=== design 1 ===
design_1/logic_types.png
Scale bar: 50 microns.
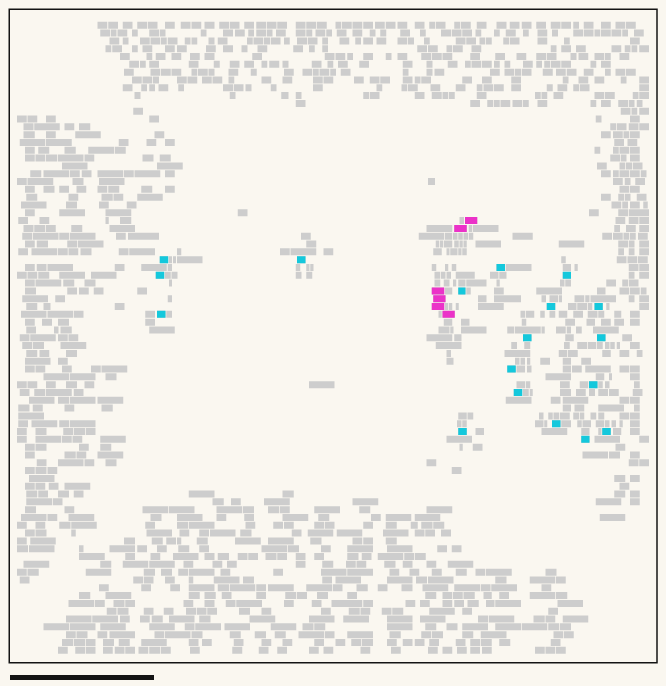
`config.mk`:
```
export PLATFORM = sky130hd
export DESIGN_NAME = ewb_pmem_scheduler_flat
export DESIGN_NICKNAME = d
export VERILOG_FILES = /design/src/rtl/ewb_pmem_scheduler_if.sv /design/src/rtl/ewb_pmem_scheduler.sv /design/src/flat_wrapper.sv
export SDC_FILE = /design/constraint.sdc
export NUM_CORES = 1
export LEC_CHECK = 0
export CAP_MARGIN = 20
export CORE_AREA = 2 2 223 225
export CTS_CLUSTER_DIAMETER = 40
export DETAILED_ROUTE_END_ITERATION = 8
export DIE_AREA = 0 0 225 227
export PLACE_DENSITY = 0.51
export SYNTH_ARGS = -nofsm -noshare
export SYNTH_HDL_FRONTEND = slang
export SYNTH_SLANG_ARGS = --single-unit
```
`constraint.sdc`:
```
create_clock -name clk -period 4.8 [get_ports clk]
set_clock_uncertainty 0.05 [all_clocks]
set_input_delay 0.48 -clock clk [delete_from_list [all_inputs] [get_ports clk]]
set_output_delay 0.48 -clock clk [all_outputs]
set_load 0.02 [all_outputs]
```
`src/rtl/ewb_pmem_scheduler_if.sv`:
```
// ewb_pmem_scheduler_if
//   Groups the L2 read-miss port, the eviction write buffer port and the
//   physical-memory port around the scheduler.
//   master: scheduler view (drives l2_rdata/l2_resp, ewb_drained, pmem strobes,
//           pmem_address, pmem_wdata).
//   slave : environment view (L2, EWB and physical memory).
interface ewb_pmem_scheduler_if;
    logic         l2_read;
    logic [15:0]  l2_raddress;
    logic [127:0] l2_rdata;
    logic         l2_resp;

    logic         ewb_valid;
    logic [15:0]  ewb_address;
    logic [127:0] ewb_wdata;
    logic         ewb_drained;

    logic         pmem_read;
    logic         pmem_write;
    logic [15:0]  pmem_address;
    logic [127:0] pmem_wdata;
    logic [127:0] pmem_rdata;
    logic         pmem_resp;

    modport master (
        input  l2_read, l2_raddress, ewb_valid, ewb_address, ewb_wdata,
               pmem_rdata, pmem_resp,
        output l2_rdata, l2_resp, ewb_drained, pmem_read, pmem_write,
               pmem_address, pmem_wdata
    );

    modport slave (
        output l2_read, l2_raddress, ewb_valid, ewb_address, ewb_wdata,
               pmem_rdata, pmem_resp,
        input  l2_rdata, l2_resp, ewb_drained, pmem_read, pmem_write,
               pmem_address, pmem_wdata
    );
endinterface

```
`src/rtl/ewb_pmem_scheduler.sv`:
```
// ewb_pmem_scheduler
//   Arbitrates the single physical-memory port between L2 read misses and the
//   eviction write buffer drain. Reads are favoured; a drain is forced first
//   when the read targets the buffered dirty line, or after STARVE_LIMIT reads
//   have bypassed a pending writeback.
//   Ports:
//     clk   - system clock, rising edge
//     rst_n - asynchronous active-low reset
//     bus   - master modport carrying the L2, EWB and pmem signals
module ewb_pmem_scheduler #(
    parameter int unsigned STARVE_LIMIT = 4
) (
    input  logic                 clk,
    input  logic                 rst_n,
    ewb_pmem_scheduler_if.master bus
);
    typedef enum logic [1:0] {IDLE, READ, WRITE} state_t;

    localparam logic [3:0] LIMIT = 4'(STARVE_LIMIT);

    state_t       state;
    logic [15:0]  addr_q;
    logic [127:0] data_q;
    logic [3:0]   starve_cnt;
    logic         rd_q;
    logic         wr_q;

    logic hit;
    logic starved;
    logic go_read;
    logic go_write;

    assign hit     = (bus.l2_raddress[15:4] == bus.ewb_address[15:4]);
    assign starved = bus.ewb_valid && (starve_cnt == LIMIT);

    // IDLE priority: hazard drain, starvation drain, read, idle drain.
    always_comb begin
        go_read  = 1'b0;
        go_write = 1'b0;
        if ((bus.l2_read && bus.ewb_valid && hit) || starved) begin
            go_write = 1'b1;
        end else if (bus.l2_read) begin
            go_read = 1'b1;
        end else if (bus.ewb_valid) begin
            go_write = 1'b1;
        end
    end

    always_ff @(posedge clk or negedge rst_n) begin
        if (!rst_n) begin
            state      <= IDLE;
            addr_q     <= '0;
            data_q     <= '0;
            starve_cnt <= '0;
            rd_q       <= 1'b0;
            wr_q       <= 1'b0;
        end else begin
            case (state)
                IDLE: begin
                    if (!bus.ewb_valid) begin
                        starve_cnt <= '0;
                    end
                    if (go_write) begin
                        state  <= WRITE;
                        wr_q   <= 1'b1;
                        addr_q <= bus.ewb_address;
                        data_q <= bus.ewb_wdata;
                    end else if (go_read) begin
                        state  <= READ;
                        rd_q   <= 1'b1;
                        addr_q <= bus.l2_raddress;
                    end
                end
                READ: begin
                    if (bus.pmem_resp) begin
                        state <= IDLE;
                        rd_q  <= 1'b0;
                        // Only reads that bypass a pending writeback count.
                        if (bus.ewb_valid && (starve_cnt != LIMIT)) begin
                            starve_cnt <= starve_cnt + 4'd1;
                        end
                    end
                end
                WRITE: begin
                    if (bus.pmem_resp) begin
                        state      <= IDLE;
                        wr_q       <= 1'b0;
                        starve_cnt <= '0;
                    end
                end
                default: begin
                    state <= IDLE;
                    rd_q  <= 1'b0;
                    wr_q  <= 1'b0;
                end
            endcase
        end
    end

    // Strobes come straight from state flops; responses are Mealy on pmem_resp.
    assign bus.pmem_read    = rd_q;
    assign bus.pmem_write   = wr_q;
    assign bus.pmem_address = addr_q;
    assign bus.pmem_wdata   = data_q;
    assign bus.l2_resp      = rd_q && bus.pmem_resp;
    assign bus.l2_rdata     = bus.l2_resp ? bus.pmem_rdata : '0;
    assign bus.ewb_drained  = wr_q && bus.pmem_resp;
endmodule

```
`src/flat_wrapper.sv`:
```
// flat-port wrapper written by rule: the top's interface ports become plain ports
module ewb_pmem_scheduler_flat 
#(
    parameter int unsigned STARVE_LIMIT = 4
)
  (clk, rst_n, bus_l2_read, bus_l2_raddress, bus_ewb_valid, bus_ewb_address, bus_ewb_wdata, bus_pmem_rdata, bus_pmem_resp, bus_l2_rdata, bus_l2_resp, bus_ewb_drained, bus_pmem_read, bus_pmem_write, bus_pmem_address, bus_pmem_wdata);
  ewb_pmem_scheduler_if bus_i ();
  input  logic clk;
  input  logic rst_n;
  input wire logic [$bits(bus_i.l2_read)-1:0] bus_l2_read;
  input wire logic [$bits(bus_i.l2_raddress)-1:0] bus_l2_raddress;
  input wire logic [$bits(bus_i.ewb_valid)-1:0] bus_ewb_valid;
  input wire logic [$bits(bus_i.ewb_address)-1:0] bus_ewb_address;
  input wire logic [$bits(bus_i.ewb_wdata)-1:0] bus_ewb_wdata;
  input wire logic [$bits(bus_i.pmem_rdata)-1:0] bus_pmem_rdata;
  input wire logic [$bits(bus_i.pmem_resp)-1:0] bus_pmem_resp;
  output wire logic [$bits(bus_i.l2_rdata)-1:0] bus_l2_rdata;
  output wire logic [$bits(bus_i.l2_resp)-1:0] bus_l2_resp;
  output wire logic [$bits(bus_i.ewb_drained)-1:0] bus_ewb_drained;
  output wire logic [$bits(bus_i.pmem_read)-1:0] bus_pmem_read;
  output wire logic [$bits(bus_i.pmem_write)-1:0] bus_pmem_write;
  output wire logic [$bits(bus_i.pmem_address)-1:0] bus_pmem_address;
  output wire logic [$bits(bus_i.pmem_wdata)-1:0] bus_pmem_wdata;
  assign bus_i.l2_read = bus_l2_read;
  assign bus_i.l2_raddress = bus_l2_raddress;
  assign bus_i.ewb_valid = bus_ewb_valid;
  assign bus_i.ewb_address = bus_ewb_address;
  assign bus_i.ewb_wdata = bus_ewb_wdata;
  assign bus_i.pmem_rdata = bus_pmem_rdata;
  assign bus_i.pmem_resp = bus_pmem_resp;
  assign bus_l2_rdata = bus_i.l2_rdata;
  assign bus_l2_resp = bus_i.l2_resp;
  assign bus_ewb_drained = bus_i.ewb_drained;
  assign bus_pmem_read = bus_i.pmem_read;
  assign bus_pmem_write = bus_i.pmem_write;
  assign bus_pmem_address = bus_i.pmem_address;
  assign bus_pmem_wdata = bus_i.pmem_wdata;
  ewb_pmem_scheduler #(.STARVE_LIMIT(STARVE_LIMIT)) u_core (.clk(clk), .rst_n(rst_n), .bus(bus_i));
endmodule
```
==> flow_metrics.env <==
# flow metrics
export IMPL_switching_share=0.388
export IMPL_root_buffer="clkbuf_16"
export IMPL_drcViolationCount=0
export IMPL_tool_warnings=34
export IMPL_async_reset_ff_frac=1.00
export IMPL_hold_class="in2async"
export IMPL_fmax_ghz=0.351
export IMPL_pwr_density_cell_nw_per_um2=560
export IMPL_place_inst=1766
export IMPL_synthFlopType="dfrtp_1"
export IMPL_power_top_group="combinational logic"
export IMPL_wl_per_cell_microns=17.9
export IMPL_nets=1463
export IMPL_outcome="complete, no violations"
export IMPL_top_cells_by_count="152 x dfrtp_1, 141 x and3_1, 77 x mux2_1"
export IMPL_cts_resized_gates=0
export IMPL_grt_busiest_layer="met2"
export IMPL_p_comb_mw=4.34
export IMPL_clockBufferCount=18
export IMPL_ys_cells=620
export IMPL_cts_max_level=4
## Picture notes: design_1/logic_types.png
AND-OR and OR-AND gates -> cyan  # cells 18, most used a211o_1
adder and majority cells -> magenta  # cells 6, most used ha_1
combinational fraction of the cell area: 0.225
most used logic cell in the final layout: clkdlybuf4s50_1
Layout Cells excl Fill: 1,799


=== design 2 ===
design_2/logic_types.png
Scale bar: 100 microns.
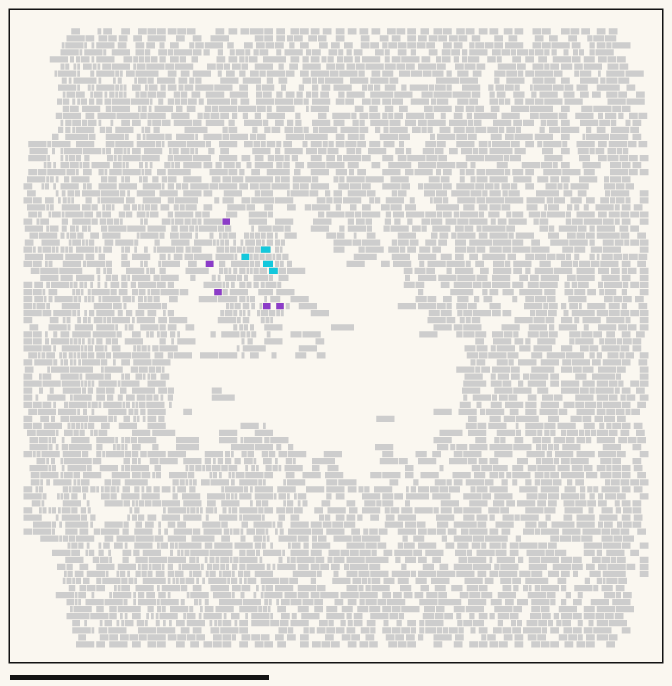
<file path="src/rtl/master_link_ctrl_pkg.sv">
// Shared definitions for the master end of the subnode serial link.
package master_link_ctrl_pkg;

  localparam int unsigned NB_DEF      = 4;
  localparam int unsigned NK_DEF      = 8;
  localparam int unsigned NR_DEF      = 14;
  localparam int unsigned TIMEOUT_DEF = 1024;

  localparam int unsigned MSG_W = 32 * NB_DEF;
  localparam int unsigned KEY_W = 32 * NK_DEF;

  // Link phases, shared with the subnode so both ends agree on the sequence
  typedef enum logic [2:0] {
    S_IDLE,
    S_LOAD,
    S_SEND_MSG,
    S_SEND_KEY,
    S_WAIT,
    S_RECV,
    S_DONE
  } link_state_e;

  function automatic int unsigned max_u(input int unsigned a, input int unsigned b);
    return (a > b) ? a : b;
  endfunction

endpackage

</file>
<file path="src/rtl/master_link_ctrl_link_shift_reg.sv">
// Loadable MSB-first shift register; OUT_W selects how many top bits are exposed.
module link_shift_reg #(
  parameter int unsigned W     = 8,
  parameter int unsigned OUT_W = W
) (
  input  logic             in_clk,
  input  logic             rst,
  input  logic             i_load,
  input  logic             i_shift,
  input  logic             i_si,
  input  logic [W-1:0]     i_data,
  output logic [OUT_W-1:0] o_data
);

  logic [W-1:0] r_data;

  // Parallel load wins over shift; shift moves toward the MSB, new bit enters at LSB
  always_ff @(posedge in_clk) begin
    if (rst) begin
      r_data <= '0;
    end else if (i_load) begin
      r_data <= i_data;
    end else if (i_shift) begin
      r_data <= {r_data[W-2:0], i_si};
    end
  end

  assign o_data = r_data[W-1 -: OUT_W];

endmodule

</file>
<file path="src/rtl/master_link_ctrl.sv">
// Master side of the subnode link: sends message then key serially, collects the result.
module master_link_ctrl
  import master_link_ctrl_pkg::*;
#(
  parameter int unsigned nk      = NK_DEF,
  parameter int unsigned nb      = NB_DEF,
  parameter int unsigned nr      = NR_DEF,
  parameter int unsigned TIMEOUT = TIMEOUT_DEF
) (
  input  logic              in_clk,
  input  logic              rst,
  input  logic              start,
  input  logic [32*nb-1:0]  msg_in,
  input  logic [32*nk-1:0]  key_in,
  input  logic              sdo_link,
  input  logic              link_valid,
  output logic              cs,
  output logic              sdi_link,
  output logic [32*nb-1:0]  result,
  output logic              busy,
  output logic              done,
  output logic              error
);

  localparam int unsigned MW = 32 * nb;
  localparam int unsigned KW = 32 * nk;
  localparam int unsigned CW = $clog2(max_u(max_u(MW, KW), TIMEOUT) + 1);

  // Round count only rides along for interface parity with the subnode
  if (nr == 0) begin : g_nr_unused
  end

  link_state_e    r_state;
  logic [CW-1:0]  r_cnt;
  logic           r_cs;
  logic           r_sdi;
  logic [MW-1:0]  r_result;
  logic           r_busy;
  logic           r_done;
  logic           r_error;

  link_state_e    w_state_n;
  logic [CW-1:0]  w_cnt_n;
  logic           w_cs_n;
  logic           w_sdi_n;
  logic [MW-1:0]  w_result_n;
  logic           w_busy_n;
  logic           w_done_n;
  logic           w_error_n;
  logic           w_load;
  logic           w_sh_msg;
  logic           w_sh_key;
  logic           w_sh_rx;
  logic           w_msg_msb;
  logic           w_key_msb;
  logic [MW-2:0]  w_rx_q;

  link_shift_reg #(.W(MW), .OUT_W(1)) u_msg_tx (
    .in_clk (in_clk),
    .rst    (rst),
    .i_load (w_load),
    .i_shift(w_sh_msg),
    .i_si   (1'b0),
    .i_data (msg_in),
    .o_data (w_msg_msb)
  );

  link_shift_reg #(.W(KW), .OUT_W(1)) u_key_tx (
    .in_clk (in_clk),
    .rst    (rst),
    .i_load (w_load),
    .i_shift(w_sh_key),
    .i_si   (1'b0),
    .i_data (key_in),
    .o_data (w_key_msb)
  );

  // Holds the first MW-1 received bits; the final bit is merged straight from the line
  link_shift_reg #(.W(MW - 1), .OUT_W(MW - 1)) u_res_rx (
    .in_clk (in_clk),
    .rst    (rst),
    .i_load (w_load),
    .i_shift(w_sh_rx),
    .i_si   (sdo_link),
    .i_data ('0),
    .o_data (w_rx_q)
  );

  // State, counter and registered outputs
  always_ff @(posedge in_clk) begin
    if (rst) begin
      r_state  <= S_IDLE;
      r_cnt    <= '0;
      r_cs     <= 1'b1;
      r_sdi    <= 1'b0;
      r_result <= '0;
      r_busy   <= 1'b0;
      r_done   <= 1'b0;
      r_error  <= 1'b0;
    end else begin
      r_state  <= w_state_n;
      r_cnt    <= w_cnt_n;
      r_cs     <= w_cs_n;
      r_sdi    <= w_sdi_n;
      r_result <= w_result_n;
      r_busy   <= w_busy_n;
      r_done   <= w_done_n;
      r_error  <= w_error_n;
    end
  end

  // Next-state, counter and next output values
  always_comb begin
    w_state_n  = r_state;
    w_cnt_n    = r_cnt;
    w_sdi_n    = 1'b0;
    w_result_n = r_result;
    w_done_n   = 1'b0;
    w_error_n  = 1'b0;
    w_load     = 1'b0;
    w_sh_msg   = 1'b0;
    w_sh_key   = 1'b0;
    w_sh_rx    = 1'b0;

    unique case (r_state)
      S_IDLE: begin
        if (start) begin
          w_state_n = S_LOAD;
          w_cnt_n   = '0;
          w_load    = 1'b1;
        end
      end
      S_LOAD: begin
        w_state_n = S_SEND_MSG;
        w_cnt_n   = '0;
        w_sdi_n   = w_msg_msb;
        w_sh_msg  = 1'b1;
      end
      S_SEND_MSG: begin
        if (r_cnt == CW'(MW - 1)) begin
          w_state_n = S_SEND_KEY;
          w_cnt_n   = '0;
          w_sdi_n   = w_key_msb;
          w_sh_key  = 1'b1;
        end else begin
          w_cnt_n   = r_cnt + CW'(1);
          w_sdi_n   = w_msg_msb;
          w_sh_msg  = 1'b1;
        end
      end
      S_SEND_KEY: begin
        if (r_cnt == CW'(KW - 1)) begin
          w_state_n = S_WAIT;
          w_cnt_n   = '0;
        end else begin
          w_cnt_n   = r_cnt + CW'(1);
          w_sdi_n   = w_key_msb;
          w_sh_key  = 1'b1;
        end
      end
      S_WAIT: begin
        if (link_valid) begin
          w_state_n = S_RECV;
          w_cnt_n   = CW'(1);
          w_sh_rx   = 1'b1;
        end else if (r_cnt == CW'(TIMEOUT - 1)) begin
          w_state_n = S_IDLE;
          w_cnt_n   = '0;
          w_error_n = 1'b1;
        end else begin
          w_cnt_n   = r_cnt + CW'(1);
        end
      end
      S_RECV: begin
        if (link_valid) begin
          if (r_cnt == CW'(MW - 1)) begin
            w_state_n  = S_DONE;
            w_cnt_n    = '0;
            w_result_n = {w_rx_q, sdo_link};
            w_done_n   = 1'b1;
          end else begin
            w_cnt_n    = r_cnt + CW'(1);
            w_sh_rx    = 1'b1;
          end
        end
      end
      S_DONE: begin
        w_state_n = S_IDLE;
      end
      default: begin
        w_state_n = S_IDLE;
        w_cnt_n   = '0;
      end
    endcase

    w_busy_n = (w_state_n != S_IDLE);
    w_cs_n   = (w_state_n == S_IDLE);
  end

  assign cs       = r_cs;
  assign sdi_link = r_sdi;
  assign result   = r_result;
  assign busy     = r_busy;
  assign done     = r_done;
  assign error    = r_error;

endmodule
</file>
<file path="config.mk">
export PLATFORM = sky130hd
export DESIGN_NAME = master_link_ctrl
export DESIGN_NICKNAME = d
export VERILOG_FILES = /design/src/rtl/master_link_ctrl_pkg.sv /design/src/rtl/master_link_ctrl_link_shift_reg.sv /design/src/rtl/master_link_ctrl.sv
export SDC_FILE = /design/constraint.sdc
export NUM_CORES = 1
export LEC_CHECK = 0
export CAP_MARGIN = 15
export CORE_MARGIN = 5
export CORE_UTILIZATION = 54
export DETAILED_ROUTE_END_ITERATION = 16
export PLACE_DENSITY = 0.81
export SLEW_MARGIN = 5
export SYNTH_ARGS = -nofsm -noshare
export SYNTH_HDL_FRONTEND = slang
export SYNTH_HIERARCHICAL = 1
export SYNTH_SLANG_ARGS = --single-unit
</file>
<file path="constraint.sdc">
create_clock -name in_clk -period 3.35 [get_ports in_clk]
set_input_delay 0.67 -clock in_clk [delete_from_list [all_inputs] [get_ports in_clk]]
set_output_delay 0.67 -clock in_clk [all_outputs]
set_load 0.03 [all_outputs]
</file>
==> flow_metrics.env <==
# flow metrics
export IMPL_whs_ns=0.453
export IMPL_via_per_inst=5.47
export IMPL_syn_avg_cell_area_sq_um=10.5
export IMPL_period_used=0.839
export IMPL_grt_max_degree=130
export IMPL_max_stage_delay_ns=0.54
export IMPL_comb_cells=2176
export IMPL_clockBufferCount=105
export IMPL_root_buffer="clkbuf_16"
export IMPL_buf_share=0.155
export IMPL_coreArea_sq_um=57800
export IMPL_utilization=0.680
export IMPL_fill_cells=4270
export IMPL_cts_tree="done"
export IMPL_n_all_buffers=583
export IMPL_rr_endpoint="u_key_tx/r_data[170]$_SDFFE_PP0P_"
export IMPL_ys_flops=658
export IMPL_ys_cells=2990
export IMPL_finalCriticalPeriod_ns=2.81
export IMPL_cts_max_level=3
export IMPL_logic_family="AND-OR/OR-AND gates"
export IMPL_hold_depth=2
export IMPL_power_top_group="sequential cells"
export IMPL_cp_required_ns=3.81
export IMPL_cp_start_kind="flop"
export IMPL_worstSetupEndpoint="u_key_tx/r_data[170]$_SDFFE_PP0P_"
export IMPL_finalSetupViolations=0
export IMPL_die_width_microns=252
export IMPL_async_reset_ff_frac=0
export IMPL_diodes=12
export IMPL_rsz0062_at_grt="false"
export IMPL_synth_warnings=6
export IMPL_ios=522
export IMPL_maxCapViolCount=0
export IMPL_clock_power_mw=7.56
export IMPL_p_total_mw=19.5
export IMPL_synthMuxAreaShare=0.162
export IMPL_tightest_slew_ns=0.610
export IMPL_combPwrFrac=0.155
export IMPL_outcome="complete, no violations"
export IMPL_fmax_ghz=0.356
About design_2/logic_types.png:
AND-OR and OR-AND gates -> cyan  # cells 4, where center
XOR/XNOR gates -> purple  # cells 5, most used xnor2_1
Layout Cells excl Fill: 4,326
most used logic cell in the final layout: dfxtp_1
combinational fraction of the cell area: 0.427


=== design 3 ===
design_3/logic_types.png
Scale bar: 50 microns.
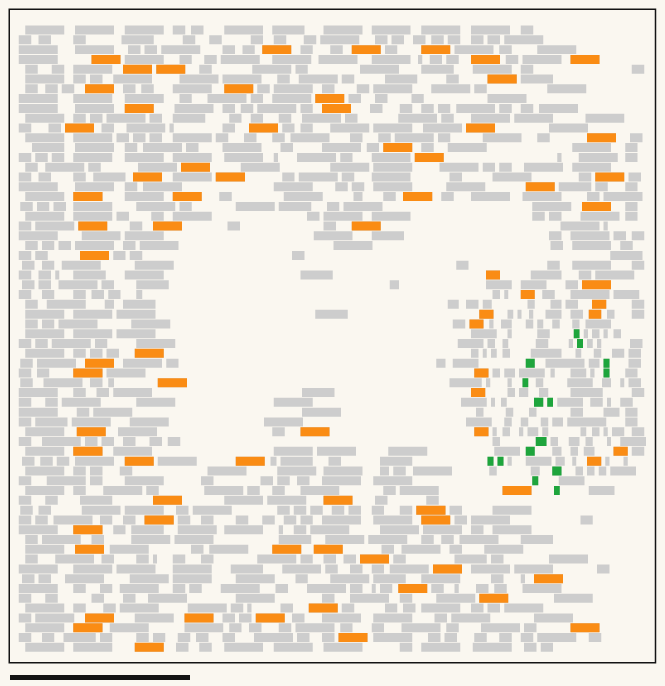
design_3/congestion.png
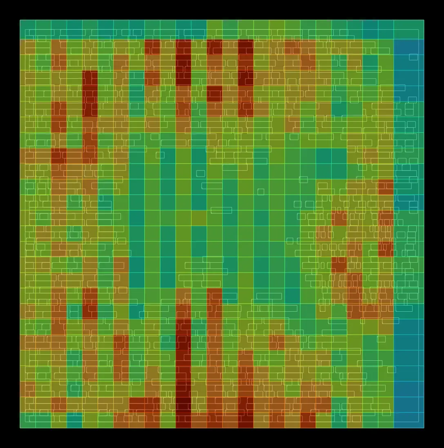
==> config.mk <==
export PLATFORM = sky130hd
export DESIGN_NAME = rx_block_unpacker
export DESIGN_NICKNAME = d
export VERILOG_FILES = /design/src/rtl/pcs_rx_pkg.sv /design/src/rtl/rx_sh_err_cnt.sv /design/src/rtl/rx_block_unpacker.sv
export SDC_FILE = /design/constraint.sdc
export NUM_CORES = 1
export LEC_CHECK = 0
export CAP_MARGIN = 0
export CELL_PAD_IN_SITES_DETAIL_PLACEMENT = 1
export CELL_PAD_IN_SITES_GLOBAL_PLACEMENT = 2
export CORE_AREA = 2 2 177 179
export DETAILED_ROUTE_END_ITERATION = 7
export DIE_AREA = 0 0 179 181
export PLACE_DENSITY = 0.9
export SLEW_MARGIN = 10
export SYNTH_ARGS = -nofsm -noshare
export SYNTH_HDL_FRONTEND = slang
export SYNTH_SLANG_ARGS = --single-unit
==> constraint.sdc <==
create_clock -name rclk -period 77.7 [get_ports rclk]
set_input_delay 15.54 -clock rclk [delete_from_list [all_inputs] [get_ports rclk]]
set_output_delay 15.54 -clock rclk [all_outputs]
set_load 0.1 [all_outputs]
==> src/rtl/pcs_rx_pkg.sv <==
// Shared 64b/66b PCS constants, unpacker state encoding and sync-header helper.
// Imported by both the TX and RX block paths.
package pcs_rx_pkg;

    localparam int BSIZE = 66;
    localparam int NBLK  = 4;

    localparam logic [1:0] SH_DATA = 2'b01;
    localparam logic [1:0] SH_CTRL = 2'b10;

    typedef enum logic {
        ST_EMPTY = 1'b0,
        ST_HOLD  = 1'b1
    } unpack_state_e;

    function automatic logic sh_valid(input logic [1:0] hdr);
        return (hdr == SH_DATA) || (hdr == SH_CTRL);
    endfunction

endpackage

==> src/rtl/rx_sh_err_cnt.sv <==
// Sync-header legality check on the presented block plus a saturating count
// of accepted blocks whose header was illegal.
module rx_sh_err_cnt
    import pcs_rx_pkg::*;
#(
    parameter int ERR_W = 16
) (
    input  logic             rclk,
    input  logic             rrst,
    input  logic [1:0]       hdr,
    input  logic             vld,
    input  logic             fire,
    output logic             hdr_err,
    output logic [ERR_W-1:0] err_cnt
);

    logic [ERR_W-1:0] cnt_q, cnt_d;

    assign hdr_err = vld & ~sh_valid(hdr);
    assign err_cnt = cnt_q;

    // Holds at all-ones instead of wrapping back to zero.
    always_comb begin
        cnt_d = cnt_q;
        if (fire && hdr_err && (cnt_q != {ERR_W{1'b1}})) begin
            cnt_d = cnt_q + ERR_W'(1);
        end
    end

    always_ff @(posedge rclk) begin
        if (rrst) begin
            cnt_q <= '0;
        end else begin
            cnt_q <= cnt_d;
        end
    end

endmodule

==> src/rtl/rx_block_unpacker.sv <==
// Pops wide words from the RX CDC FIFO (first-word-fall-through) and replays
// them as one 66-bit block per cycle, block 0 first, over valid/ready.
module rx_block_unpacker #(
    parameter int DSIZE = 264,
    parameter int BSIZE = pcs_rx_pkg::BSIZE,
    parameter int NBLK  = pcs_rx_pkg::NBLK,
    parameter int ERR_W = 16
) (
    input  logic             rclk,
    input  logic             rrst,
    input  logic [DSIZE-1:0] rdata,
    input  logic             rempty,
    output logic             rinc,
    input  logic             flush,
    output logic [BSIZE-1:0] blk_data,
    output logic             blk_valid,
    input  logic             blk_ready,
    output logic             hdr_err,
    output logic [ERR_W-1:0] err_cnt
);

    import pcs_rx_pkg::unpack_state_e;
    import pcs_rx_pkg::ST_EMPTY;
    import pcs_rx_pkg::ST_HOLD;

    localparam int IDX_W = (NBLK > 1) ? $clog2(NBLK) : 1;

    if (DSIZE != NBLK * BSIZE) begin : g_size_check
        $error("rx_block_unpacker: DSIZE must equal NBLK*BSIZE");
    end

    unpack_state_e    state_q, state_d;
    logic [DSIZE-1:0] hold_q, hold_d;
    logic [IDX_W-1:0] idx_q, idx_d;
    logic             fire;
    logic             last;

    assign blk_valid = (state_q == ST_HOLD);
    assign blk_data  = hold_q[idx_q*BSIZE +: BSIZE];
    assign fire      = blk_valid & blk_ready;
    assign last      = (idx_q == IDX_W'(NBLK - 1));

    // Refill either into an empty holder or on the very cycle the last block leaves.
    assign rinc = ~rrst & ~flush & ~rempty & (~blk_valid | (fire & last));

    // flush beats load, and load beats the plain end-of-word drain.
    always_comb begin
        state_d = state_q;
        hold_d  = hold_q;
        idx_d   = idx_q;
        if (flush) begin
            state_d = ST_EMPTY;
            idx_d   = '0;
        end else if (rinc) begin
            state_d = ST_HOLD;
            hold_d  = rdata;
            idx_d   = '0;
        end else if (fire) begin
            if (last) begin
                state_d = ST_EMPTY;
                idx_d   = '0;
            end else begin
                idx_d = idx_q + IDX_W'(1);
            end
        end
    end

    always_ff @(posedge rclk) begin
        if (rrst) begin
            state_q <= ST_EMPTY;
            idx_q   <= '0;
        end else begin
            state_q <= state_d;
            idx_q   <= idx_d;
        end
    end

    // The word itself needs no reset; it is only observed while in ST_HOLD.
    always_ff @(posedge rclk) begin
        hold_q <= hold_d;
    end

    rx_sh_err_cnt #(
        .ERR_W (ERR_W)
    ) u_sh_err_cnt (
        .rclk    (rclk),
        .rrst    (rrst),
        .hdr     (blk_data[BSIZE-1 -: 2]),
        .vld     (blk_valid),
        .fire    (fire & ~flush),
        .hdr_err (hdr_err),
        .err_cnt (err_cnt)
    );

endmodule
==> flow_metrics.env <==
# flow metrics
export IMPL_rrSetupSlack_ns=73.16
export IMPL_synth_warnings=0
export IMPL_cp_startpoint="rrst"
export IMPL_max_stage_delay_ns=1.19
export IMPL_outcome="complete, no violations"
export IMPL_initCoreUtil=0.349
export IMPL_largest_register_ffs=264
export IMPL_grtUsageMet2=0.317
export IMPL_slew_headroom=0.280
export IMPL_root_buffer="clkbuf_16"
export IMPL_cp_start_kind="primary input"
export IMPL_yosys_area_sq_um=10600
export IMPL_tightest_slew_ns=1.08
export IMPL_ys_sh_aoi=0.00910
export IMPL_syn_nets=751
export IMPL_via_per_inst=4.89
export IMPL_seqPwrFrac=0.506
export IMPL_buf_share=0.231
export IMPL_adder_share=0.00236
export IMPL_critical_path_most_common_cell="clkdlybuf4s50_1"
export IMPL_grt_pass1_wl_mm=42.5
export IMPL_seq_share=0.535
export IMPL_power_top_group="sequential cells"
export IMPL_synth_cell_types=33
export IMPL_hold_depth=2
export IMPL_ys_top_cells_by_area="edfxtp_1 75%, mux4_2 14%, dfxtp_1 3.6%"
export IMPL_ys_seq_share=0.785
export IMPL_place_inst=1211
About design_3/logic_types.png:
multiplexers -> orange  # cells 77, most used mux4_2, where spread over the die
inverting AOI/OAI gates -> green  # cells 15, most used a21oi_1, where middle right
Layout Cells excl Fill: 1,265
combinational fraction of the cell area: 0.140
most used logic cell in the final layout: clkdlybuf4s50_1

About design_3/congestion.png:
met1 GRT Util: 0.194
GR peak layer: met2


=== design 4 ===
design_4/sizes.png
Scale bar: 20 microns.
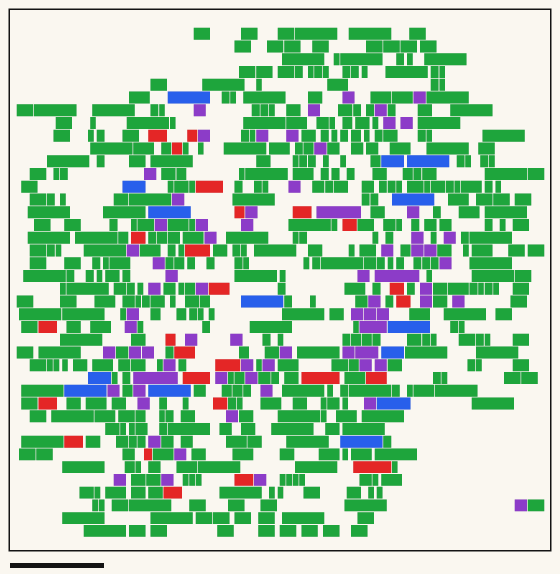
File: src/rtl/iq_dump_decim.sv
// iq_dump_decim: integrate-and-dump decimator for the filtered baseband I/Q
// stream. The two rails share one sample counter and one control path, so
// I and Q stay aligned. Each rail sums SPS valid samples, shifts the sum
// arithmetically, clamps it to WO bits and holds the result until the next dump.

// Per-rail accumulator, shift and saturation stage.
module iq_dump_rail #(
  parameter int WI    = 16,
  parameter int WO    = 16,
  parameter int SPS   = 8,
  parameter int SHIFT = 3
) (
  input  logic          clk,
  input  logic          rst_n,
  input  logic          clr,
  input  logic          take,
  input  logic          dump,
  input  logic [WI-1:0] sample,
  output logic [WO-1:0] out,
  output logic          sat
);
  // The headroom covers SPS full-scale samples, so the sum cannot wrap.
  localparam int AW = WI + $clog2(SPS);
  // This width can hold the shifted sum and also the output range.
  localparam int EW = (AW > WO) ? AW : WO;
  localparam logic signed [EW-1:0] OMAX = $signed({{(EW-WO+1){1'b0}}, {(WO-1){1'b1}}});
  localparam logic signed [EW-1:0] OMIN = $signed({{(EW-WO+1){1'b1}}, {(WO-1){1'b0}}});

  logic signed [AW-1:0] acc;
  logic signed [AW-1:0] sum;
  logic signed [AW-1:0] shifted;
  logic signed [EW-1:0] ext;
  logic [WO-1:0]        clamped;

  // Running sum including the current sample. The shift floors the result
  // toward -inf, and out-of-range values are clamped.
  always_comb begin
    sum     = acc + $signed({{(AW-WI){sample[WI-1]}}, sample});
    shifted = sum >>> SHIFT;
    ext     = EW'(shifted);
    clamped = ext[WO-1:0];
    sat     = 1'b0;
    if (ext > OMAX) begin
      clamped = OMAX[WO-1:0];
      sat     = 1'b1;
    end else if (ext < OMIN) begin
      clamped = OMIN[WO-1:0];
      sat     = 1'b1;
    end
  end

  // The accumulator clears on a realign and on a dump, so the dump sample
  // belongs to the symbol that is being dumped.
  always_ff @(posedge clk or negedge rst_n) begin
    if (!rst_n)           acc <= '0;
    else if (clr || dump) acc <= '0;
    else if (take)        acc <= sum;
  end

  // Output register: it loads only on a dump and otherwise holds its value.
  always_ff @(posedge clk or negedge rst_n) begin
    if (!rst_n)    out <= '0;
    else if (dump) out <= clamped;
  end
endmodule

// Top level: shared sample counter, phase realignment and the two rails.
module iq_dump_decim #(
  parameter int WI    = 16,
  parameter int WO    = 16,
  parameter int SPS   = 8,
  parameter int SHIFT = 3
) (
  input  logic                    clk,
  input  logic                    rst_n,
  input  logic [WI-1:0]           i_in,
  input  logic [WI-1:0]           q_in,
  input  logic                    iq_in_val,
  input  logic [$clog2(SPS)-1:0]  phase,
  input  logic                    phase_load,
  output logic [WO-1:0]           i_out,
  output logic [WO-1:0]           q_out,
  output logic                    iq_out_val,
  output logic                    sat_flag
);
  localparam int CW     = $clog2(SPS);
  localparam int NR     = 2;
  localparam int STAGES = 1;
  localparam logic [CW-1:0] LAST = CW'(SPS - 1);

  logic [CW-1:0]          cnt;
  logic [CW-1:0]          load_val;
  logic                   take;
  logic                   dump;
  logic [NR-1:0][WI-1:0]  rail_in;
  logic [NR-1:0][WO-1:0]  rail_out;
  logic [NR-1:0]          rail_sat;
  logic [STAGES:0]        vld_pipe;

  // phase_load wins over a coincident sample, and also over a would-be dump.
  assign take     = iq_in_val && !phase_load;
  assign dump     = take && (cnt == LAST);
  // A phase value beyond the last slot is pinned to the last slot.
  assign load_val = ({1'b0, phase} > (CW+1)'(SPS - 1)) ? LAST : phase;
  assign rail_in  = {q_in, i_in};

  // Sample counter: it advances only on consumed samples and wraps at SPS-1.
  always_ff @(posedge clk or negedge rst_n) begin
    if (!rst_n)          cnt <= '0;
    else if (phase_load) cnt <= load_val;
    else if (take)       cnt <= (cnt == LAST) ? '0 : cnt + 1'b1;
  end

  for (genvar r = 0; r < NR; r++) begin : g_rail
    iq_dump_rail #(.WI(WI), .WO(WO), .SPS(SPS), .SHIFT(SHIFT)) u_rail (
      .clk    (clk),
      .rst_n  (rst_n),
      .clr    (phase_load),
      .take   (take),
      .dump   (dump),
      .sample (rail_in[r]),
      .out    (rail_out[r]),
      .sat    (rail_sat[r])
    );
  end

  // The output strobe follows the dump by one cycle and lines up with the output registers.
  assign vld_pipe[0] = dump;
  always_ff @(posedge clk or negedge rst_n) begin
    if (!rst_n) vld_pipe[STAGES:1] <= '0;
    else        vld_pipe[STAGES:1] <= vld_pipe[STAGES-1:0];
  end

  // Sticky saturation flag: it is set when either rail clamps on a dump, and only reset clears it.
  always_ff @(posedge clk or negedge rst_n) begin
    if (!rst_n)                     sat_flag <= 1'b0;
    else if (dump && (|rail_sat))   sat_flag <= 1'b1;
  end

  assign i_out      = rail_out[0];
  assign q_out      = rail_out[1];
  assign iq_out_val = vld_pipe[STAGES];
endmodule

File: config.mk
export PLATFORM = sky130hd
export DESIGN_NAME = iq_dump_decim
export DESIGN_NICKNAME = d
export VERILOG_FILES = /design/src/rtl/iq_dump_decim.sv
export SDC_FILE = /design/constraint.sdc
export NUM_CORES = 1
export LEC_CHECK = 0
export CORE_UTILIZATION = 36
export DETAILED_ROUTE_END_ITERATION = 6
export SLEW_MARGIN = 20
export SYNTH_ARGS = -nofsm -noshare
export SYNTH_HDL_FRONTEND = slang
export SYNTH_SLANG_ARGS = --single-unit
File: constraint.sdc
create_clock -name clk -period 2.6 [get_ports clk]
set_clock_uncertainty 0.15 [all_clocks]
set_input_delay 0.26 -clock clk [delete_from_list [all_inputs] [get_ports clk]]
set_output_delay 0.26 -clock clk [all_outputs]
set_load 0.05 [all_outputs]
==> flow_metrics.env <==
# flow metrics
export IMPL_grt_pass1_vias=4199
export IMPL_ys_seq_share=0.407
export IMPL_max_stage_delay_ns=0.47
export IMPL_use_met3=0.0332
export IMPL_cts_buffer_depth=2
export IMPL_adder_share=0.112
export IMPL_seq_share=0.298
export IMPL_synth_xor_area_share=0.0642
export IMPL_largest_register="g_rail.u_rail.acc"
export IMPL_top_cells_by_count="79 x nand2_1, 75 x dfrtp_1, 54 x o21ai_0"
export IMPL_comb_cells=374
export IMPL_layout_top_cell="nand2_1"
export IMPL_dr_wl_met3_microns=440
export IMPL_outcome="complete, no violations"
export IMPL_clockBufferCount=15
export IMPL_top_layer_used="met4"
export IMPL_ys_cells=488
## Picture notes: design_4/sizes.png
_0 and _1 cells -> green  # cells 507, share 82%
_2 cells -> red  # cells 26, share 4.2%
_3 and _4 cells -> purple  # cells 72, share 12%
_6 and larger -> blue  # cells 14, share 2.3%
Layout Area Growth over Synthesis: 36.5%
Worst Setup Slack, final: 0.130 ns
Non-CTS buffers: 140
Final Instance Area: 6300 sq um


=== design 5 ===
design_5/placement_by_type.png
Scale bar: 20 microns.
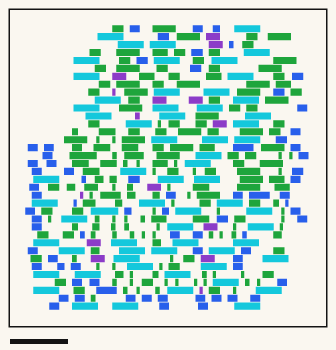
design_5/logic_types.png
Scale bar: 20 microns.
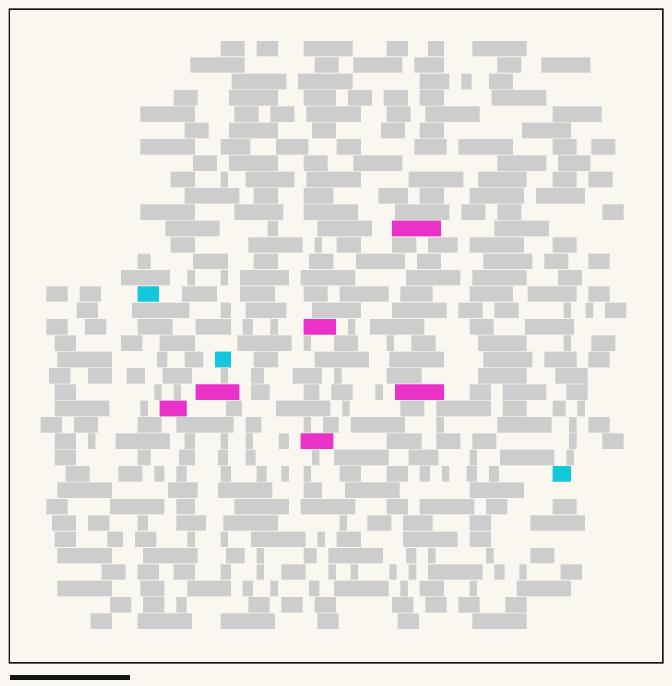
design_5/congestion.png
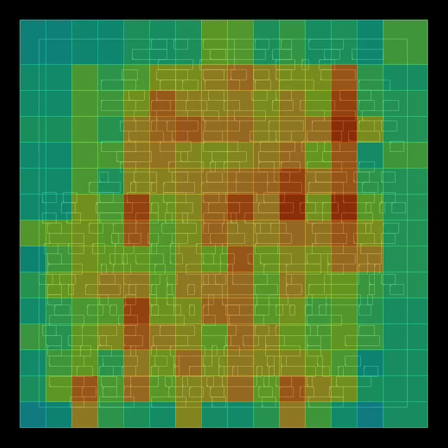
File: config.mk
export PLATFORM = sky130hd
export DESIGN_NAME = alu4_nibble_sequencer
export DESIGN_NICKNAME = d
export VERILOG_FILES = /design/src/rtl/alu4_pkg.sv /design/src/rtl/alu4_regfile.sv /design/src/rtl/alu4_nibble_sequencer.sv
export SDC_FILE = /design/constraint.sdc
export NUM_CORES = 1
export LEC_CHECK = 0
export CELL_PAD_IN_SITES_DETAIL_PLACEMENT = 2
export CELL_PAD_IN_SITES_GLOBAL_PLACEMENT = 2
export CORE_MARGIN = 5
export CORE_UTILIZATION = 36
export DETAILED_ROUTE_END_ITERATION = 8
export GPL_ROUTABILITY_DRIVEN = 0
export GPL_TIMING_DRIVEN = 0
export PLACE_DENSITY = 0.79
export SLEW_MARGIN = 25
export SYNTH_ARGS = -nofsm -noshare
export SYNTH_HDL_FRONTEND = slang
export SYNTH_SLANG_ARGS = --single-unit
File: constraint.sdc
create_clock -name clk -period 2.93 [get_ports clk]
set_input_delay 0.586 -clock clk [delete_from_list [all_inputs] [get_ports clk]]
set_output_delay 0.586 -clock clk [all_outputs]
set_load 0.03 [all_outputs]
File: src/rtl/alu4_pkg.sv
// Shared definitions for the nibble-sliced ALU sequencer.
// Contents: ALU opcode width and opcode constants, flag bit positions inside
// the {V,Z,RC,MC} flag word, and the sequencer FSM state encoding.
package alu4_pkg;

    localparam int OP_W = 4;

    localparam logic [OP_W-1:0] ALU4_OP_ADD  = 4'h0;
    localparam logic [OP_W-1:0] ALU4_OP_SUB  = 4'h1;
    localparam logic [OP_W-1:0] ALU4_OP_AND  = 4'h2;
    localparam logic [OP_W-1:0] ALU4_OP_OR   = 4'h3;
    localparam logic [OP_W-1:0] ALU4_OP_XOR  = 4'h4;
    localparam logic [OP_W-1:0] ALU4_OP_ROL  = 4'h5;
    localparam logic [OP_W-1:0] ALU4_OP_ROR  = 4'h6;
    localparam logic [OP_W-1:0] ALU4_OP_PASS = 4'h7;

    localparam int FLAG_MC = 0;
    localparam int FLAG_RC = 1;
    localparam int FLAG_Z  = 2;
    localparam int FLAG_V  = 3;

    typedef enum logic [1:0] {
        ST_IDLE = 2'd0,
        ST_EXEC = 2'd1,
        ST_DONE = 2'd2
    } seq_state_t;

endpackage

File: src/rtl/alu4_regfile.sv
// NREGS x 4-bit register file for the nibble sequencer.
// Ports:
//   clk, rst_n            clock, asynchronous active-low clear of every register
//   we, waddr, wdata      single write port (host write or slice writeback, muxed by the parent)
//   a_addr/a_data         combinational operand-A read port
//   b_addr/b_data         combinational operand-B read port
//   rd_addr/rd_data       combinational host read port
module alu4_regfile #(
    parameter  int NREGS = 8,
    localparam int AW    = $clog2(NREGS)
) (
    input  logic          clk,
    input  logic          rst_n,
    input  logic          we,
    input  logic [AW-1:0] waddr,
    input  logic [3:0]    wdata,
    input  logic [AW-1:0] a_addr,
    output logic [3:0]    a_data,
    input  logic [AW-1:0] b_addr,
    output logic [3:0]    b_data,
    input  logic [AW-1:0] rd_addr,
    output logic [3:0]    rd_data
);

    logic [3:0] regs_r [NREGS];

    // Register storage: cleared on reset, one write per cycle.
    always_ff @(posedge clk or negedge rst_n) begin
        if (!rst_n) begin
            for (int i = 0; i < NREGS; i++) begin
                regs_r[i] <= 4'h0;
            end
        end else if (we) begin
            regs_r[waddr] <= wdata;
        end
    end

    // Reads see pre-edge contents, so a read during writeback returns the old value.
    assign a_data  = regs_r[a_addr];
    assign b_data  = regs_r[b_addr];
    assign rd_data = regs_r[rd_addr];

endmodule

File: src/rtl/alu4_nibble_sequencer.sv
// Operand/writeback sequencer around an external 4-bit ALU. Executes one
// command as len+1 nibble slices, chaining math/rotate carries between slices,
// writing each result nibble back, and posting {V,Z,RC,MC} flags at the end.
// Ports:
//   cmd_valid/cmd_ready + cmd_op/dst/srca/srcb/len/dir   command handshake
//   wr_en/wr_addr/wr_data                                host write (IDLE only)
//   rd_addr/rd_data                                      combinational host read
//   alu_op/alu_a/alu_b/alu_mcin/alu_rcin                 drive to the ALU
//   alu_out/alu_mcout/alu_rcout/alu_v                    results from the ALU
//   done                                                 one-cycle completion pulse
//   flags                                                {V,Z,RC,MC}
// Build option: ALU4_SEQ_CARRY_KEEP_EN -- when defined, the first slice takes
// its carries from the flag register so precision chains across commands;
// otherwise the first slice carries-in are zero.
module alu4_nibble_sequencer
    import alu4_pkg::*;
#(
    parameter  int NREGS  = 8,
    parameter  int MAXLEN = 4,
    localparam int AW     = $clog2(NREGS),
    localparam int LW     = $clog2(MAXLEN)
) (
    input  logic            clk,
    input  logic            rst_n,
    input  logic            cmd_valid,
    output logic            cmd_ready,
    input  logic [OP_W-1:0] cmd_op,
    input  logic [AW-1:0]   cmd_dst,
    input  logic [AW-1:0]   cmd_srca,
    input  logic [AW-1:0]   cmd_srcb,
    input  logic [LW-1:0]   cmd_len,
    input  logic            cmd_dir,
    input  logic            wr_en,
    input  logic [AW-1:0]   wr_addr,
    input  logic [3:0]      wr_data,
    input  logic [AW-1:0]   rd_addr,
    output logic [3:0]      rd_data,
    output logic [OP_W-1:0] alu_op,
    output logic [3:0]      alu_a,
    output logic [3:0]      alu_b,
    output logic            alu_mcin,
    output logic            alu_rcin,
    input  logic [3:0]      alu_out,
    input  logic            alu_mcout,
    input  logic            alu_rcout,
    input  logic            alu_v,
    output logic            done,
    output logic [3:0]      flags
);

    localparam logic [LW-1:0] LEN_ONE = LW'(1);

    seq_state_t      state_r, state_s;
    logic [OP_W-1:0] op_r;
    logic [AW-1:0]   dst_r, srca_r, srcb_r;
    logic [LW-1:0]   len_r, idx_r, cnt_r;
    logic            dir_r, mc_r, rc_r, v_r, z_acc_r;
    logic [3:0]      flags_r;
    logic            mc_init_s, rc_init_s;
    logic            rf_we_s;
    logic [AW-1:0]   rf_waddr_s;
    logic [3:0]      rf_wdata_s;
    logic [AW-1:0]   addr_a_s, addr_b_s, addr_d_s;

`ifdef ALU4_SEQ_CARRY_KEEP_EN
    assign mc_init_s = flags_r[FLAG_MC];
    assign rc_init_s = flags_r[FLAG_RC];
`else
    assign mc_init_s = 1'b0;
    assign rc_init_s = 1'b0;
`endif

    // Slice addresses wrap modulo NREGS through the AW-bit adders.
    assign addr_a_s = srca_r + AW'(idx_r);
    assign addr_b_s = srcb_r + AW'(idx_r);
    assign addr_d_s = dst_r  + AW'(idx_r);

    // FSM state register.
    always_ff @(posedge clk or negedge rst_n) begin
        if (!rst_n) begin
            state_r <= ST_IDLE;
        end else begin
            state_r <= state_s;
        end
    end

    // Next-state logic: EXEC runs until the slice counter reaches len.
    always_comb begin
        state_s = state_r;
        case (state_r)
            ST_IDLE: begin
                if (cmd_valid) begin
                    state_s = ST_EXEC;
                end else begin
                    state_s = ST_IDLE;
                end
            end
            ST_EXEC: begin
                if (cnt_r == len_r) begin
                    state_s = ST_DONE;
                end else begin
                    state_s = ST_EXEC;
                end
            end
            ST_DONE: state_s = ST_IDLE;
            default: state_s = ST_IDLE;
        endcase
    end

    // Write port mux: slice writeback in EXEC, host write only in IDLE.
    always_comb begin
        rf_we_s    = 1'b0;
        rf_waddr_s = wr_addr;
        rf_wdata_s = wr_data;
        if (state_r == ST_EXEC) begin
            rf_we_s    = 1'b1;
            rf_waddr_s = addr_d_s;
            rf_wdata_s = alu_out;
        end else if ((state_r == ST_IDLE) && wr_en) begin
            rf_we_s    = 1'b1;
        end else begin
            rf_we_s    = 1'b0;
        end
    end

    // Command latch, slice index/counter, carry chain, Z accumulation and flags.
    always_ff @(posedge clk or negedge rst_n) begin
        if (!rst_n) begin
            op_r    <= 4'h0;
            dst_r   <= '0;
            srca_r  <= '0;
            srcb_r  <= '0;
            len_r   <= '0;
            dir_r   <= 1'b0;
            idx_r   <= '0;
            cnt_r   <= '0;
            mc_r    <= 1'b0;
            rc_r    <= 1'b0;
            v_r     <= 1'b0;
            z_acc_r <= 1'b0;
            flags_r <= 4'h0;
        end else begin
            case (state_r)
                ST_IDLE: begin
                    if (cmd_valid) begin
                        op_r    <= cmd_op;
                        dst_r   <= cmd_dst;
                        srca_r  <= cmd_srca;
                        srcb_r  <= cmd_srcb;
                        len_r   <= cmd_len;
                        dir_r   <= cmd_dir;
                        idx_r   <= cmd_dir ? cmd_len : '0;
                        cnt_r   <= '0;
                        // Preloading the chain latches makes slice 1 identical to later slices.
                        mc_r    <= mc_init_s;
                        rc_r    <= rc_init_s;
                        z_acc_r <= 1'b1;
                    end
                end
                ST_EXEC: begin
                    mc_r    <= alu_mcout;
                    rc_r    <= alu_rcout;
                    v_r     <= alu_v;
                    z_acc_r <= z_acc_r & (alu_out == 4'h0);
                    idx_r   <= dir_r ? (idx_r - LEN_ONE) : (idx_r + LEN_ONE);
                    cnt_r   <= cnt_r + LEN_ONE;
                end
                ST_DONE: begin
                    flags_r[FLAG_V]  <= v_r;
                    flags_r[FLAG_Z]  <= z_acc_r;
                    flags_r[FLAG_RC] <= rc_r;
                    flags_r[FLAG_MC] <= mc_r;
                end
                default: begin
                    flags_r <= flags_r;
                end
            endcase
        end
    end

    alu4_regfile #(.NREGS(NREGS)) u_regfile (
        .clk     (clk),
        .rst_n   (rst_n),
        .we      (rf_we_s),
        .waddr   (rf_waddr_s),
        .wdata   (rf_wdata_s),
        .a_addr  (addr_a_s),
        .a_data  (alu_a),
        .b_addr  (addr_b_s),
        .b_data  (alu_b),
        .rd_addr (rd_addr),
        .rd_data (rd_data)
    );

    assign cmd_ready = (state_r == ST_IDLE);
    assign done      = (state_r == ST_DONE);
    assign flags     = flags_r;
    assign alu_op    = op_r;
    assign alu_mcin  = mc_r;
    assign alu_rcin  = rc_r;

endmodule
==> flow_metrics.env <==
# flow metrics
export IMPL_outcome="complete, but fails checks"
export IMPL_violations="setup timing"
export IMPL_n_all_buffers=72
export IMPL_grt_pass1_vias=2848
export IMPL_dpl_hpwl_mm=7.52
export IMPL_place_inst=445
export IMPL_crit_path_end_kind="output port"
export IMPL_worstReg2RegStart="idx_r[0]$_DFFE_PN0P_"
export IMPL_slew_viol_final=0
export IMPL_finalSetupViolations=8
export IMPL_initCoreUtil=0.364
export IMPL_dr_pass1_iters=4
export IMPL_critPathTopFamily="adder cells"
export IMPL_synth_top_area_share=0.445
export IMPL_clock_area_frac=0.0369
export IMPL_area_growth_pct=30.2
export IMPL_met1Wirelength_mm=4.33
export IMPL_cts_hold_buffers_added=0
export IMPL_worstSetupEndpoint="alu_b[0]"
export IMPL_comb_cells=171
export IMPL_fill_cells=934
export IMPL_ys_flops=62
export IMPL_die_width_microns=108
export IMPL_root_buffer="clkbuf_8"
export IMPL_final_hold_viol_count=0
export IMPL_fmax_ghz=0.330
export IMPL_clock_latency_late_pin_ns=0.34
export IMPL_clkSinkCount=62
export IMPL_yosys_area_sq_um=3490
export IMPL_worst_slack_ns=-0.101
export IMPL_lay_top_cells="61 x dfrtp_1, 52 x mux2_2, 49 x clkdlybuf4s50_1"
export IMPL_synth_warnings=0
export IMPL_syn_nets=296
## Picture notes: design_5/placement_by_type.png
flops -> cyan  # cells 62
combinational and other logic -> green  # cells 179
other buffers and delay cells -> blue  # cells 72
clock drivers and dummy loads -> purple  # cells 15
Cell Rows: 36
Core Region: 9590 sq um
Final Instance Area: 4540 sq um

## Picture notes: design_5/logic_types.png
adder and majority cells -> magenta  # cells 6, where center
AND-OR and OR-AND gates -> cyan  # cells 3
most used logic cell in the final layout: dfrtp_1
combinational fraction of the cell area: 0.419
Layout Cells excl Fill: 461

## Picture notes: design_5/congestion.png
GR Util met2: 0.328
final core utilization: 0.473


=== design 6 ===
design_6/congestion.png
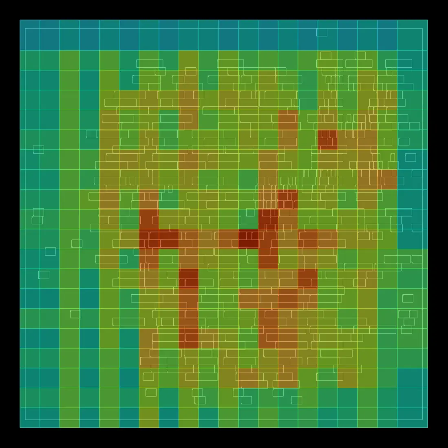
## config.mk

```make
export PLATFORM = sky130hd
export DESIGN_NAME = return_stack_ctrl
export DESIGN_NICKNAME = d
export VERILOG_FILES = /design/src/rtl/return_stack_ctrl_pkg.sv /design/src/rtl/return_stack_ctrl_regfile.sv /design/src/rtl/return_stack_ctrl.sv
export SDC_FILE = /design/constraint.sdc
export NUM_CORES = 1
export LEC_CHECK = 0
export ABC_CLOCK_PERIOD_IN_PS = 3000
export CAP_MARGIN = 30
export CORE_MARGIN = 1.5
export CORE_UTILIZATION = 30
export DETAILED_ROUTE_END_ITERATION = 7
export SKIP_LAST_GASP = 1
export SLEW_MARGIN = 25
export SYNTH_ARGS = -nofsm -noshare
export SYNTH_HDL_FRONTEND = slang
export SYNTH_HIERARCHICAL = 1
export SYNTH_SLANG_ARGS = --single-unit
```

## constraint.sdc

```tcl
create_clock -name clk -period 3 [get_ports clk]
set_clock_uncertainty 0.1 [all_clocks]
set_input_delay 0.6 -clock clk [delete_from_list [all_inputs] [get_ports clk]]
set_output_delay 0.6 -clock clk [all_outputs]
set_load 0.01 [all_outputs]
```

## src/rtl/return_stack_ctrl_pkg.sv

```systemverilog
// Shared sizing defaults and controller state encoding for the return-address stack.
package return_stack_ctrl_pkg;

  localparam int RS_PC_W  = 12;
  localparam int RS_DEPTH = 8;
  localparam int RS_SP_W  = 3;

  // Controller state; ERR freezes the stack until software clears the error.
  typedef enum logic {
    ST_RUN = 1'b0,
    ST_ERR = 1'b1
  } rs_state_e;

endpackage

```

## src/rtl/return_stack_ctrl_regfile.sv

```systemverilog
// Stack storage: DEPTH x W array, synchronous write, asynchronous read, no reset.
module stack_regfile #(
  parameter int W     = 14,
  parameter int DEPTH = 8,
  parameter int AW    = 3
) (
  input  logic          clk,
  input  logic          we,
  input  logic [AW-1:0] waddr,
  input  logic [W-1:0]  wdata,
  input  logic [AW-1:0] raddr,
  output logic [W-1:0]  rdata
);

  logic [W-1:0] mem [DEPTH];

  // Write port; contents are don't-care after reset so no reset branch.
  always_ff @(posedge clk) begin
    if (we) mem[waddr] <= wdata;
  end

  assign rdata = mem[raddr];

endmodule

```

## src/rtl/return_stack_ctrl.sv

```systemverilog
// Return-address stack controller: saves {zero,carry,pc} on call, restores on RET.
module return_stack_ctrl
  import return_stack_ctrl_pkg::*;
#(
  parameter int PC_W  = RS_PC_W,
  parameter int DEPTH = RS_DEPTH,
  parameter int SP_W  = RS_SP_W
) (
  input  logic            clk,
  input  logic            rst,
  input  logic            push,
  input  logic            pop,
  input  logic [PC_W-1:0] pc_ret,
  input  logic            zero_in,
  input  logic            carry_in,
  input  logic            err_clr,
  output logic [PC_W-1:0] pc_out,
  output logic            zero_out,
  output logic            carry_out,
  output logic            ret_valid,
  output logic [SP_W-1:0] sp,
  output logic            full,
  output logic            empty,
  output logic            overflow,
  output logic            underflow
);

  localparam int EW = PC_W + 2;

  rs_state_e       state_q, state_d;
  logic [SP_W-1:0] sp_q, sp_d;
  logic [SP_W:0]   cnt_q, cnt_d;
  logic            ovf_q, ovf_d;
  logic            udf_q, udf_d;
  logic            rv_q, rv_d;
  logic [PC_W-1:0] pc_q, pc_d;
  logic            z_q, z_d;
  logic            c_q, c_d;

  logic            we;
  logic [SP_W-1:0] waddr;
  logic [EW-1:0]   wdata;
  logic [SP_W-1:0] sp_m1;
  logic [EW-1:0]   rdata;
  logic            is_full, is_empty;

  // Reads always target the current top (sp-1); wraps naturally mod DEPTH.
  assign sp_m1    = sp_q - SP_W'(1);
  assign is_full  = (cnt_q == (SP_W+1)'(DEPTH));
  assign is_empty = (cnt_q == '0);

  stack_regfile #(.W(EW), .DEPTH(DEPTH), .AW(SP_W)) u_regfile (
    .clk   (clk),
    .we    (we),
    .waddr (waddr),
    .wdata (wdata),
    .raddr (sp_m1),
    .rdata (rdata)
  );

  // Next-state: stack operations in RUN, frozen in ERR until err_clr.
  always_comb begin
    state_d = state_q;
    sp_d    = sp_q;
    cnt_d   = cnt_q;
    ovf_d   = ovf_q;
    udf_d   = udf_q;
    rv_d    = 1'b0;
    pc_d    = pc_q;
    z_d     = z_q;
    c_d     = c_q;
    we      = 1'b0;
    waddr   = sp_q;
    wdata   = {zero_in, carry_in, pc_ret};
    unique case (state_q)
      ST_RUN: begin
        if (push && pop) begin
          if (is_empty) begin
            // err_clr wins over a coincident error event
            if (!err_clr) begin
              udf_d   = 1'b1;
              state_d = ST_ERR;
            end
          end else begin
            // Replace top: old top goes out (async read) while new entry lands.
            we                = 1'b1;
            waddr             = sp_m1;
            rv_d              = 1'b1;
            {z_d, c_d, pc_d}  = rdata;
          end
        end else if (push) begin
          if (is_full) begin
            if (!err_clr) begin
              ovf_d   = 1'b1;
              state_d = ST_ERR;
            end
          end else begin
            we    = 1'b1;
            sp_d  = sp_q + SP_W'(1);
            cnt_d = cnt_q + (SP_W+1)'(1);
          end
        end else if (pop) begin
          if (is_empty) begin
            if (!err_clr) begin
              udf_d   = 1'b1;
              state_d = ST_ERR;
            end
          end else begin
            sp_d             = sp_m1;
            cnt_d            = cnt_q - (SP_W+1)'(1);
            rv_d             = 1'b1;
            {z_d, c_d, pc_d} = rdata;
          end
        end
      end
      ST_ERR: begin
        if (err_clr) begin
          state_d = ST_RUN;
          ovf_d   = 1'b0;
          udf_d   = 1'b0;
        end
      end
      default: state_d = ST_RUN;
    endcase
  end

  // State, pointer, sticky flags and registered restore outputs.
  always_ff @(posedge clk or negedge rst) begin
    if (!rst) begin
      state_q <= ST_RUN;
      sp_q    <= '0;
      cnt_q   <= '0;
      ovf_q   <= 1'b0;
      udf_q   <= 1'b0;
      rv_q    <= 1'b0;
      pc_q    <= '0;
      z_q     <= 1'b0;
      c_q     <= 1'b0;
    end else begin
      state_q <= state_d;
      sp_q    <= sp_d;
      cnt_q   <= cnt_d;
      ovf_q   <= ovf_d;
      udf_q   <= udf_d;
      rv_q    <= rv_d;
      pc_q    <= pc_d;
      z_q     <= z_d;
      c_q     <= c_d;
    end
  end

  assign pc_out    = pc_q;
  assign zero_out  = z_q;
  assign carry_out = c_q;
  assign ret_valid = rv_q;
  assign sp        = sp_q;
  assign full      = is_full;
  assign empty     = is_empty;
  assign overflow  = ovf_q;
  assign underflow = udf_q;

endmodule

```

==> flow_metrics.env <==
# flow metrics
export IMPL_outcome="complete, no violations"
export IMPL_regArea_sq_um=3990
export IMPL_path_depth=2
export IMPL_intPower_mw=5.30
export IMPL_via_per_inst=4.72
export IMPL_use_met3=0.0300
export IMPL_gr_total_overflow=0
export IMPL_tap_cells=234
export IMPL_enable_flop_cells=112
export IMPL_rows=50
export IMPL_grtUsageMet2=0.191
export IMPL_cp_start_kind="flop"
export IMPL_reg2reg_depth=7
export IMPL_final_cells=604
export IMPL_critPathTopFamily="buffers and inverters"
export IMPL_io_buffers=40
export IMPL_crit_path_end_kind="output port"
export IMPL_clock_latency_late_pin_ns=0.42
export IMPL_max_stage_delay_ns=0.62
export IMPL_drtIter0Drc=172
export IMPL_comb_area_share=0.234
export IMPL_fill_cells=1718
export IMPL_logic_family="multiplexers"
export IMPL_buf_share=0.0805
About design_6/congestion.png:
final core utilization: 0.379
detailed-route wire length per cell: 18.4 microns
GRT Overall Usage: 0.121


=== design 7 ===
<file path="src/rtl/dmw_xlate_ctrl_pkg.sv">
`default_nettype none
// ----------------------------------------------------------------
// dmw_xlate_ctrl_pkg : FSM states and DMW CSR field positions
// Rev 1.0
// ----------------------------------------------------------------
package dmw_xlate_ctrl_pkg;

  typedef enum logic [1:0] {
    RUN   = 2'd0,
    DRAIN = 2'd1,
    GRANT = 2'd2
  } xlate_state_e;

  // Bit positions shared with the DMW CSR register implementation
  localparam int C_DMW_VSEG_HI = 31;
  localparam int C_DMW_VSEG_LO = 29;
  localparam int C_DMW_PSEG_HI = 27;
  localparam int C_DMW_PSEG_LO = 25;
  localparam int C_DMW_MAT_HI  = 5;
  localparam int C_DMW_MAT_LO  = 4;
  localparam int C_DMW_PLV3    = 3;
  localparam int C_DMW_PLV0    = 0;

  typedef struct packed {
    logic        hit;
    logic [1:0]  mat;
    logic [31:0] paddr;
  } xlate_res_t;

endpackage
`default_nettype wire

</file>
<file path="src/rtl/dmw_xlate_ctrl_match.sv">
`default_nettype none
// ----------------------------------------------------------------
// dmw_match : evaluates one direct-mapped window against a vaddr
// Rev 1.0
// ----------------------------------------------------------------
module dmw_match
  import dmw_xlate_ctrl_pkg::*;
(
  input  logic [31:0] dmw,
  input  logic [31:0] vaddr,
  input  logic [1:0]  plv,
  output logic        hit,
  output logic [31:0] paddr,
  output logic [1:0]  mat
);

  logic w_plv_ok;
  logic w_unused;

  // Only PLV0 and PLV3 have enable bits; PLV1/2 can never use a window
  assign w_plv_ok = ((plv == 2'd0) && dmw[C_DMW_PLV0]) ||
                    ((plv == 2'd3) && dmw[C_DMW_PLV3]);
  assign hit      = (vaddr[31:29] == dmw[C_DMW_VSEG_HI:C_DMW_VSEG_LO]) && w_plv_ok;
  assign paddr    = {dmw[C_DMW_PSEG_HI:C_DMW_PSEG_LO], vaddr[28:0]};
  assign mat      = dmw[C_DMW_MAT_HI:C_DMW_MAT_LO];

  assign w_unused = ^{dmw[28], dmw[24:6], dmw[2:1]};

endmodule
`default_nettype wire

</file>
<file path="src/rtl/dmw_xlate_ctrl.sv">
`default_nettype none
// ----------------------------------------------------------------
// dmw_xlate_ctrl : DA/DMW translation with CSR-write drain/grant
// Rev 1.0
// ----------------------------------------------------------------
module dmw_xlate_ctrl
  import dmw_xlate_ctrl_pkg::*;
#(
  parameter int MISS_CNT_W = 16
) (
  input  logic                  clk,
  input  logic                  rst_n,
  input  logic                  req_valid,
  output logic                  req_ready,
  input  logic [31:0]           req_vaddr,
  input  logic                  crmd_da,
  input  logic                  crmd_pg,
  input  logic [1:0]            crmd_plv,
  input  logic [31:0]           dmw0,
  input  logic [31:0]           dmw1,
  input  logic                  csr_wr_req,
  output logic                  csr_wr_grant,
  output logic                  resp_valid,
  input  logic                  resp_ready,
  output logic [31:0]           resp_paddr,
  output logic [1:0]            resp_mat,
  output logic                  resp_hit,
  output logic [MISS_CNT_W-1:0] miss_cnt
);

  xlate_state_e          r_state;
  xlate_state_e          w_state_nxt;
  logic                  w_grant;
  logic                  w_accept;
  logic                  r_resp_valid;
  xlate_res_t            r_resp;
  xlate_res_t            w_res;
  logic [MISS_CNT_W-1:0] r_miss_cnt;
  logic [31:0]           w_dmw       [2];
  logic [1:0]            w_win_hit;
  logic [31:0]           w_win_paddr [2];
  logic [1:0]            w_win_mat   [2];
  logic                  w_unused;

  assign w_dmw[0] = dmw0;
  assign w_dmw[1] = dmw1;
  assign w_unused = crmd_pg;

  for (genvar gi = 0; gi < 2; gi++) begin : g_dmw
    dmw_match u_match (
      .dmw   (w_dmw[gi]),
      .vaddr (req_vaddr),
      .plv   (crmd_plv),
      .hit   (w_win_hit[gi]),
      .paddr (w_win_paddr[gi]),
      .mat   (w_win_mat[gi])
    );
  end

  always_comb begin
    w_res.hit   = 1'b0;
    w_res.mat   = 2'b00;
    w_res.paddr = req_vaddr;
    if (crmd_da) begin
      w_res.hit = 1'b1;
    end else if (w_win_hit[0]) begin
      w_res.hit   = 1'b1;
      w_res.mat   = w_win_mat[0];
      w_res.paddr = w_win_paddr[0];
    end else if (w_win_hit[1]) begin
      w_res.hit   = 1'b1;
      w_res.mat   = w_win_mat[1];
      w_res.paddr = w_win_paddr[1];
    end
  end

  // A pending CSR write blocks new requests so in-flight work uses old CSRs
  assign req_ready = (r_state == RUN) && !csr_wr_req && (!r_resp_valid || resp_ready);
  assign w_accept  = req_valid && req_ready;

  always_ff @(posedge clk or negedge rst_n) begin
    if (!rst_n) r_state <= RUN;
    else        r_state <= w_state_nxt;
  end

  always_comb begin
    w_state_nxt = r_state;
    w_grant     = 1'b0;
    case (r_state)
      RUN:     if (csr_wr_req) w_state_nxt = DRAIN;
      DRAIN:   if (!r_resp_valid || resp_ready) w_state_nxt = GRANT;
      GRANT: begin
        w_grant     = 1'b1;
        w_state_nxt = RUN;
      end
      default: w_state_nxt = RUN;
    endcase
  end

  always_ff @(posedge clk or negedge rst_n) begin
    if (!rst_n) begin
      r_resp_valid <= 1'b0;
      r_resp       <= '0;
    end else if (w_accept) begin
      r_resp_valid <= 1'b1;
      r_resp       <= w_res;
    end else if (resp_ready) begin
      r_resp_valid <= 1'b0;
    end
  end

  always_ff @(posedge clk or negedge rst_n) begin
    if (!rst_n) begin
      r_miss_cnt <= '0;
    end else if (w_accept && !w_res.hit && (r_miss_cnt != {MISS_CNT_W{1'b1}})) begin
      r_miss_cnt <= r_miss_cnt + MISS_CNT_W'(1);
    end
  end

  assign csr_wr_grant = w_grant;
  assign resp_valid   = r_resp_valid;
  assign resp_paddr   = r_resp.paddr;
  assign resp_mat     = r_resp.mat;
  assign resp_hit     = r_resp.hit;
  assign miss_cnt     = r_miss_cnt;

endmodule
`default_nettype wire

</file>
<file path="config.mk">
export PLATFORM = sky130hd
export DESIGN_NAME = dmw_xlate_ctrl
export DESIGN_NICKNAME = d
export VERILOG_FILES = /design/src/rtl/dmw_xlate_ctrl_pkg.sv /design/src/rtl/dmw_xlate_ctrl_match.sv /design/src/rtl/dmw_xlate_ctrl.sv
export SDC_FILE = /design/constraint.sdc
export NUM_CORES = 1
export LEC_CHECK = 0
export CORE_MARGIN = 5
export CORE_UTILIZATION = 34
export CTS_BUF_LIST = sky130_fd_sc_hd__clkbuf_4 sky130_fd_sc_hd__clkbuf_8
export DETAILED_ROUTE_END_ITERATION = 8
export PLACE_DENSITY_LB_ADDON = 0.05
export SYNTH_ARGS = -nofsm -noshare
export SYNTH_HDL_FRONTEND = slang
export SYNTH_SLANG_ARGS = --single-unit
</file>
<file path="constraint.sdc">
create_clock -name clk -period 1.76 [get_ports clk]
set_clock_uncertainty 0.1 [all_clocks]
set_input_delay 0.352 -clock clk [delete_from_list [all_inputs] [get_ports clk]]
set_output_delay 0.352 -clock clk [all_outputs]
set_load 0.05 [all_outputs]
</file>
==> flow_metrics.env <==
# flow metrics
export IMPL_p_leak_nw=1.99
export IMPL_worst_slack_ns=-0.0451
export IMPL_diodes=0
export IMPL_most_common_cell="dfrtp_1"
export IMPL_largest_register_ffs=32
export IMPL_finalSetupViolations=12
export IMPL_violations="setup timing"
export IMPL_gp_congestion=0.757
export IMPL_grt_pass1_wl_mm=11.4
export IMPL_slew_viol_final=0
export IMPL_hold_end="r_state[0]$_DFFE_PN0P_"
export IMPL_p_comb_mw=3.64
export IMPL_met1Wirelength_mm=3.06
export IMPL_intPower_mw=3.54
export IMPL_grt_pass1_vias=2273
export IMPL_pwr_density_cell_nw_per_um2=1450
export IMPL_rsz0062_at_grt="true"
export IMPL_period_used=1.03
export IMPL_cp_start_kind="primary input"
export IMPL_ys_cells=195
export IMPL_cts_tree="done"
export IMPL_slew_headroom=0.768
export IMPL_tool_warnings=74
export IMPL_io_buffers=113
export IMPL_outcome="complete, but fails checks"
export IMPL_fill_cells=543
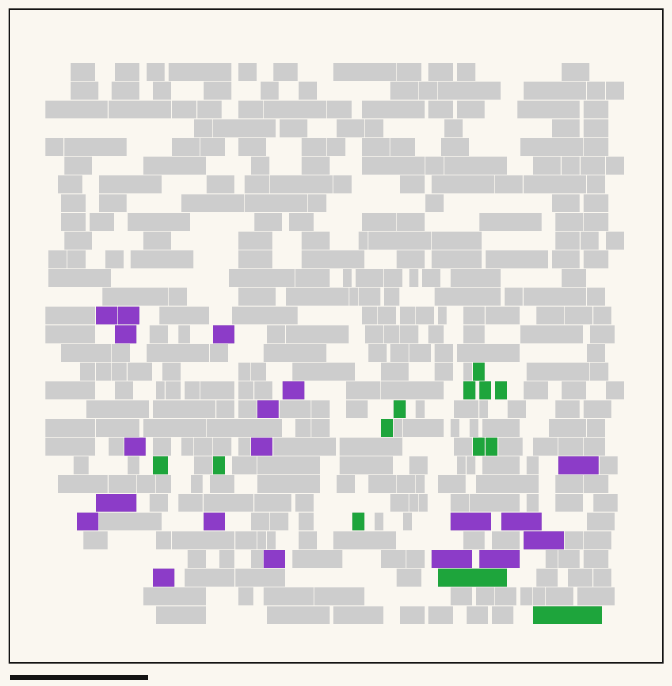
design_7/logic_types.png
Scale bar: 20 microns.
XOR/XNOR gates -> purple  # cells 19, most used xnor2_1
inverting AOI/OAI gates -> green  # cells 13
most used logic cell in the final layout: buf_4
Layout Cells excl Fill: 459

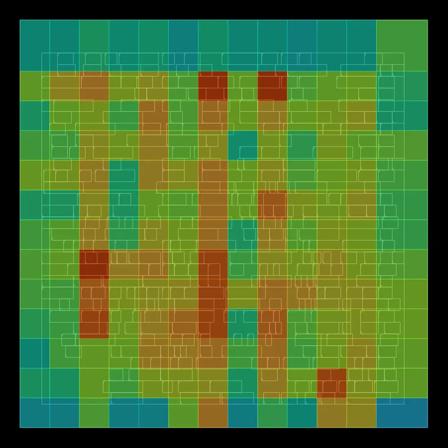
design_7/congestion.png
detailed-route wire length per cell: 15.7 microns
met1 GRT Util: 0.206

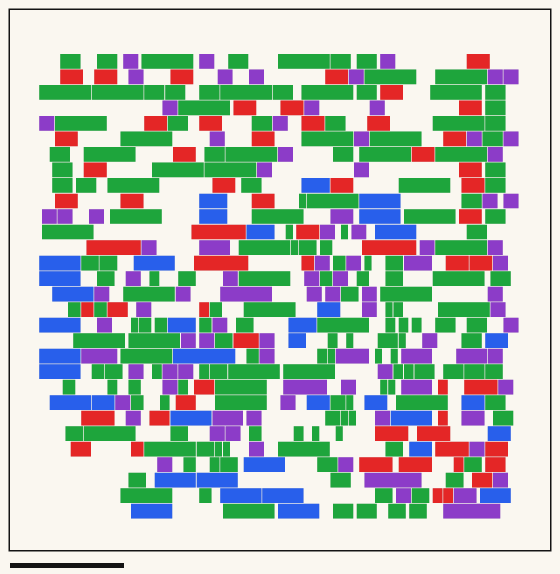
design_7/sizes.png
Scale bar: 20 microns.
_6 and larger -> blue  # cells 37, share 10%
_0 and _1 cells -> green  # cells 175, share 48%
_2 cells -> red  # cells 59, share 16%
_3 and _4 cells -> purple  # cells 92, share 25%
Final Instance Area: 4470 sq um
Worst Setup Slack, final: -0.0451 ns
Non-CTS buffers: 165


=== design 8 ===
File: src/rtl/lcd_bus_writer.sv
// HD44780-style LCD bus write sequencer: one byte (or nibble) per handshake,
// driving RS/DB with programmable setup, EN-high and EN-low phases.
module lcd_bus_writer #(
    parameter bit BUS4    = 1'b0,
    parameter int T_SETUP = 3,
    parameter int T_EN_HI = 27778,
    parameter int T_EN_LO = 27778,
    parameter int CNT_W   = 16,
    localparam int DB_W   = BUS4 ? 4 : 8
) (
    input  logic            clk,
    input  logic            rst,
    input  logic            req_valid,
    output logic            req_ready,
    input  logic            req_rs,
    input  logic [7:0]      req_data,
    input  logic            req_single,
    output logic            lcd_rs,
    output logic            lcd_en,
    output logic [DB_W-1:0] lcd_db,
    output logic            busy,
    output logic            done
);

    typedef enum logic [2:0] {
        ST_IDLE  = 3'd0,
        ST_SETUP = 3'd1,
        ST_EN_HI = 3'd2,
        ST_EN_LO = 3'd3,
        ST_DONE  = 3'd4
    } state_t;

    localparam logic [CNT_W-1:0] SETUP_LAST = CNT_W'(T_SETUP - 1);
    localparam logic [CNT_W-1:0] EN_HI_LAST = CNT_W'(T_EN_HI - 1);
    localparam logic [CNT_W-1:0] EN_LO_LAST = CNT_W'(T_EN_LO - 1);

    state_t            state_q, state_d;
    logic [CNT_W-1:0]  cnt_q, cnt_d;
    logic              lcd_rs_q, lcd_rs_d;
    logic [DB_W-1:0]   lcd_db_q, lcd_db_d;
    logic              lcd_en_q;
    logic              done_q;
    logic              busy_q;
    logic              pend_q, pend_d;
    logic [3:0]        lo_nib_q, lo_nib_d;
    logic [DB_W-1:0]   db_first;
    logic [DB_W-1:0]   db_second;

    // What goes on the bus at accept time and at the second-nibble SETUP entry.
    generate
        if (BUS4) begin : g_bus4
            assign db_first  = req_data[7:4];
            assign db_second = lo_nib_q;
        end else begin : g_bus8
            assign db_first  = req_data;
            assign db_second = {lcd_db_q[7:4], lo_nib_q};
        end
    endgenerate

    always_comb begin
        state_d  = state_q;
        cnt_d    = cnt_q + 1'b1;
        lcd_rs_d = lcd_rs_q;
        lcd_db_d = lcd_db_q;
        pend_d   = pend_q;
        lo_nib_d = lo_nib_q;
        case (state_q)
            ST_IDLE: begin
                cnt_d = '0;
                if (req_valid) begin
                    state_d  = ST_SETUP;
                    lcd_rs_d = req_rs;
                    lcd_db_d = db_first;
                    lo_nib_d = req_data[3:0];
                    pend_d   = BUS4 && !req_single;
                end
            end
            ST_SETUP: begin
                if (cnt_q == SETUP_LAST) begin
                    state_d = ST_EN_HI;
                    cnt_d   = '0;
                end
            end
            ST_EN_HI: begin
                if (cnt_q == EN_HI_LAST) begin
                    state_d = ST_EN_LO;
                    cnt_d   = '0;
                end
            end
            ST_EN_LO: begin
                if (cnt_q == EN_LO_LAST) begin
                    cnt_d = '0;
                    if (pend_q) begin
                        pend_d   = 1'b0;
                        lcd_db_d = db_second;
                        state_d  = ST_SETUP;
                    end else begin
                        state_d = ST_DONE;
                    end
                end
            end
            ST_DONE: begin
                cnt_d   = '0;
                state_d = ST_IDLE;
            end
            default: begin
                cnt_d   = '0;
                state_d = ST_IDLE;
            end
        endcase
    end

    // Status outputs are registered from the next state so they line up with it.
    always_ff @(posedge clk) begin
        if (rst) begin
            state_q  <= ST_IDLE;
            cnt_q    <= '0;
            lcd_rs_q <= 1'b0;
            lcd_db_q <= '0;
            lcd_en_q <= 1'b0;
            done_q   <= 1'b0;
            busy_q   <= 1'b0;
            pend_q   <= 1'b0;
            lo_nib_q <= 4'd0;
        end else begin
            state_q  <= state_d;
            cnt_q    <= cnt_d;
            lcd_rs_q <= lcd_rs_d;
            lcd_db_q <= lcd_db_d;
            lcd_en_q <= (state_d == ST_EN_HI);
            done_q   <= (state_d == ST_DONE);
            busy_q   <= (state_d != ST_IDLE);
            pend_q   <= pend_d;
            lo_nib_q <= lo_nib_d;
        end
    end

    assign req_ready = (state_q == ST_IDLE) && !rst;
    assign lcd_rs    = lcd_rs_q;
    assign lcd_en    = lcd_en_q;
    assign lcd_db    = lcd_db_q;
    assign busy      = busy_q;
    assign done      = done_q;

endmodule
File: config.mk
export PLATFORM = sky130hd
export DESIGN_NAME = lcd_bus_writer
export DESIGN_NICKNAME = d
export VERILOG_FILES = /design/src/rtl/lcd_bus_writer.sv
export SDC_FILE = /design/constraint.sdc
export NUM_CORES = 1
export LEC_CHECK = 0
export ABC_AREA = 1
export CELL_PAD_IN_SITES_DETAIL_PLACEMENT = 0
export CELL_PAD_IN_SITES_GLOBAL_PLACEMENT = 2
export CORE_ASPECT_RATIO = 2
export CORE_MARGIN = 5
export CORE_UTILIZATION = 27
export CTS_BUF_LIST = sky130_fd_sc_hd__clkbuf_4 sky130_fd_sc_hd__clkbuf_8
export CTS_CLUSTER_DIAMETER = 150
export DETAILED_ROUTE_END_ITERATION = 6
export GPL_TIMING_DRIVEN = 0
export PLACE_DENSITY = 0.78
export SYNTH_ARGS = -nofsm -noshare
export SYNTH_HDL_FRONTEND = slang
export SYNTH_SLANG_ARGS = --single-unit
export TNS_END_PERCENT = 5
File: constraint.sdc
create_clock -name clk -period 1.4 [get_ports clk]
set_clock_uncertainty 0.15 [all_clocks]
set_input_delay 0.28 -clock clk [delete_from_list [all_inputs] [get_ports clk]]
set_output_delay 0.28 -clock clk [all_outputs]
set_load 0.02 [all_outputs]
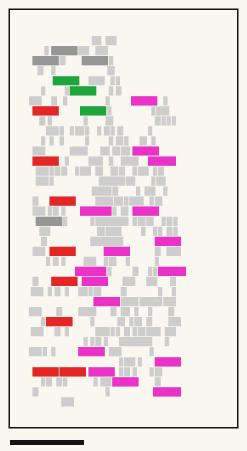
design_8/flops_by_reg.png
Scale bar: 20 microns. Other sequential cells in the stronger gray, the rest of the logic in the fainter gray.
cnt_q -> magenta  # flops 16
state_q -> green  # flops 3
lcd_db -> red  # flops 8
not colored = 4
FF+latch area: 632 sq um
sequential cell area share: 0.320
final core utilization: 0.384
P_seq: 0.920 mW

==> flow_metrics.env <==
# flow metrics
export IMPL_clkSinkCount=31
export IMPL_clock_area_frac=0.0450
export IMPL_p_leak_nw=0.781
export IMPL_rrSetupSlack_ns=-0.23
export IMPL_top_layer_used="met4"
export IMPL_syn_avg_cell_area_sq_um=7.20
export IMPL_netlist_area_sq_um=1430
export IMPL_power_top_group="sequential cells"
export IMPL_rsz0062_at_grt="true"
export IMPL_slew_headroom=0.763
export IMPL_syn_nets=215
export IMPL_p_switching_mw=0.469
export IMPL_finalSetupViolations=21
export IMPL_ys_flops=31
export IMPL_clockBufferCount=6
export IMPL_inverters_excl_clock=25
export IMPL_rows=37
export IMPL_via_per_inst=4.44
export IMPL_nets=250
export IMPL_use_met3=0.0320
export IMPL_routed_wirelength_mm=3.60
export IMPL_outcome="complete, but fails checks"
export IMPL_worst_slack_ns=-0.227
export IMPL_violations="setup timing"
export IMPL_largest_register_ffs=16
export IMPL_worstSetupEndpoint="cnt_q[3]$_SDFF_PP0_"
export IMPL_whs_ns=0.174
export IMPL_grt_pass1_vias=1398
export IMPL_ys_sh_aoi=0.0716
export IMPL_p_comb_mw=0.205
export IMPL_cts_buffer_depth=2
export IMPL_ios=26
export IMPL_worstSetupPathType="reg2reg"
export IMPL_diodes=0

=== design 9 ===
--- src/rtl/ti_share_encoder_if.sv ---
`default_nettype none
// ----------------------------------------------------------------------------
// ti_share_encoder_if : handshake bundle for the TI masking front end
// Rev 1.0
// ----------------------------------------------------------------------------
interface ti_share_encoder_if;
    logic        in_valid;
    logic        in_ready;
    logic [3:0]  in_data;
    logic        reseed;
    logic [15:0] seed_in;
    logic        out_valid;
    logic        out_ready;
    logic [7:0]  out_shares;
    logic [15:0] xfer_count;

    modport master (
        output in_valid, in_data, reseed, seed_in, out_ready,
        input  in_ready, out_valid, out_shares, xfer_count
    );

    modport slave (
        input  in_valid, in_data, reseed, seed_in, out_ready,
        output in_ready, out_valid, out_shares, xfer_count
    );
endinterface
`default_nettype wire

--- src/rtl/ti_share_encoder.sv ---
`default_nettype none
// ----------------------------------------------------------------------------
// ti_share_encoder : splits nibbles into two Boolean shares with an LFSR mask
// Rev 1.0
// ----------------------------------------------------------------------------
module ti_share_encoder #(
    parameter logic [15:0] SEED = 16'hACE1
) (
    input  wire logic         clk,
    input  wire logic         rst,
    ti_share_encoder_if.slave bus
);

    function automatic logic [15:0] f_lfsr_step(input logic [15:0] l);
        return {l[14:0], l[15] ^ l[13] ^ l[12] ^ l[10]};
    endfunction

    logic [15:0] r_lfsr;
    logic [7:0]  r_mem [2];
    logic        r_wptr;
    logic        r_rptr;
    logic [1:0]  r_count;
    logic [15:0] r_xfer;

    logic        w_push;
    logic        w_pop;
    logic [3:0]  w_mask;
    logic [15:0] w_lfsr_adv;

    assign bus.in_ready   = (r_count != 2'd2);
    assign bus.out_valid  = (r_count != 2'd0);
    assign bus.out_shares = r_mem[r_rptr];
    assign bus.xfer_count = r_xfer;

    assign w_push     = bus.in_valid && bus.in_ready;
    assign w_pop      = bus.out_valid && bus.out_ready;
    assign w_mask     = r_lfsr[3:0];
    // Four steps per accept so successive masks are disjoint windows of the stream.
    assign w_lfsr_adv = f_lfsr_step(f_lfsr_step(f_lfsr_step(f_lfsr_step(r_lfsr))));

    always_ff @(posedge clk or posedge rst) begin
        if (rst) begin
            r_lfsr   <= SEED;
            r_mem[0] <= 8'h00;
            r_mem[1] <= 8'h00;
            r_wptr   <= 1'b0;
            r_rptr   <= 1'b0;
            r_count  <= 2'd0;
            r_xfer   <= 16'h0000;
        end else begin
            if (bus.reseed) begin
                r_lfsr <= (bus.seed_in == 16'h0000) ? SEED : bus.seed_in;
            end else if (w_push) begin
                r_lfsr <= w_lfsr_adv;
            end

            if (w_push) begin
                r_mem[r_wptr] <= {w_mask, bus.in_data ^ w_mask};
                r_wptr        <= ~r_wptr;
            end

            if (w_pop) begin
                r_rptr <= ~r_rptr;
                r_xfer <= r_xfer + 16'd1;
            end

            case ({w_push, w_pop})
                2'b10:   r_count <= r_count + 2'd1;
                2'b01:   r_count <= r_count - 2'd1;
                default: r_count <= r_count;
            endcase
        end
    end

endmodule
`default_nettype wire

--- src/flat_wrapper.sv ---
// flat-port wrapper written by rule: the top's interface ports become plain ports
module ti_share_encoder_flat 
#(
    parameter logic [15:0] SEED = 16'hACE1
)
  (clk, rst, bus_in_valid, bus_in_data, bus_reseed, bus_seed_in, bus_out_ready, bus_in_ready, bus_out_valid, bus_out_shares, bus_xfer_count);
  ti_share_encoder_if bus_i ();
  input  wire logic clk;
  input  wire logic rst;
  input wire logic [$bits(bus_i.in_valid)-1:0] bus_in_valid;
  input wire logic [$bits(bus_i.in_data)-1:0] bus_in_data;
  input wire logic [$bits(bus_i.reseed)-1:0] bus_reseed;
  input wire logic [$bits(bus_i.seed_in)-1:0] bus_seed_in;
  input wire logic [$bits(bus_i.out_ready)-1:0] bus_out_ready;
  output wire logic [$bits(bus_i.in_ready)-1:0] bus_in_ready;
  output wire logic [$bits(bus_i.out_valid)-1:0] bus_out_valid;
  output wire logic [$bits(bus_i.out_shares)-1:0] bus_out_shares;
  output wire logic [$bits(bus_i.xfer_count)-1:0] bus_xfer_count;
  assign bus_i.in_valid = bus_in_valid;
  assign bus_i.in_data = bus_in_data;
  assign bus_i.reseed = bus_reseed;
  assign bus_i.seed_in = bus_seed_in;
  assign bus_i.out_ready = bus_out_ready;
  assign bus_in_ready = bus_i.in_ready;
  assign bus_out_valid = bus_i.out_valid;
  assign bus_out_shares = bus_i.out_shares;
  assign bus_xfer_count = bus_i.xfer_count;
  ti_share_encoder #(.SEED(SEED)) u_core (.clk(clk), .rst(rst), .bus(bus_i));
endmodule
--- config.mk ---
export PLATFORM = sky130hd
export DESIGN_NAME = ti_share_encoder_flat
export DESIGN_NICKNAME = d
export VERILOG_FILES = /design/src/rtl/ti_share_encoder_if.sv /design/src/rtl/ti_share_encoder.sv /design/src/flat_wrapper.sv
export SDC_FILE = /design/constraint.sdc
export NUM_CORES = 1
export LEC_CHECK = 0
export CORE_UTILIZATION = 50
export CTS_BUF_LIST = sky130_fd_sc_hd__clkbuf_4
export DETAILED_ROUTE_END_ITERATION = 7
export GPL_TIMING_DRIVEN = 0
export PLACE_DENSITY_LB_ADDON = 0.2
export SLEW_MARGIN = 40
export SYNTH_ARGS = -nofsm -noshare
export SYNTH_HDL_FRONTEND = slang
export SYNTH_SLANG_ARGS = --single-unit
--- constraint.sdc ---
create_clock -name clk -period 2.15 [get_ports clk]
set_clock_uncertainty 0.1 [all_clocks]
set_input_delay 0.215 -clock clk [delete_from_list [all_inputs] [get_ports clk]]
set_output_delay 0.215 -clock clk [all_outputs]
set_load 0.01 [all_outputs]
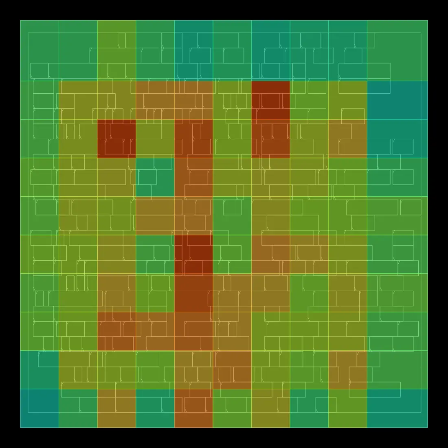
design_9/congestion.png
GRT Overall Usage: 0.199
met3 Use GR: 0.0470
final core utilization: 0.662
GR Util met2: 0.314
met1 GRT Util: 0.272

==> flow_metrics.env <==
# flow metrics
export IMPL_finalCriticalPeriod_ns=2.05
export IMPL_cp_startpoint="u_core.r_rptr$_DFFE_PP0P_"
export IMPL_final_cells=325
export IMPL_cts_resized_gates=1
export IMPL_cts_buffer_depth=2
export IMPL_synth_cell_types=27
export IMPL_clk_pin_slew_worst_paths_ns=0.15
export IMPL_clkSinkCount=52
export IMPL_ir_drop_v=0.000701
export IMPL_routed_wirelength_mm=4.65
export IMPL_outcome="complete, no violations"
export IMPL_tool_warnings=26
export IMPL_slew_headroom=0.626
export IMPL_synth_top_area_share=0.438
export IMPL_cp_required_ns=1.84
export IMPL_clock_area_frac=0.0178
export IMPL_place_inst=318
export IMPL_final_hold_viol_count=0
export IMPL_dr_wl_met3_microns=225
export IMPL_p_total_mw=3.65
export IMPL_synthSimpleGateAreaFrac=0.0910
export IMPL_comb_area_sq_um=1130
export IMPL_rsz0062_at_grt="false"
export IMPL_via_per_inst=5.18
export IMPL_met1Wirelength_mm=2.17
export IMPL_slew_viol_final=0
export IMPL_drtAntennaViolNets=0
export IMPL_drcViolationCount=0
export IMPL_area_growth_pct=25.9
export IMPL_flops=52
export IMPL_initCoreUtil=0.526
export IMPL_ys_seq_share=0.521
export IMPL_seqPwrFrac=0.442
export IMPL_synth_top_cell_by_area="dfrtp_1"
export IMPL_syn_avg_cell_area_sq_um=12.5
export IMPL_rr_endpoint="u_core.r_mem[8]$_DFFE_PP0P_"
export IMPL_adder_share=0.00995
export IMPL_power_top_group="sequential cells"
export IMPL_logic_family="multiplexers"
export IMPL_path_depth=2
export IMPL_drtIter0Drc=99
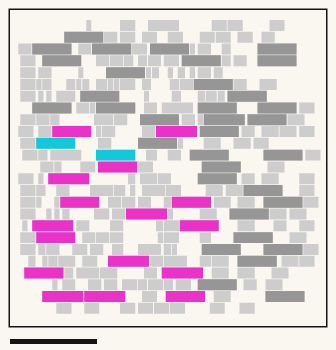
design_9/flops_by_reg.png
Scale bar: 20 microns. Other sequential cells in the stronger gray, the rest of the logic in the fainter gray.
u_core.r_lfsr -> magenta  # flops 16
u_core.r_count -> cyan  # flops 2
sequential cell area share: 0.414
FF+latch area: 1310 sq um
P_seq: 1.61 mW


=== design 10 ===
design_10/sizes.png
Scale bar: 20 microns.
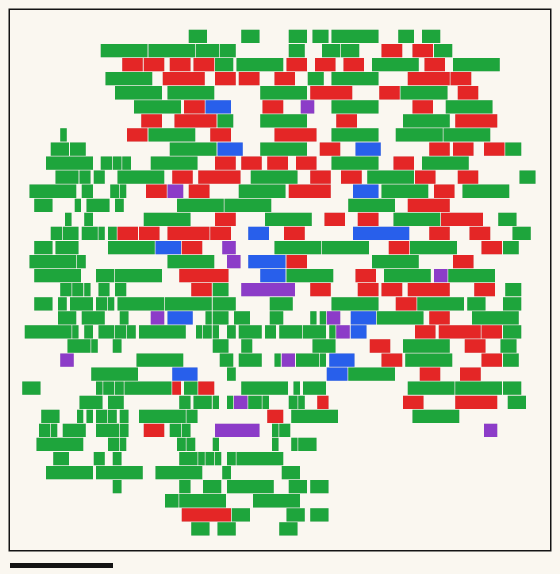
design_10/placement_by_type.png
Scale bar: 20 microns.
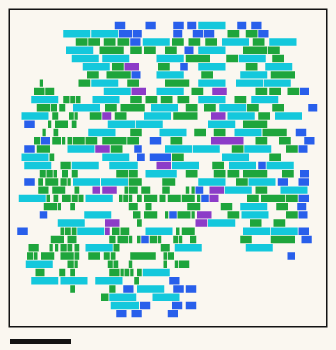
File: config.mk
export PLATFORM = sky130hd
export DESIGN_NAME = stopwatch_ctrl
export DESIGN_NICKNAME = d
export VERILOG_FILES = /design/src/rtl/stopwatch_pkg.sv /design/src/rtl/btn_event.sv /design/src/rtl/stopwatch_ctrl.sv
export SDC_FILE = /design/constraint.sdc
export NUM_CORES = 1
export LEC_CHECK = 0
export ABC_CLOCK_PERIOD_IN_PS = 3100
export CELL_PAD_IN_SITES_DETAIL_PLACEMENT = 0
export CELL_PAD_IN_SITES_GLOBAL_PLACEMENT = 1
export CORE_MARGIN = 2
export CORE_UTILIZATION = 41
export CTS_CLUSTER_DIAMETER = 200
export DETAILED_ROUTE_END_ITERATION = 10
export PLACE_DENSITY = 0.77
export SETUP_SLACK_MARGIN = 0.5
export SYNTH_ARGS = -nofsm -noshare
export SYNTH_HDL_FRONTEND = slang
export SYNTH_SLANG_ARGS = --single-unit
export TNS_END_PERCENT = 1
File: constraint.sdc
create_clock -name clk100Hz -period 3.1 [get_ports clk100Hz]
set_clock_uncertainty 0.05 [all_clocks]
set_input_delay 0.62 -clock clk100Hz [delete_from_list [all_inputs] [get_ports clk100Hz]]
set_output_delay 0.62 -clock clk100Hz [all_outputs]
set_load 0.01 [all_outputs]
File: src/rtl/stopwatch_pkg.sv
// ============================================================================
// Module   : stopwatch_pkg
// Purpose  : Shared state encodings and default widths for the stopwatch
//            control block.
// Revision : 1.0 - initial release
// ============================================================================
`default_nettype none

package stopwatch_pkg;

    localparam int SW_TIME_W    = 7;
    localparam int SW_LAP_DEPTH = 4;

    typedef enum logic [1:0] {
        ST_IDLE   = 2'd0,
        ST_RUN    = 2'd1,
        ST_PAUSE  = 2'd2,
        ST_REVIEW = 2'd3
    } state_t;

endpackage

`default_nettype wire

File: src/rtl/btn_event.sv
// ============================================================================
// Module   : btn_event
// Purpose  : Turns a raw active-high push-button into a single one-cycle
//            event once it has been seen high for DEB_CYCLES edges.
// Revision : 1.0 - initial release
// ============================================================================
`default_nettype none

module btn_event #(
    parameter int DEB_CYCLES = 2
) (
    input  logic clk100Hz,
    input  logic reset,
    input  logic btn,
    output logic evt
);

    localparam logic [3:0] C_DEB = 4'(DEB_CYCLES);

    logic [3:0] r_cnt;
    logic       r_evt;

    // Counter saturates at C_DEB so a held button fires only once.
    always_ff @(posedge clk100Hz or negedge reset) begin
        if (!reset) begin
            r_cnt <= '0;
            r_evt <= 1'b0;
        end else if (!btn) begin
            r_cnt <= '0;
            r_evt <= 1'b0;
        end else if (r_cnt != C_DEB) begin
            r_cnt <= r_cnt + 4'd1;
            r_evt <= ((r_cnt + 4'd1) == C_DEB);
        end else begin
            r_evt <= 1'b0;
        end
    end

    assign evt = r_evt;

endmodule

`default_nettype wire

File: src/rtl/stopwatch_ctrl.sv
// ============================================================================
// Module   : stopwatch_ctrl
// Purpose  : Stopwatch control FSM: button events, run/clear control of the
//            counter core, lap register bank and display mux.
// Revision : 1.0 - initial release
// ============================================================================
`default_nettype none

module stopwatch_ctrl
    import stopwatch_pkg::*;
#(
    parameter int LAP_DEPTH  = SW_LAP_DEPTH,
    parameter int DEB_CYCLES = 2,
    parameter int TIME_W     = SW_TIME_W
) (
    input  logic              clk100Hz,
    input  logic              reset,
    input  logic              btn_start_stop,
    input  logic              btn_lap,
    input  logic              btn_clear,
    input  logic [TIME_W-1:0] live_sec,
    input  logic [TIME_W-1:0] live_msec,
    output logic              run_en,
    output logic              clear_req,
    output logic [TIME_W-1:0] disp_sec,
    output logic [TIME_W-1:0] disp_msec,
    output logic [3:0]        lap_count,
    output logic [2:0]        view_idx,
    output logic              lap_full,
    output logic [1:0]        state
);

    localparam int         IDX_W   = $clog2(LAP_DEPTH);
    localparam logic [3:0] C_DEPTH = 4'(LAP_DEPTH);

    logic w_evt_ss;
    logic w_evt_lap;
    logic w_evt_clr;

    btn_event #(.DEB_CYCLES(DEB_CYCLES)) u_evt_ss (
        .clk100Hz (clk100Hz),
        .reset    (reset),
        .btn      (btn_start_stop),
        .evt      (w_evt_ss)
    );

    btn_event #(.DEB_CYCLES(DEB_CYCLES)) u_evt_lap (
        .clk100Hz (clk100Hz),
        .reset    (reset),
        .btn      (btn_lap),
        .evt      (w_evt_lap)
    );

    btn_event #(.DEB_CYCLES(DEB_CYCLES)) u_evt_clr (
        .clk100Hz (clk100Hz),
        .reset    (reset),
        .btn      (btn_clear),
        .evt      (w_evt_clr)
    );

    // Lower-priority events coinciding with a higher one are discarded.
    logic w_clr;
    logic w_ss;
    logic w_lap;

    assign w_clr = w_evt_clr;
    assign w_ss  = w_evt_ss & ~w_evt_clr;
    assign w_lap = w_evt_lap & ~w_evt_ss & ~w_evt_clr;

    state_t            r_state;
    state_t            r_ret;
    logic              r_run_en;
    logic              r_clear_req;
    logic [3:0]        r_lap_count;
    logic [2:0]        r_view_idx;
    logic [TIME_W-1:0] r_lap_sec  [LAP_DEPTH];
    logic [TIME_W-1:0] r_lap_msec [LAP_DEPTH];

    state_t            w_state_nxt;
    state_t            w_ret_nxt;
    logic [3:0]        w_lap_count_nxt;
    logic [2:0]        w_view_idx_nxt;
    logic              w_capture;
    logic              w_clear;

    always_comb begin
        w_state_nxt     = r_state;
        w_ret_nxt       = r_ret;
        w_lap_count_nxt = r_lap_count;
        w_view_idx_nxt  = r_view_idx;
        w_capture       = 1'b0;
        w_clear         = 1'b0;

        case (r_state)
            ST_IDLE: begin
                if (w_clr) begin
                    w_clear = 1'b1;
                end else if (w_ss) begin
                    w_state_nxt = ST_RUN;
                end else if (w_lap && (r_lap_count != 4'd0)) begin
                    w_state_nxt    = ST_REVIEW;
                    w_ret_nxt      = ST_IDLE;
                    w_view_idx_nxt = 3'd0;
                end
            end
            ST_RUN: begin
                if (w_ss) begin
                    w_state_nxt = ST_PAUSE;
                end else if (w_lap && (r_lap_count < C_DEPTH)) begin
                    w_capture       = 1'b1;
                    w_lap_count_nxt = r_lap_count + 4'd1;
                end
            end
            ST_PAUSE: begin
                if (w_clr) begin
                    w_state_nxt     = ST_IDLE;
                    w_clear         = 1'b1;
                    w_lap_count_nxt = 4'd0;
                end else if (w_ss) begin
                    w_state_nxt = ST_RUN;
                end else if (w_lap && (r_lap_count != 4'd0)) begin
                    w_state_nxt    = ST_REVIEW;
                    w_ret_nxt      = ST_PAUSE;
                    w_view_idx_nxt = 3'd0;
                end
            end
            ST_REVIEW: begin
                if (w_clr) begin
                    w_state_nxt     = ST_IDLE;
                    w_clear         = 1'b1;
                    w_lap_count_nxt = 4'd0;
                    w_view_idx_nxt  = 3'd0;
                end else if (w_ss) begin
                    w_state_nxt    = r_ret;
                    w_view_idx_nxt = 3'd0;
                end else if (w_lap) begin
                    // Wrap after the last valid lap so stale entries stay hidden.
                    if (({1'b0, r_view_idx} + 4'd1) >= r_lap_count) begin
                        w_view_idx_nxt = 3'd0;
                    end else begin
                        w_view_idx_nxt = r_view_idx + 3'd1;
                    end
                end
            end
            default: begin
                w_state_nxt = ST_IDLE;
            end
        endcase
    end

    always_ff @(posedge clk100Hz or negedge reset) begin
        if (!reset) begin
            r_state     <= ST_IDLE;
            r_ret       <= ST_IDLE;
            r_run_en    <= 1'b0;
            r_clear_req <= 1'b0;
            r_lap_count <= 4'd0;
            r_view_idx  <= 3'd0;
        end else begin
            r_state     <= w_state_nxt;
            r_ret       <= w_ret_nxt;
            r_run_en    <= (w_state_nxt == ST_RUN);
            r_clear_req <= w_clear;
            r_lap_count <= w_lap_count_nxt;
            r_view_idx  <= w_view_idx_nxt;
        end
    end

    always_ff @(posedge clk100Hz or negedge reset) begin
        if (!reset) begin
            for (int i = 0; i < LAP_DEPTH; i++) begin
                r_lap_sec[i]  <= '0;
                r_lap_msec[i] <= '0;
            end
        end else if (w_capture) begin
            r_lap_sec[r_lap_count[IDX_W-1:0]]  <= live_sec;
            r_lap_msec[r_lap_count[IDX_W-1:0]] <= live_msec;
        end
    end

    always_comb begin
        disp_sec  = live_sec;
        disp_msec = live_msec;
        if (r_state == ST_REVIEW) begin
            disp_sec  = r_lap_sec[r_view_idx[IDX_W-1:0]];
            disp_msec = r_lap_msec[r_view_idx[IDX_W-1:0]];
        end
    end

    assign run_en    = r_run_en;
    assign clear_req = r_clear_req;
    assign lap_count = r_lap_count;
    assign view_idx  = r_view_idx;
    assign lap_full  = (r_lap_count == C_DEPTH);
    assign state     = r_state;

endmodule

`default_nettype wire

==> flow_metrics.env <==
# flow metrics
export IMPL_path_depth=5
export IMPL_comb_area_sq_um=1930
export IMPL_whs_ns=0.203
export IMPL_seq_power_mw=1.69
export IMPL_wl_per_cell_microns=14.9
export IMPL_preCtsSetupSlack_ns=0.375
export IMPL_fmax_ghz=0.370
export IMPL_cp_startpoint="view_idx[0]$_DFFE_PN0P_"
export IMPL_outcome="complete, no violations"
export IMPL_syn_nets=344
export IMPL_worstSetupPathType="reg2out"
export IMPL_antenna_found_initial=0
export IMPL_flops=83
export IMPL_die_area_sq_um=10900
export IMPL_critPathTopFamily="multiplexers"
export IMPL_vias=2584
export IMPL_met1Wirelength_mm=3.44
Notes on design_10/sizes.png above:
_6 and larger -> blue  # cells 15, share 4.1%
_3 and _4 cells -> purple  # cells 14, share 3.8%
_0 and _1 cells -> green  # cells 246, share 67%
_2 cells -> red  # cells 92, share 25%
Final Instance Area: 4970 sq um
Worst Setup Slack, final: 0.401 ns
Layout Area Growth over Synthesis: 20.4%

Notes on design_10/placement_by_type.png above:
flops -> cyan  # cells 83
clock drivers and dummy loads -> purple  # cells 16
other buffers and delay cells -> blue  # cells 55
combinational and other logic -> green  # cells 213
sequential cell area share: 0.419
Core Region: 9770 sq um
Cell Rows: 36
final core utilization: 0.509


=== design 11 ===
--- src/rtl/load_store_unit.sv ---
// Load/store unit: one memory access per accepted start, with alignment check,
// byte-lane steering, load extension and a bounded wait for mem_ack.
module load_store_unit #(
  parameter int unsigned TIMEOUT_CYCLES = 255
) (
  input  logic        clk,
  input  logic        rst_n,
  input  logic        start,
  input  logic [5:0]  alucode,
  input  logic [31:0] alu_result,
  input  logic [31:0] store_data,
  output logic        busy,
  output logic        done,
  output logic [31:0] load_data,
  output logic        misaligned,
  output logic        timeout,
  output logic        mem_req,
  output logic        mem_we,
  output logic [31:0] mem_addr,
  output logic [31:0] mem_wdata,
  output logic [3:0]  mem_be,
  input  logic        mem_ack,
  input  logic [31:0] mem_rdata
);

  // Memory opcode encodings mirror define.vh.
  localparam logic [5:0] ALU_LB  = 6'd9;
  localparam logic [5:0] ALU_LH  = 6'd10;
  localparam logic [5:0] ALU_LW  = 6'd11;
  localparam logic [5:0] ALU_LBU = 6'd12;
  localparam logic [5:0] ALU_LHU = 6'd13;
  localparam logic [5:0] ALU_SB  = 6'd14;
  localparam logic [5:0] ALU_SH  = 6'd15;
  localparam logic [5:0] ALU_SW  = 6'd16;

  localparam logic [7:0] CNT_LAST = 8'(TIMEOUT_CYCLES - 1);

  typedef enum logic [1:0] {IDLE, ACCESS, RESP} state_t;

  state_t      state_q;
  logic [5:0]  op_q;
  logic [1:0]  off_q;
  logic [7:0]  cnt_q;
  logic        done_q, mis_q, to_q;
  logic [31:0] load_data_q;
  logic        mem_req_q, mem_we_q;
  logic [31:0] mem_addr_q, mem_wdata_q;
  logic [3:0]  mem_be_q;

  logic        is_mem_d, is_store_d, mis_d;
  logic [3:0]  be_d;
  logic [31:0] wdata_d;

  function automatic logic [31:0] extract(input logic [5:0] op, input logic [1:0] off,
                                          input logic [31:0] rd);
    logic [7:0]  b;
    logic [15:0] h;
    b = rd[8*off +: 8];
    h = off[1] ? rd[31:16] : rd[15:0];
    case (op)
      ALU_LB:  extract = {{24{b[7]}}, b};
      ALU_LBU: extract = {24'd0, b};
      ALU_LH:  extract = {{16{h[15]}}, h};
      ALU_LHU: extract = {16'd0, h};
      default: extract = rd;
    endcase
  endfunction

  // Decode of the op presented with start; only consumed in IDLE.
  always_comb begin
    is_mem_d   = 1'b1;
    is_store_d = 1'b0;
    mis_d      = 1'b0;
    be_d       = 4'b0000;
    wdata_d    = 32'd0;
    case (alucode)
      ALU_LB, ALU_LBU: be_d = 4'b0001 << alu_result[1:0];
      ALU_LH, ALU_LHU: begin
        mis_d = alu_result[0];
        be_d  = alu_result[1] ? 4'b1100 : 4'b0011;
      end
      ALU_LW: begin
        mis_d = |alu_result[1:0];
        be_d  = 4'b1111;
      end
      ALU_SB: begin
        is_store_d = 1'b1;
        be_d       = 4'b0001 << alu_result[1:0];
        wdata_d    = {4{store_data[7:0]}};
      end
      ALU_SH: begin
        is_store_d = 1'b1;
        mis_d      = alu_result[0];
        be_d       = alu_result[1] ? 4'b1100 : 4'b0011;
        wdata_d    = {2{store_data[15:0]}};
      end
      ALU_SW: begin
        is_store_d = 1'b1;
        mis_d      = |alu_result[1:0];
        be_d       = 4'b1111;
        wdata_d    = store_data;
      end
      default: is_mem_d = 1'b0;
    endcase
  end

  always_ff @(posedge clk or negedge rst_n) begin
    if (!rst_n) begin
      state_q     <= IDLE;
      op_q        <= 6'd0;
      off_q       <= 2'd0;
      cnt_q       <= 8'd0;
      done_q      <= 1'b0;
      mis_q       <= 1'b0;
      to_q        <= 1'b0;
      load_data_q <= 32'd0;
      mem_req_q   <= 1'b0;
      mem_we_q    <= 1'b0;
      mem_addr_q  <= 32'd0;
      mem_wdata_q <= 32'd0;
      mem_be_q    <= 4'd0;
    end else begin
      case (state_q)
        IDLE: begin
          if (start) begin
            op_q        <= alucode;
            off_q       <= alu_result[1:0];
            cnt_q       <= 8'd0;
            load_data_q <= 32'd0;
            if (!is_mem_d || mis_d) begin
              state_q <= RESP;
              done_q  <= 1'b1;
              mis_q   <= is_mem_d;
            end else begin
              state_q     <= ACCESS;
              mem_req_q   <= 1'b1;
              mem_we_q    <= is_store_d;
              mem_addr_q  <= {alu_result[31:2], 2'b00};
              mem_be_q    <= be_d;
              mem_wdata_q <= wdata_d;
            end
          end
        end
        ACCESS: begin
          // An ack on the final wait cycle still wins over the timeout.
          if (mem_ack || cnt_q == CNT_LAST) begin
            state_q     <= RESP;
            done_q      <= 1'b1;
            to_q        <= !mem_ack;
            mem_req_q   <= 1'b0;
            mem_we_q    <= 1'b0;
            mem_addr_q  <= 32'd0;
            mem_wdata_q <= 32'd0;
            mem_be_q    <= 4'd0;
            if (mem_ack && !mem_we_q)
              load_data_q <= extract(op_q, off_q, mem_rdata);
          end else begin
            cnt_q <= cnt_q + 8'd1;
          end
        end
        RESP: begin
          state_q <= IDLE;
          done_q  <= 1'b0;
          mis_q   <= 1'b0;
          to_q    <= 1'b0;
        end
        default: state_q <= IDLE;
      endcase
    end
  end

  assign busy       = (state_q != IDLE);
  assign done       = done_q;
  assign misaligned = mis_q;
  assign timeout    = to_q;
  assign load_data  = load_data_q;
  assign mem_req    = mem_req_q;
  assign mem_we     = mem_we_q;
  assign mem_addr   = mem_addr_q;
  assign mem_wdata  = mem_wdata_q;
  assign mem_be     = mem_be_q;

endmodule

--- config.mk ---
export PLATFORM = sky130hd
export DESIGN_NAME = load_store_unit
export DESIGN_NICKNAME = d
export VERILOG_FILES = /design/src/rtl/load_store_unit.sv
export SDC_FILE = /design/constraint.sdc
export NUM_CORES = 1
export LEC_CHECK = 0
export ABC_CLOCK_PERIOD_IN_PS = 2100
export CAP_MARGIN = 20
export CORE_UTILIZATION = 25
export DETAILED_ROUTE_END_ITERATION = 7
export SLEW_MARGIN = 20
export SYNTH_ARGS = -nofsm -noshare
export SYNTH_HDL_FRONTEND = slang
export SYNTH_SLANG_ARGS = --single-unit
--- constraint.sdc ---
create_clock -name clk -period 2.1 [get_ports clk]
set_input_delay 0.525 -clock clk [delete_from_list [all_inputs] [get_ports clk]]
set_output_delay 0.525 -clock clk [all_outputs]
set_load 0.01 [all_outputs]
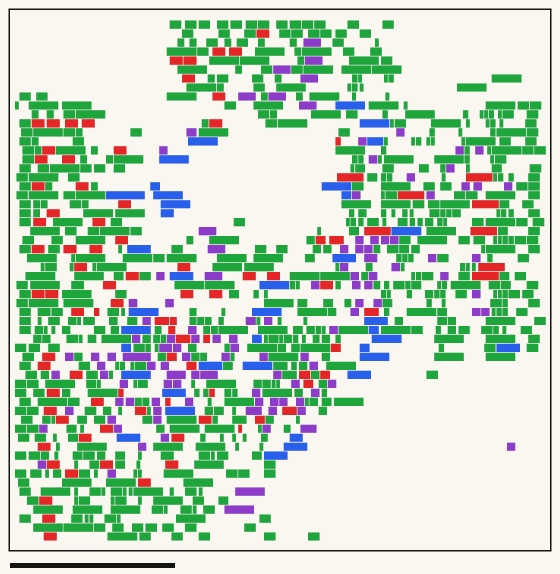
design_11/sizes.png
Scale bar: 50 microns.
_0 and _1 cells -> green  # cells 681, share 74%
_3 and _4 cells -> purple  # cells 115, share 12%
_6 and larger -> blue  # cells 38, share 4.1%
_2 cells -> red  # cells 90, share 9.7%
Layout Area Growth over Synthesis: 59.4%
Non-CTS buffers: 312

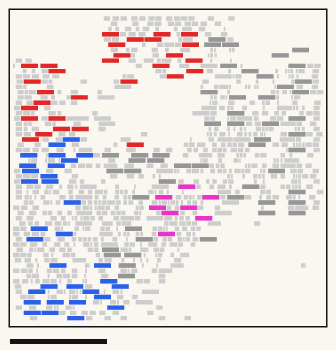
design_11/flops_by_reg.png
Scale bar: 50 microns. Other sequential cells in the stronger gray, the rest of the logic in the fainter gray.
cnt_q -> magenta  # flops 8
mem_addr -> red  # flops 30
mem_wdata -> blue  # flops 32
not colored = 51
FF+latch area: 3030 sq um
P_seq: 3.21 mW
final core utilization: 0.410
sequential cell area share: 0.291

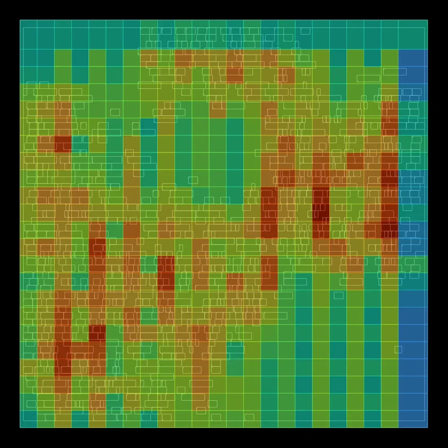
design_11/congestion.png
met1 GRT Util: 0.205
detailed-route wire length per cell: 17.3 microns
met3 Use GR: 0.0531
GRT Overall Usage: 0.163

==> flow_metrics.env <==
# flow metrics
export IMPL_outcome="complete, no violations"
export IMPL_routed_wirelength_mm=21.7
export IMPL_synthSimpleGateAreaFrac=0.138
export IMPL_pwr_share_clk=0.255
export IMPL_whs_ns=0.0160
export IMPL_tool_warnings=29
export IMPL_clk_pin_slew_worst_paths_ns=0.06
export IMPL_synthFlopType="dfrtp_1"
export IMPL_cts_resized_gates=13
export IMPL_crit_chain="inv_1, ha_4, inv_1, dlygate4sd2_1"
export IMPL_top_cells_by_count="121 x dfrtp_1, 59 x mux2_2, 53 x nand2_1"
export IMPL_synth_warnings=0
export IMPL_clockBufferCount=18
export IMPL_grt_busiest_layer="met2"
export IMPL_tap_cells=330

=== design 12 ===
`src/rtl/wb_buf_pkg.sv`:
```
// Shared memory-port types for the cache, the write-back buffer and the memory model.
package wb_buf_pkg;

  localparam int unsigned MEM_IDX_LEN = 8;
  localparam int unsigned MEM_TAG_LEN = 2;
  localparam int unsigned MEM_BLK_LEN = 32;

  typedef logic [MEM_IDX_LEN-1:0] mem_idx_t;
  typedef logic [MEM_BLK_LEN-1:0] mem_blk_t;

  typedef enum logic [1:0] {
    MEM_CMD_NONE  = 2'd0,
    MEM_CMD_LOAD  = 2'd1,
    MEM_CMD_STORE = 2'd2
  } mem_cmd_t;

  typedef struct packed {
    logic     valid;
    mem_idx_t idx;
    mem_blk_t blk;
  } wb_entry_t;

  // Pointer width for an n-entry structure (at least one bit).
  function automatic int unsigned IDX_LEN(input int unsigned n);
    return (n > 1) ? $clog2(n) : 1;
  endfunction

endpackage

```
`src/rtl/wb_buf_if.sv`:
```
// Eviction, lookup and memory-query signals between the cache, wb_buf and memory.
interface wb_buf_if #(parameter int unsigned DEPTH = 4);
  import wb_buf_pkg::*;

  localparam int unsigned CNT_LEN = IDX_LEN(DEPTH) + 1;

  logic                   evict_valid;
  mem_idx_t               evict_idx;
  mem_blk_t               evict_blk;
  logic                   evict_ready;
  logic                   lookup_valid;
  mem_idx_t               lookup_idx;
  logic                   lookup_hit;
  mem_blk_t               lookup_blk;
  logic                   load_pending;
  mem_cmd_t               mem_qry_cmd;
  mem_idx_t               mem_qry_idx;
  mem_blk_t               mem_qry_blk;
  logic [MEM_TAG_LEN-1:0] mem_ack;
  logic [CNT_LEN-1:0]     count;

  modport master (
    output evict_valid, evict_idx, evict_blk, lookup_valid, lookup_idx,
           load_pending, mem_ack,
    input  evict_ready, lookup_hit, lookup_blk, mem_qry_cmd, mem_qry_idx,
           mem_qry_blk, count
  );

  modport slave (
    input  evict_valid, evict_idx, evict_blk, lookup_valid, lookup_idx,
           load_pending, mem_ack,
    output evict_ready, lookup_hit, lookup_blk, mem_qry_cmd, mem_qry_idx,
           mem_qry_blk, count
  );

endinterface

```
`src/rtl/wb_buf_match.sv`:
```
// Age-ordered CAM search: youngest valid entry whose idx matches, walking from head.
module wb_buf_match
  import wb_buf_pkg::*;
#(
  parameter int unsigned DEPTH = 4,
  localparam int unsigned IW   = IDX_LEN(DEPTH)
) (
  input  wb_entry_t [DEPTH-1:0] ent_i,
  input  logic [IW-1:0]         head_i,
  input  logic                  excl_head_i,
  input  mem_idx_t              idx_i,
  output logic                  hit_o,
  output logic [IW-1:0]         pos_o,
  output mem_blk_t              blk_o
);

  logic [IW-1:0] p;

  // Later (younger) matches overwrite earlier ones.
  always_comb begin
    hit_o = 1'b0;
    pos_o = head_i;
    blk_o = '0;
    p     = head_i;
    for (int unsigned k = 0; k < DEPTH; k++) begin
      p = head_i + IW'(k);
      if (ent_i[p].valid && (ent_i[p].idx == idx_i) && !(excl_head_i && (k == 0))) begin
        hit_o = 1'b1;
        pos_o = p;
        blk_o = ent_i[p].blk;
      end
    end
  end

endmodule

```
`src/rtl/wb_buf.sv`:
```
// Write-back victim buffer: FIFO of dirty blocks drained as stores, with
// coalescing on push and same-cycle forwarding to cache load-miss lookups.
module wb_buf
  import wb_buf_pkg::*;
#(
  parameter int unsigned DEPTH = 4
) (
  input logic    clock,
  input logic    reset,
  wb_buf_if.slave bus
);

  localparam int unsigned IW = IDX_LEN(DEPTH);
  localparam int unsigned CW = IW + 1;

  wb_entry_t [DEPTH-1:0] ent_q, ent_d;
  logic [IW-1:0]         head_q, head_d, tail_q, tail_d;
  logic [CW-1:0]         cnt_q, cnt_d;

  logic          full, store, push, pop;
  logic          co_hit, lk_hit;
  logic [IW-1:0] co_pos, lk_pos;
  mem_blk_t      co_blk, lk_blk;
  logic          unused_match;

  assign full  = (cnt_q == CW'(DEPTH));
  assign store = !reset && (cnt_q != '0) && (!bus.load_pending || full);
  assign push  = !reset && bus.evict_valid && !full;
  assign pop   = store && (bus.mem_ack != '0);

  // Coalesce target; the head is off-limits while its store is on the port.
  wb_buf_match #(.DEPTH(DEPTH)) u_co_match (
    .ent_i       (ent_q),
    .head_i      (head_q),
    .excl_head_i (store),
    .idx_i       (bus.evict_idx),
    .hit_o       (co_hit),
    .pos_o       (co_pos),
    .blk_o       (co_blk)
  );

  wb_buf_match #(.DEPTH(DEPTH)) u_lk_match (
    .ent_i       (ent_q),
    .head_i      (head_q),
    .excl_head_i (1'b0),
    .idx_i       (bus.lookup_idx),
    .hit_o       (lk_hit),
    .pos_o       (lk_pos),
    .blk_o       (lk_blk)
  );

  assign unused_match = ^{co_blk, lk_pos};

  always_comb begin
    ent_d  = ent_q;
    head_d = head_q;
    tail_d = tail_q;
    if (push) begin
      if (co_hit) begin
        ent_d[co_pos].blk = bus.evict_blk;
      end else begin
        ent_d[tail_q] = '{valid: 1'b1, idx: bus.evict_idx, blk: bus.evict_blk};
        tail_d        = tail_q + IW'(1);
      end
    end
    if (pop) begin
      ent_d[head_q].valid = 1'b0;
      head_d              = head_q + IW'(1);
    end
    cnt_d = cnt_q + CW'(push && !co_hit) - CW'(pop);
  end

  always_ff @(posedge clock) begin
    if (reset) begin
      ent_q  <= '0;
      head_q <= '0;
      tail_q <= '0;
      cnt_q  <= '0;
    end else begin
      ent_q  <= ent_d;
      head_q <= head_d;
      tail_q <= tail_d;
      cnt_q  <= cnt_d;
    end
  end

  assign bus.evict_ready = reset || !full;
  assign bus.count       = cnt_q;
  assign bus.mem_qry_cmd = store ? MEM_CMD_STORE : MEM_CMD_NONE;
  assign bus.mem_qry_idx = store ? ent_q[head_q].idx : '0;
  assign bus.mem_qry_blk = store ? ent_q[head_q].blk : '0;

  // The victim arriving this cycle is newer than anything stored.
  always_comb begin
    bus.lookup_hit = 1'b0;
    bus.lookup_blk = '0;
    if (!reset && bus.lookup_valid) begin
      if (push && (bus.evict_idx == bus.lookup_idx)) begin
        bus.lookup_hit = 1'b1;
        bus.lookup_blk = bus.evict_blk;
      end else if (lk_hit) begin
        bus.lookup_hit = 1'b1;
        bus.lookup_blk = lk_blk;
      end
    end
  end

endmodule
```
`src/flat_wrapper.sv`:
```
// flat-port wrapper written by rule: the top's interface ports become plain ports
module wb_buf_flat import wb_buf_pkg::*;
#(
  parameter int unsigned DEPTH = 4
)
  (clock, reset, bus_evict_valid, bus_evict_idx, bus_evict_blk, bus_lookup_valid, bus_lookup_idx, bus_load_pending, bus_mem_ack, bus_evict_ready, bus_lookup_hit, bus_lookup_blk, bus_mem_qry_cmd, bus_mem_qry_idx, bus_mem_qry_blk, bus_count);
  wb_buf_if #(.DEPTH(DEPTH)) bus_i ();
  input logic clock;
  input logic reset;
  input wire logic [$bits(bus_i.evict_valid)-1:0] bus_evict_valid;
  input wire logic [$bits(bus_i.evict_idx)-1:0] bus_evict_idx;
  input wire logic [$bits(bus_i.evict_blk)-1:0] bus_evict_blk;
  input wire logic [$bits(bus_i.lookup_valid)-1:0] bus_lookup_valid;
  input wire logic [$bits(bus_i.lookup_idx)-1:0] bus_lookup_idx;
  input wire logic [$bits(bus_i.load_pending)-1:0] bus_load_pending;
  input wire logic [$bits(bus_i.mem_ack)-1:0] bus_mem_ack;
  output wire logic [$bits(bus_i.evict_ready)-1:0] bus_evict_ready;
  output wire logic [$bits(bus_i.lookup_hit)-1:0] bus_lookup_hit;
  output wire logic [$bits(bus_i.lookup_blk)-1:0] bus_lookup_blk;
  output wire logic [$bits(bus_i.mem_qry_cmd)-1:0] bus_mem_qry_cmd;
  output wire logic [$bits(bus_i.mem_qry_idx)-1:0] bus_mem_qry_idx;
  output wire logic [$bits(bus_i.mem_qry_blk)-1:0] bus_mem_qry_blk;
  output wire logic [$bits(bus_i.count)-1:0] bus_count;
  assign bus_i.evict_valid = bus_evict_valid;
  assign bus_i.evict_idx = bus_evict_idx;
  assign bus_i.evict_blk = bus_evict_blk;
  assign bus_i.lookup_valid = bus_lookup_valid;
  assign bus_i.lookup_idx = bus_lookup_idx;
  assign bus_i.load_pending = bus_load_pending;
  assign bus_i.mem_ack = bus_mem_ack;
  assign bus_evict_ready = bus_i.evict_ready;
  assign bus_lookup_hit = bus_i.lookup_hit;
  assign bus_lookup_blk = bus_i.lookup_blk;
  assign bus_mem_qry_cmd = bus_i.mem_qry_cmd;
  assign bus_mem_qry_idx = bus_i.mem_qry_idx;
  assign bus_mem_qry_blk = bus_i.mem_qry_blk;
  assign bus_count = bus_i.count;
  wb_buf #(.DEPTH(DEPTH)) u_core (.clock(clock), .reset(reset), .bus(bus_i));
endmodule
```
`config.mk`:
```
export PLATFORM = sky130hd
export DESIGN_NAME = wb_buf_flat
export DESIGN_NICKNAME = d
export VERILOG_FILES = /design/src/rtl/wb_buf_pkg.sv /design/src/rtl/wb_buf_if.sv /design/src/rtl/wb_buf_match.sv /design/src/rtl/wb_buf.sv /design/src/flat_wrapper.sv
export SDC_FILE = /design/constraint.sdc
export NUM_CORES = 1
export LEC_CHECK = 0
export CORE_MARGIN = 2
export CORE_UTILIZATION = 55
export DETAILED_ROUTE_END_ITERATION = 10
export PLACE_DENSITY = 0.77
export SYNTH_ARGS = -nofsm -noshare
export SYNTH_HDL_FRONTEND = slang
export SYNTH_SLANG_ARGS = --single-unit
```
`constraint.sdc`:
```
create_clock -name clock -period 5 [get_ports clock]
set_input_delay 1 -clock clock [delete_from_list [all_inputs] [get_ports clock]]
set_output_delay 1 -clock clock [all_outputs]
set_load 0.1 [all_outputs]
```
==> flow_metrics.env <==
# flow metrics
export IMPL_outcome="complete, no violations"
export IMPL_final_cells=1855
export IMPL_ys_sh_aoi=0.122
export IMPL_root_buffer="clkbuf_16"
export IMPL_yosys_area_sq_um=13500
export IMPL_crit_chain="inv_2, ha_4, clkbuf_4, buf_6, mux4_2, xor2_1, nor4_2, nand4_1, buf_6, clkbuf_16, o2111ai_1, o21ai_1, mux2_2, a221o_2, buf_12"
export IMPL_via_per_inst=6.33
export IMPL_worst_slack_ns=0.0311
export IMPL_fill_cells=1805
export IMPL_syn_avg_cell_area_sq_um=9.38
export IMPL_synthMuxAreaShare=0.348
export IMPL_critical_path_most_common_cell="buf_6"
export IMPL_power_top_group="combinational logic"
export IMPL_met1Wirelength_mm=16.0
export IMPL_synth_top_cell_by_area="dfxtp_1"
export IMPL_combPwrFrac=0.465
export IMPL_finClkSkew_ns=0.00882
export IMPL_area_growth_pct=21.5
export IMPL_synth_top_area_share=0.254
export IMPL_seqPwrFrac=0.276
export IMPL_fin_area_sq_um=16400
export IMPL_pwr_share_clk=0.259
export IMPL_cts_max_level=4
export IMPL_ys_flops=171
export IMPL_regArea_sq_um=3430
export IMPL_whs_ns=0.496
export IMPL_chipHeight_microns=160
export IMPL_enable_flop_cells=0
export IMPL_use_met3=0.0579
export IMPL_drcViolationCount=0
export IMPL_comb_area_share=0.577
export IMPL_clk_pin_slew_worst_paths_ns=0.07
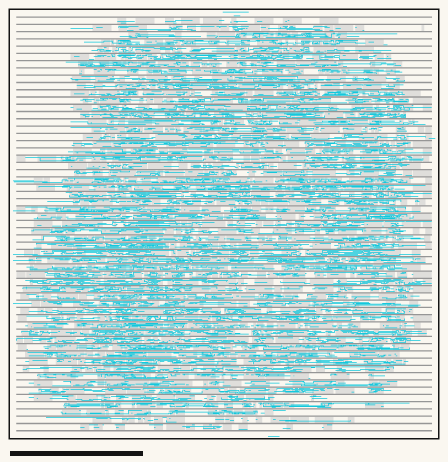
design_12/layer_met1.png
Scale bar: 50 microns. Supply wires on this layer in gray.
main direction = horizontal
wire length on this layer = 16,000 microns
longest straight run = 48.3 microns
share of all routed wire = 40%
nets with wire on the layer = 1,456
via count: 11,736
routed wire length: 40.1 mm



==> notes/layouts.md <==
Pictures saved along the way, in no particular order.

Sequential cells grouped by signal name.
shot_01.png
Scale bar: 20 microns. Other sequential cells in the stronger gray, the rest of the logic in the fainter gray.
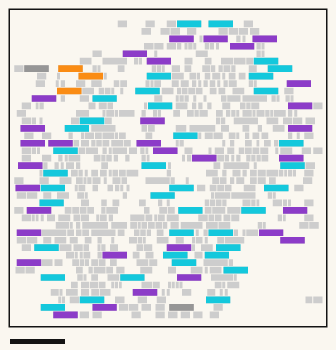
shot_02.png
Scale bar: 20 microns. Other sequential cells in the stronger gray, the rest of the logic in the fainter gray.
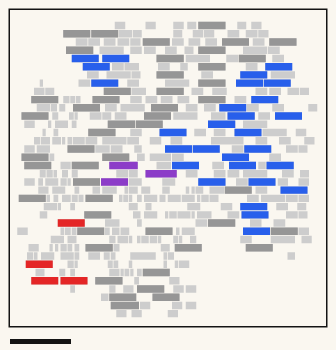
shot_03.png
Scale bar: 20 microns. Other sequential cells in the stronger gray, the rest of the logic in the fainter gray.
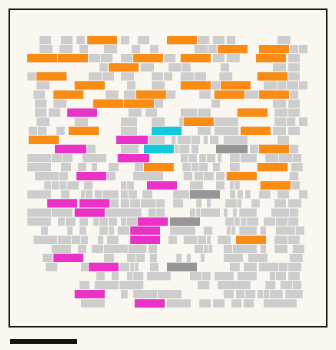
shot_04.png
Scale bar: 50 microns. Other sequential cells in the stronger gray, the rest of the logic in the fainter gray.
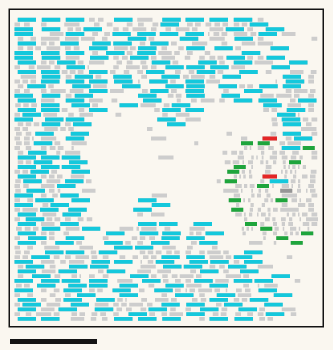
shot_05.png
Scale bar: 50 microns. Other sequential cells in the stronger gray, the rest of the logic in the fainter gray.
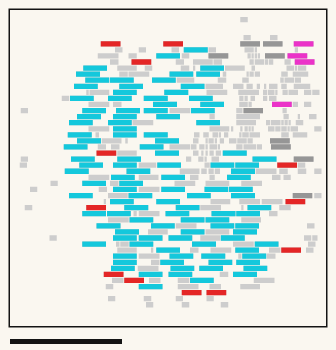
shot_06.png
Scale bar: 20 microns. Other sequential cells in the stronger gray, the rest of the logic in the fainter gray.
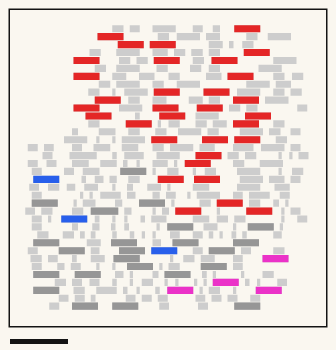
The one with the largest die is shot_04.png.
The one with the most sequential cells is shot_04.png.
For design 6, see shot_05.png.
For design 10, see shot_02.png.
For design 7, see shot_03.png.
For design 4, see shot_01.png.
For design 3, see shot_04.png.
For design 5, see shot_06.png.


==> notes/layouts.md <==
Pictures saved along the way, in no particular order.

Track usage over the die.
image #1
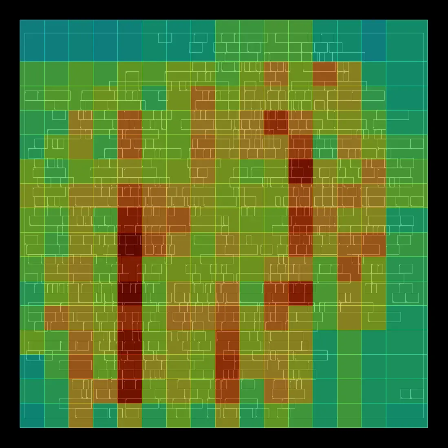
image #2
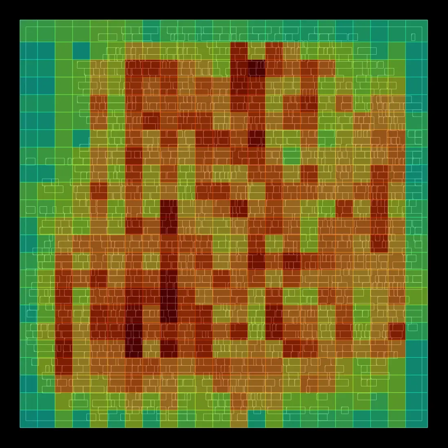
image #3
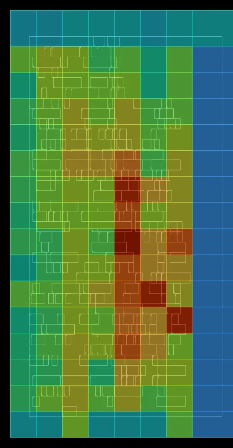
image #4
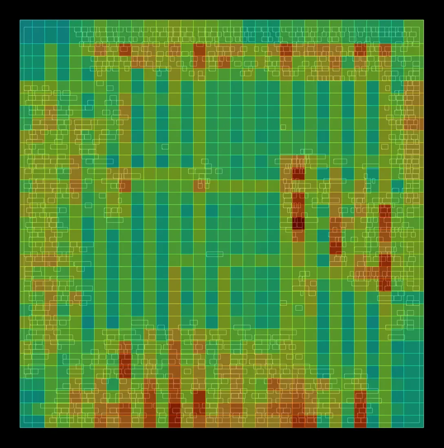
image #5
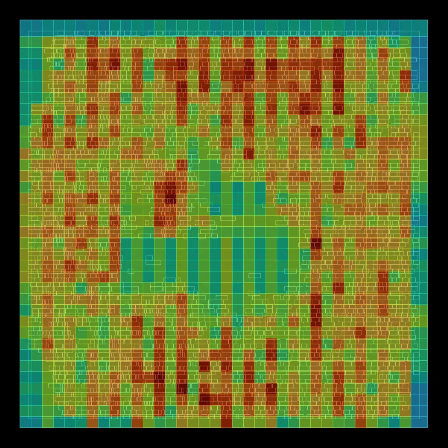
image #6
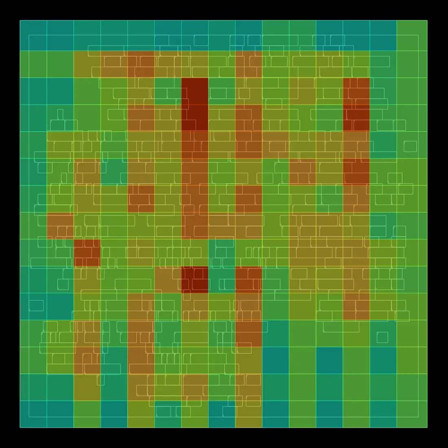
Design 12 is image #2.
Design 1 is image #4.
Design 2 is image #5.
Design 10 is image #6.
Design 4 is image #1.
Design 8 is image #3.
The one with the highest track usage is image #2.
The one with the lowest utilization is image #4.

Power figures rest on the tool's default switching activity, not on a simulated workload.
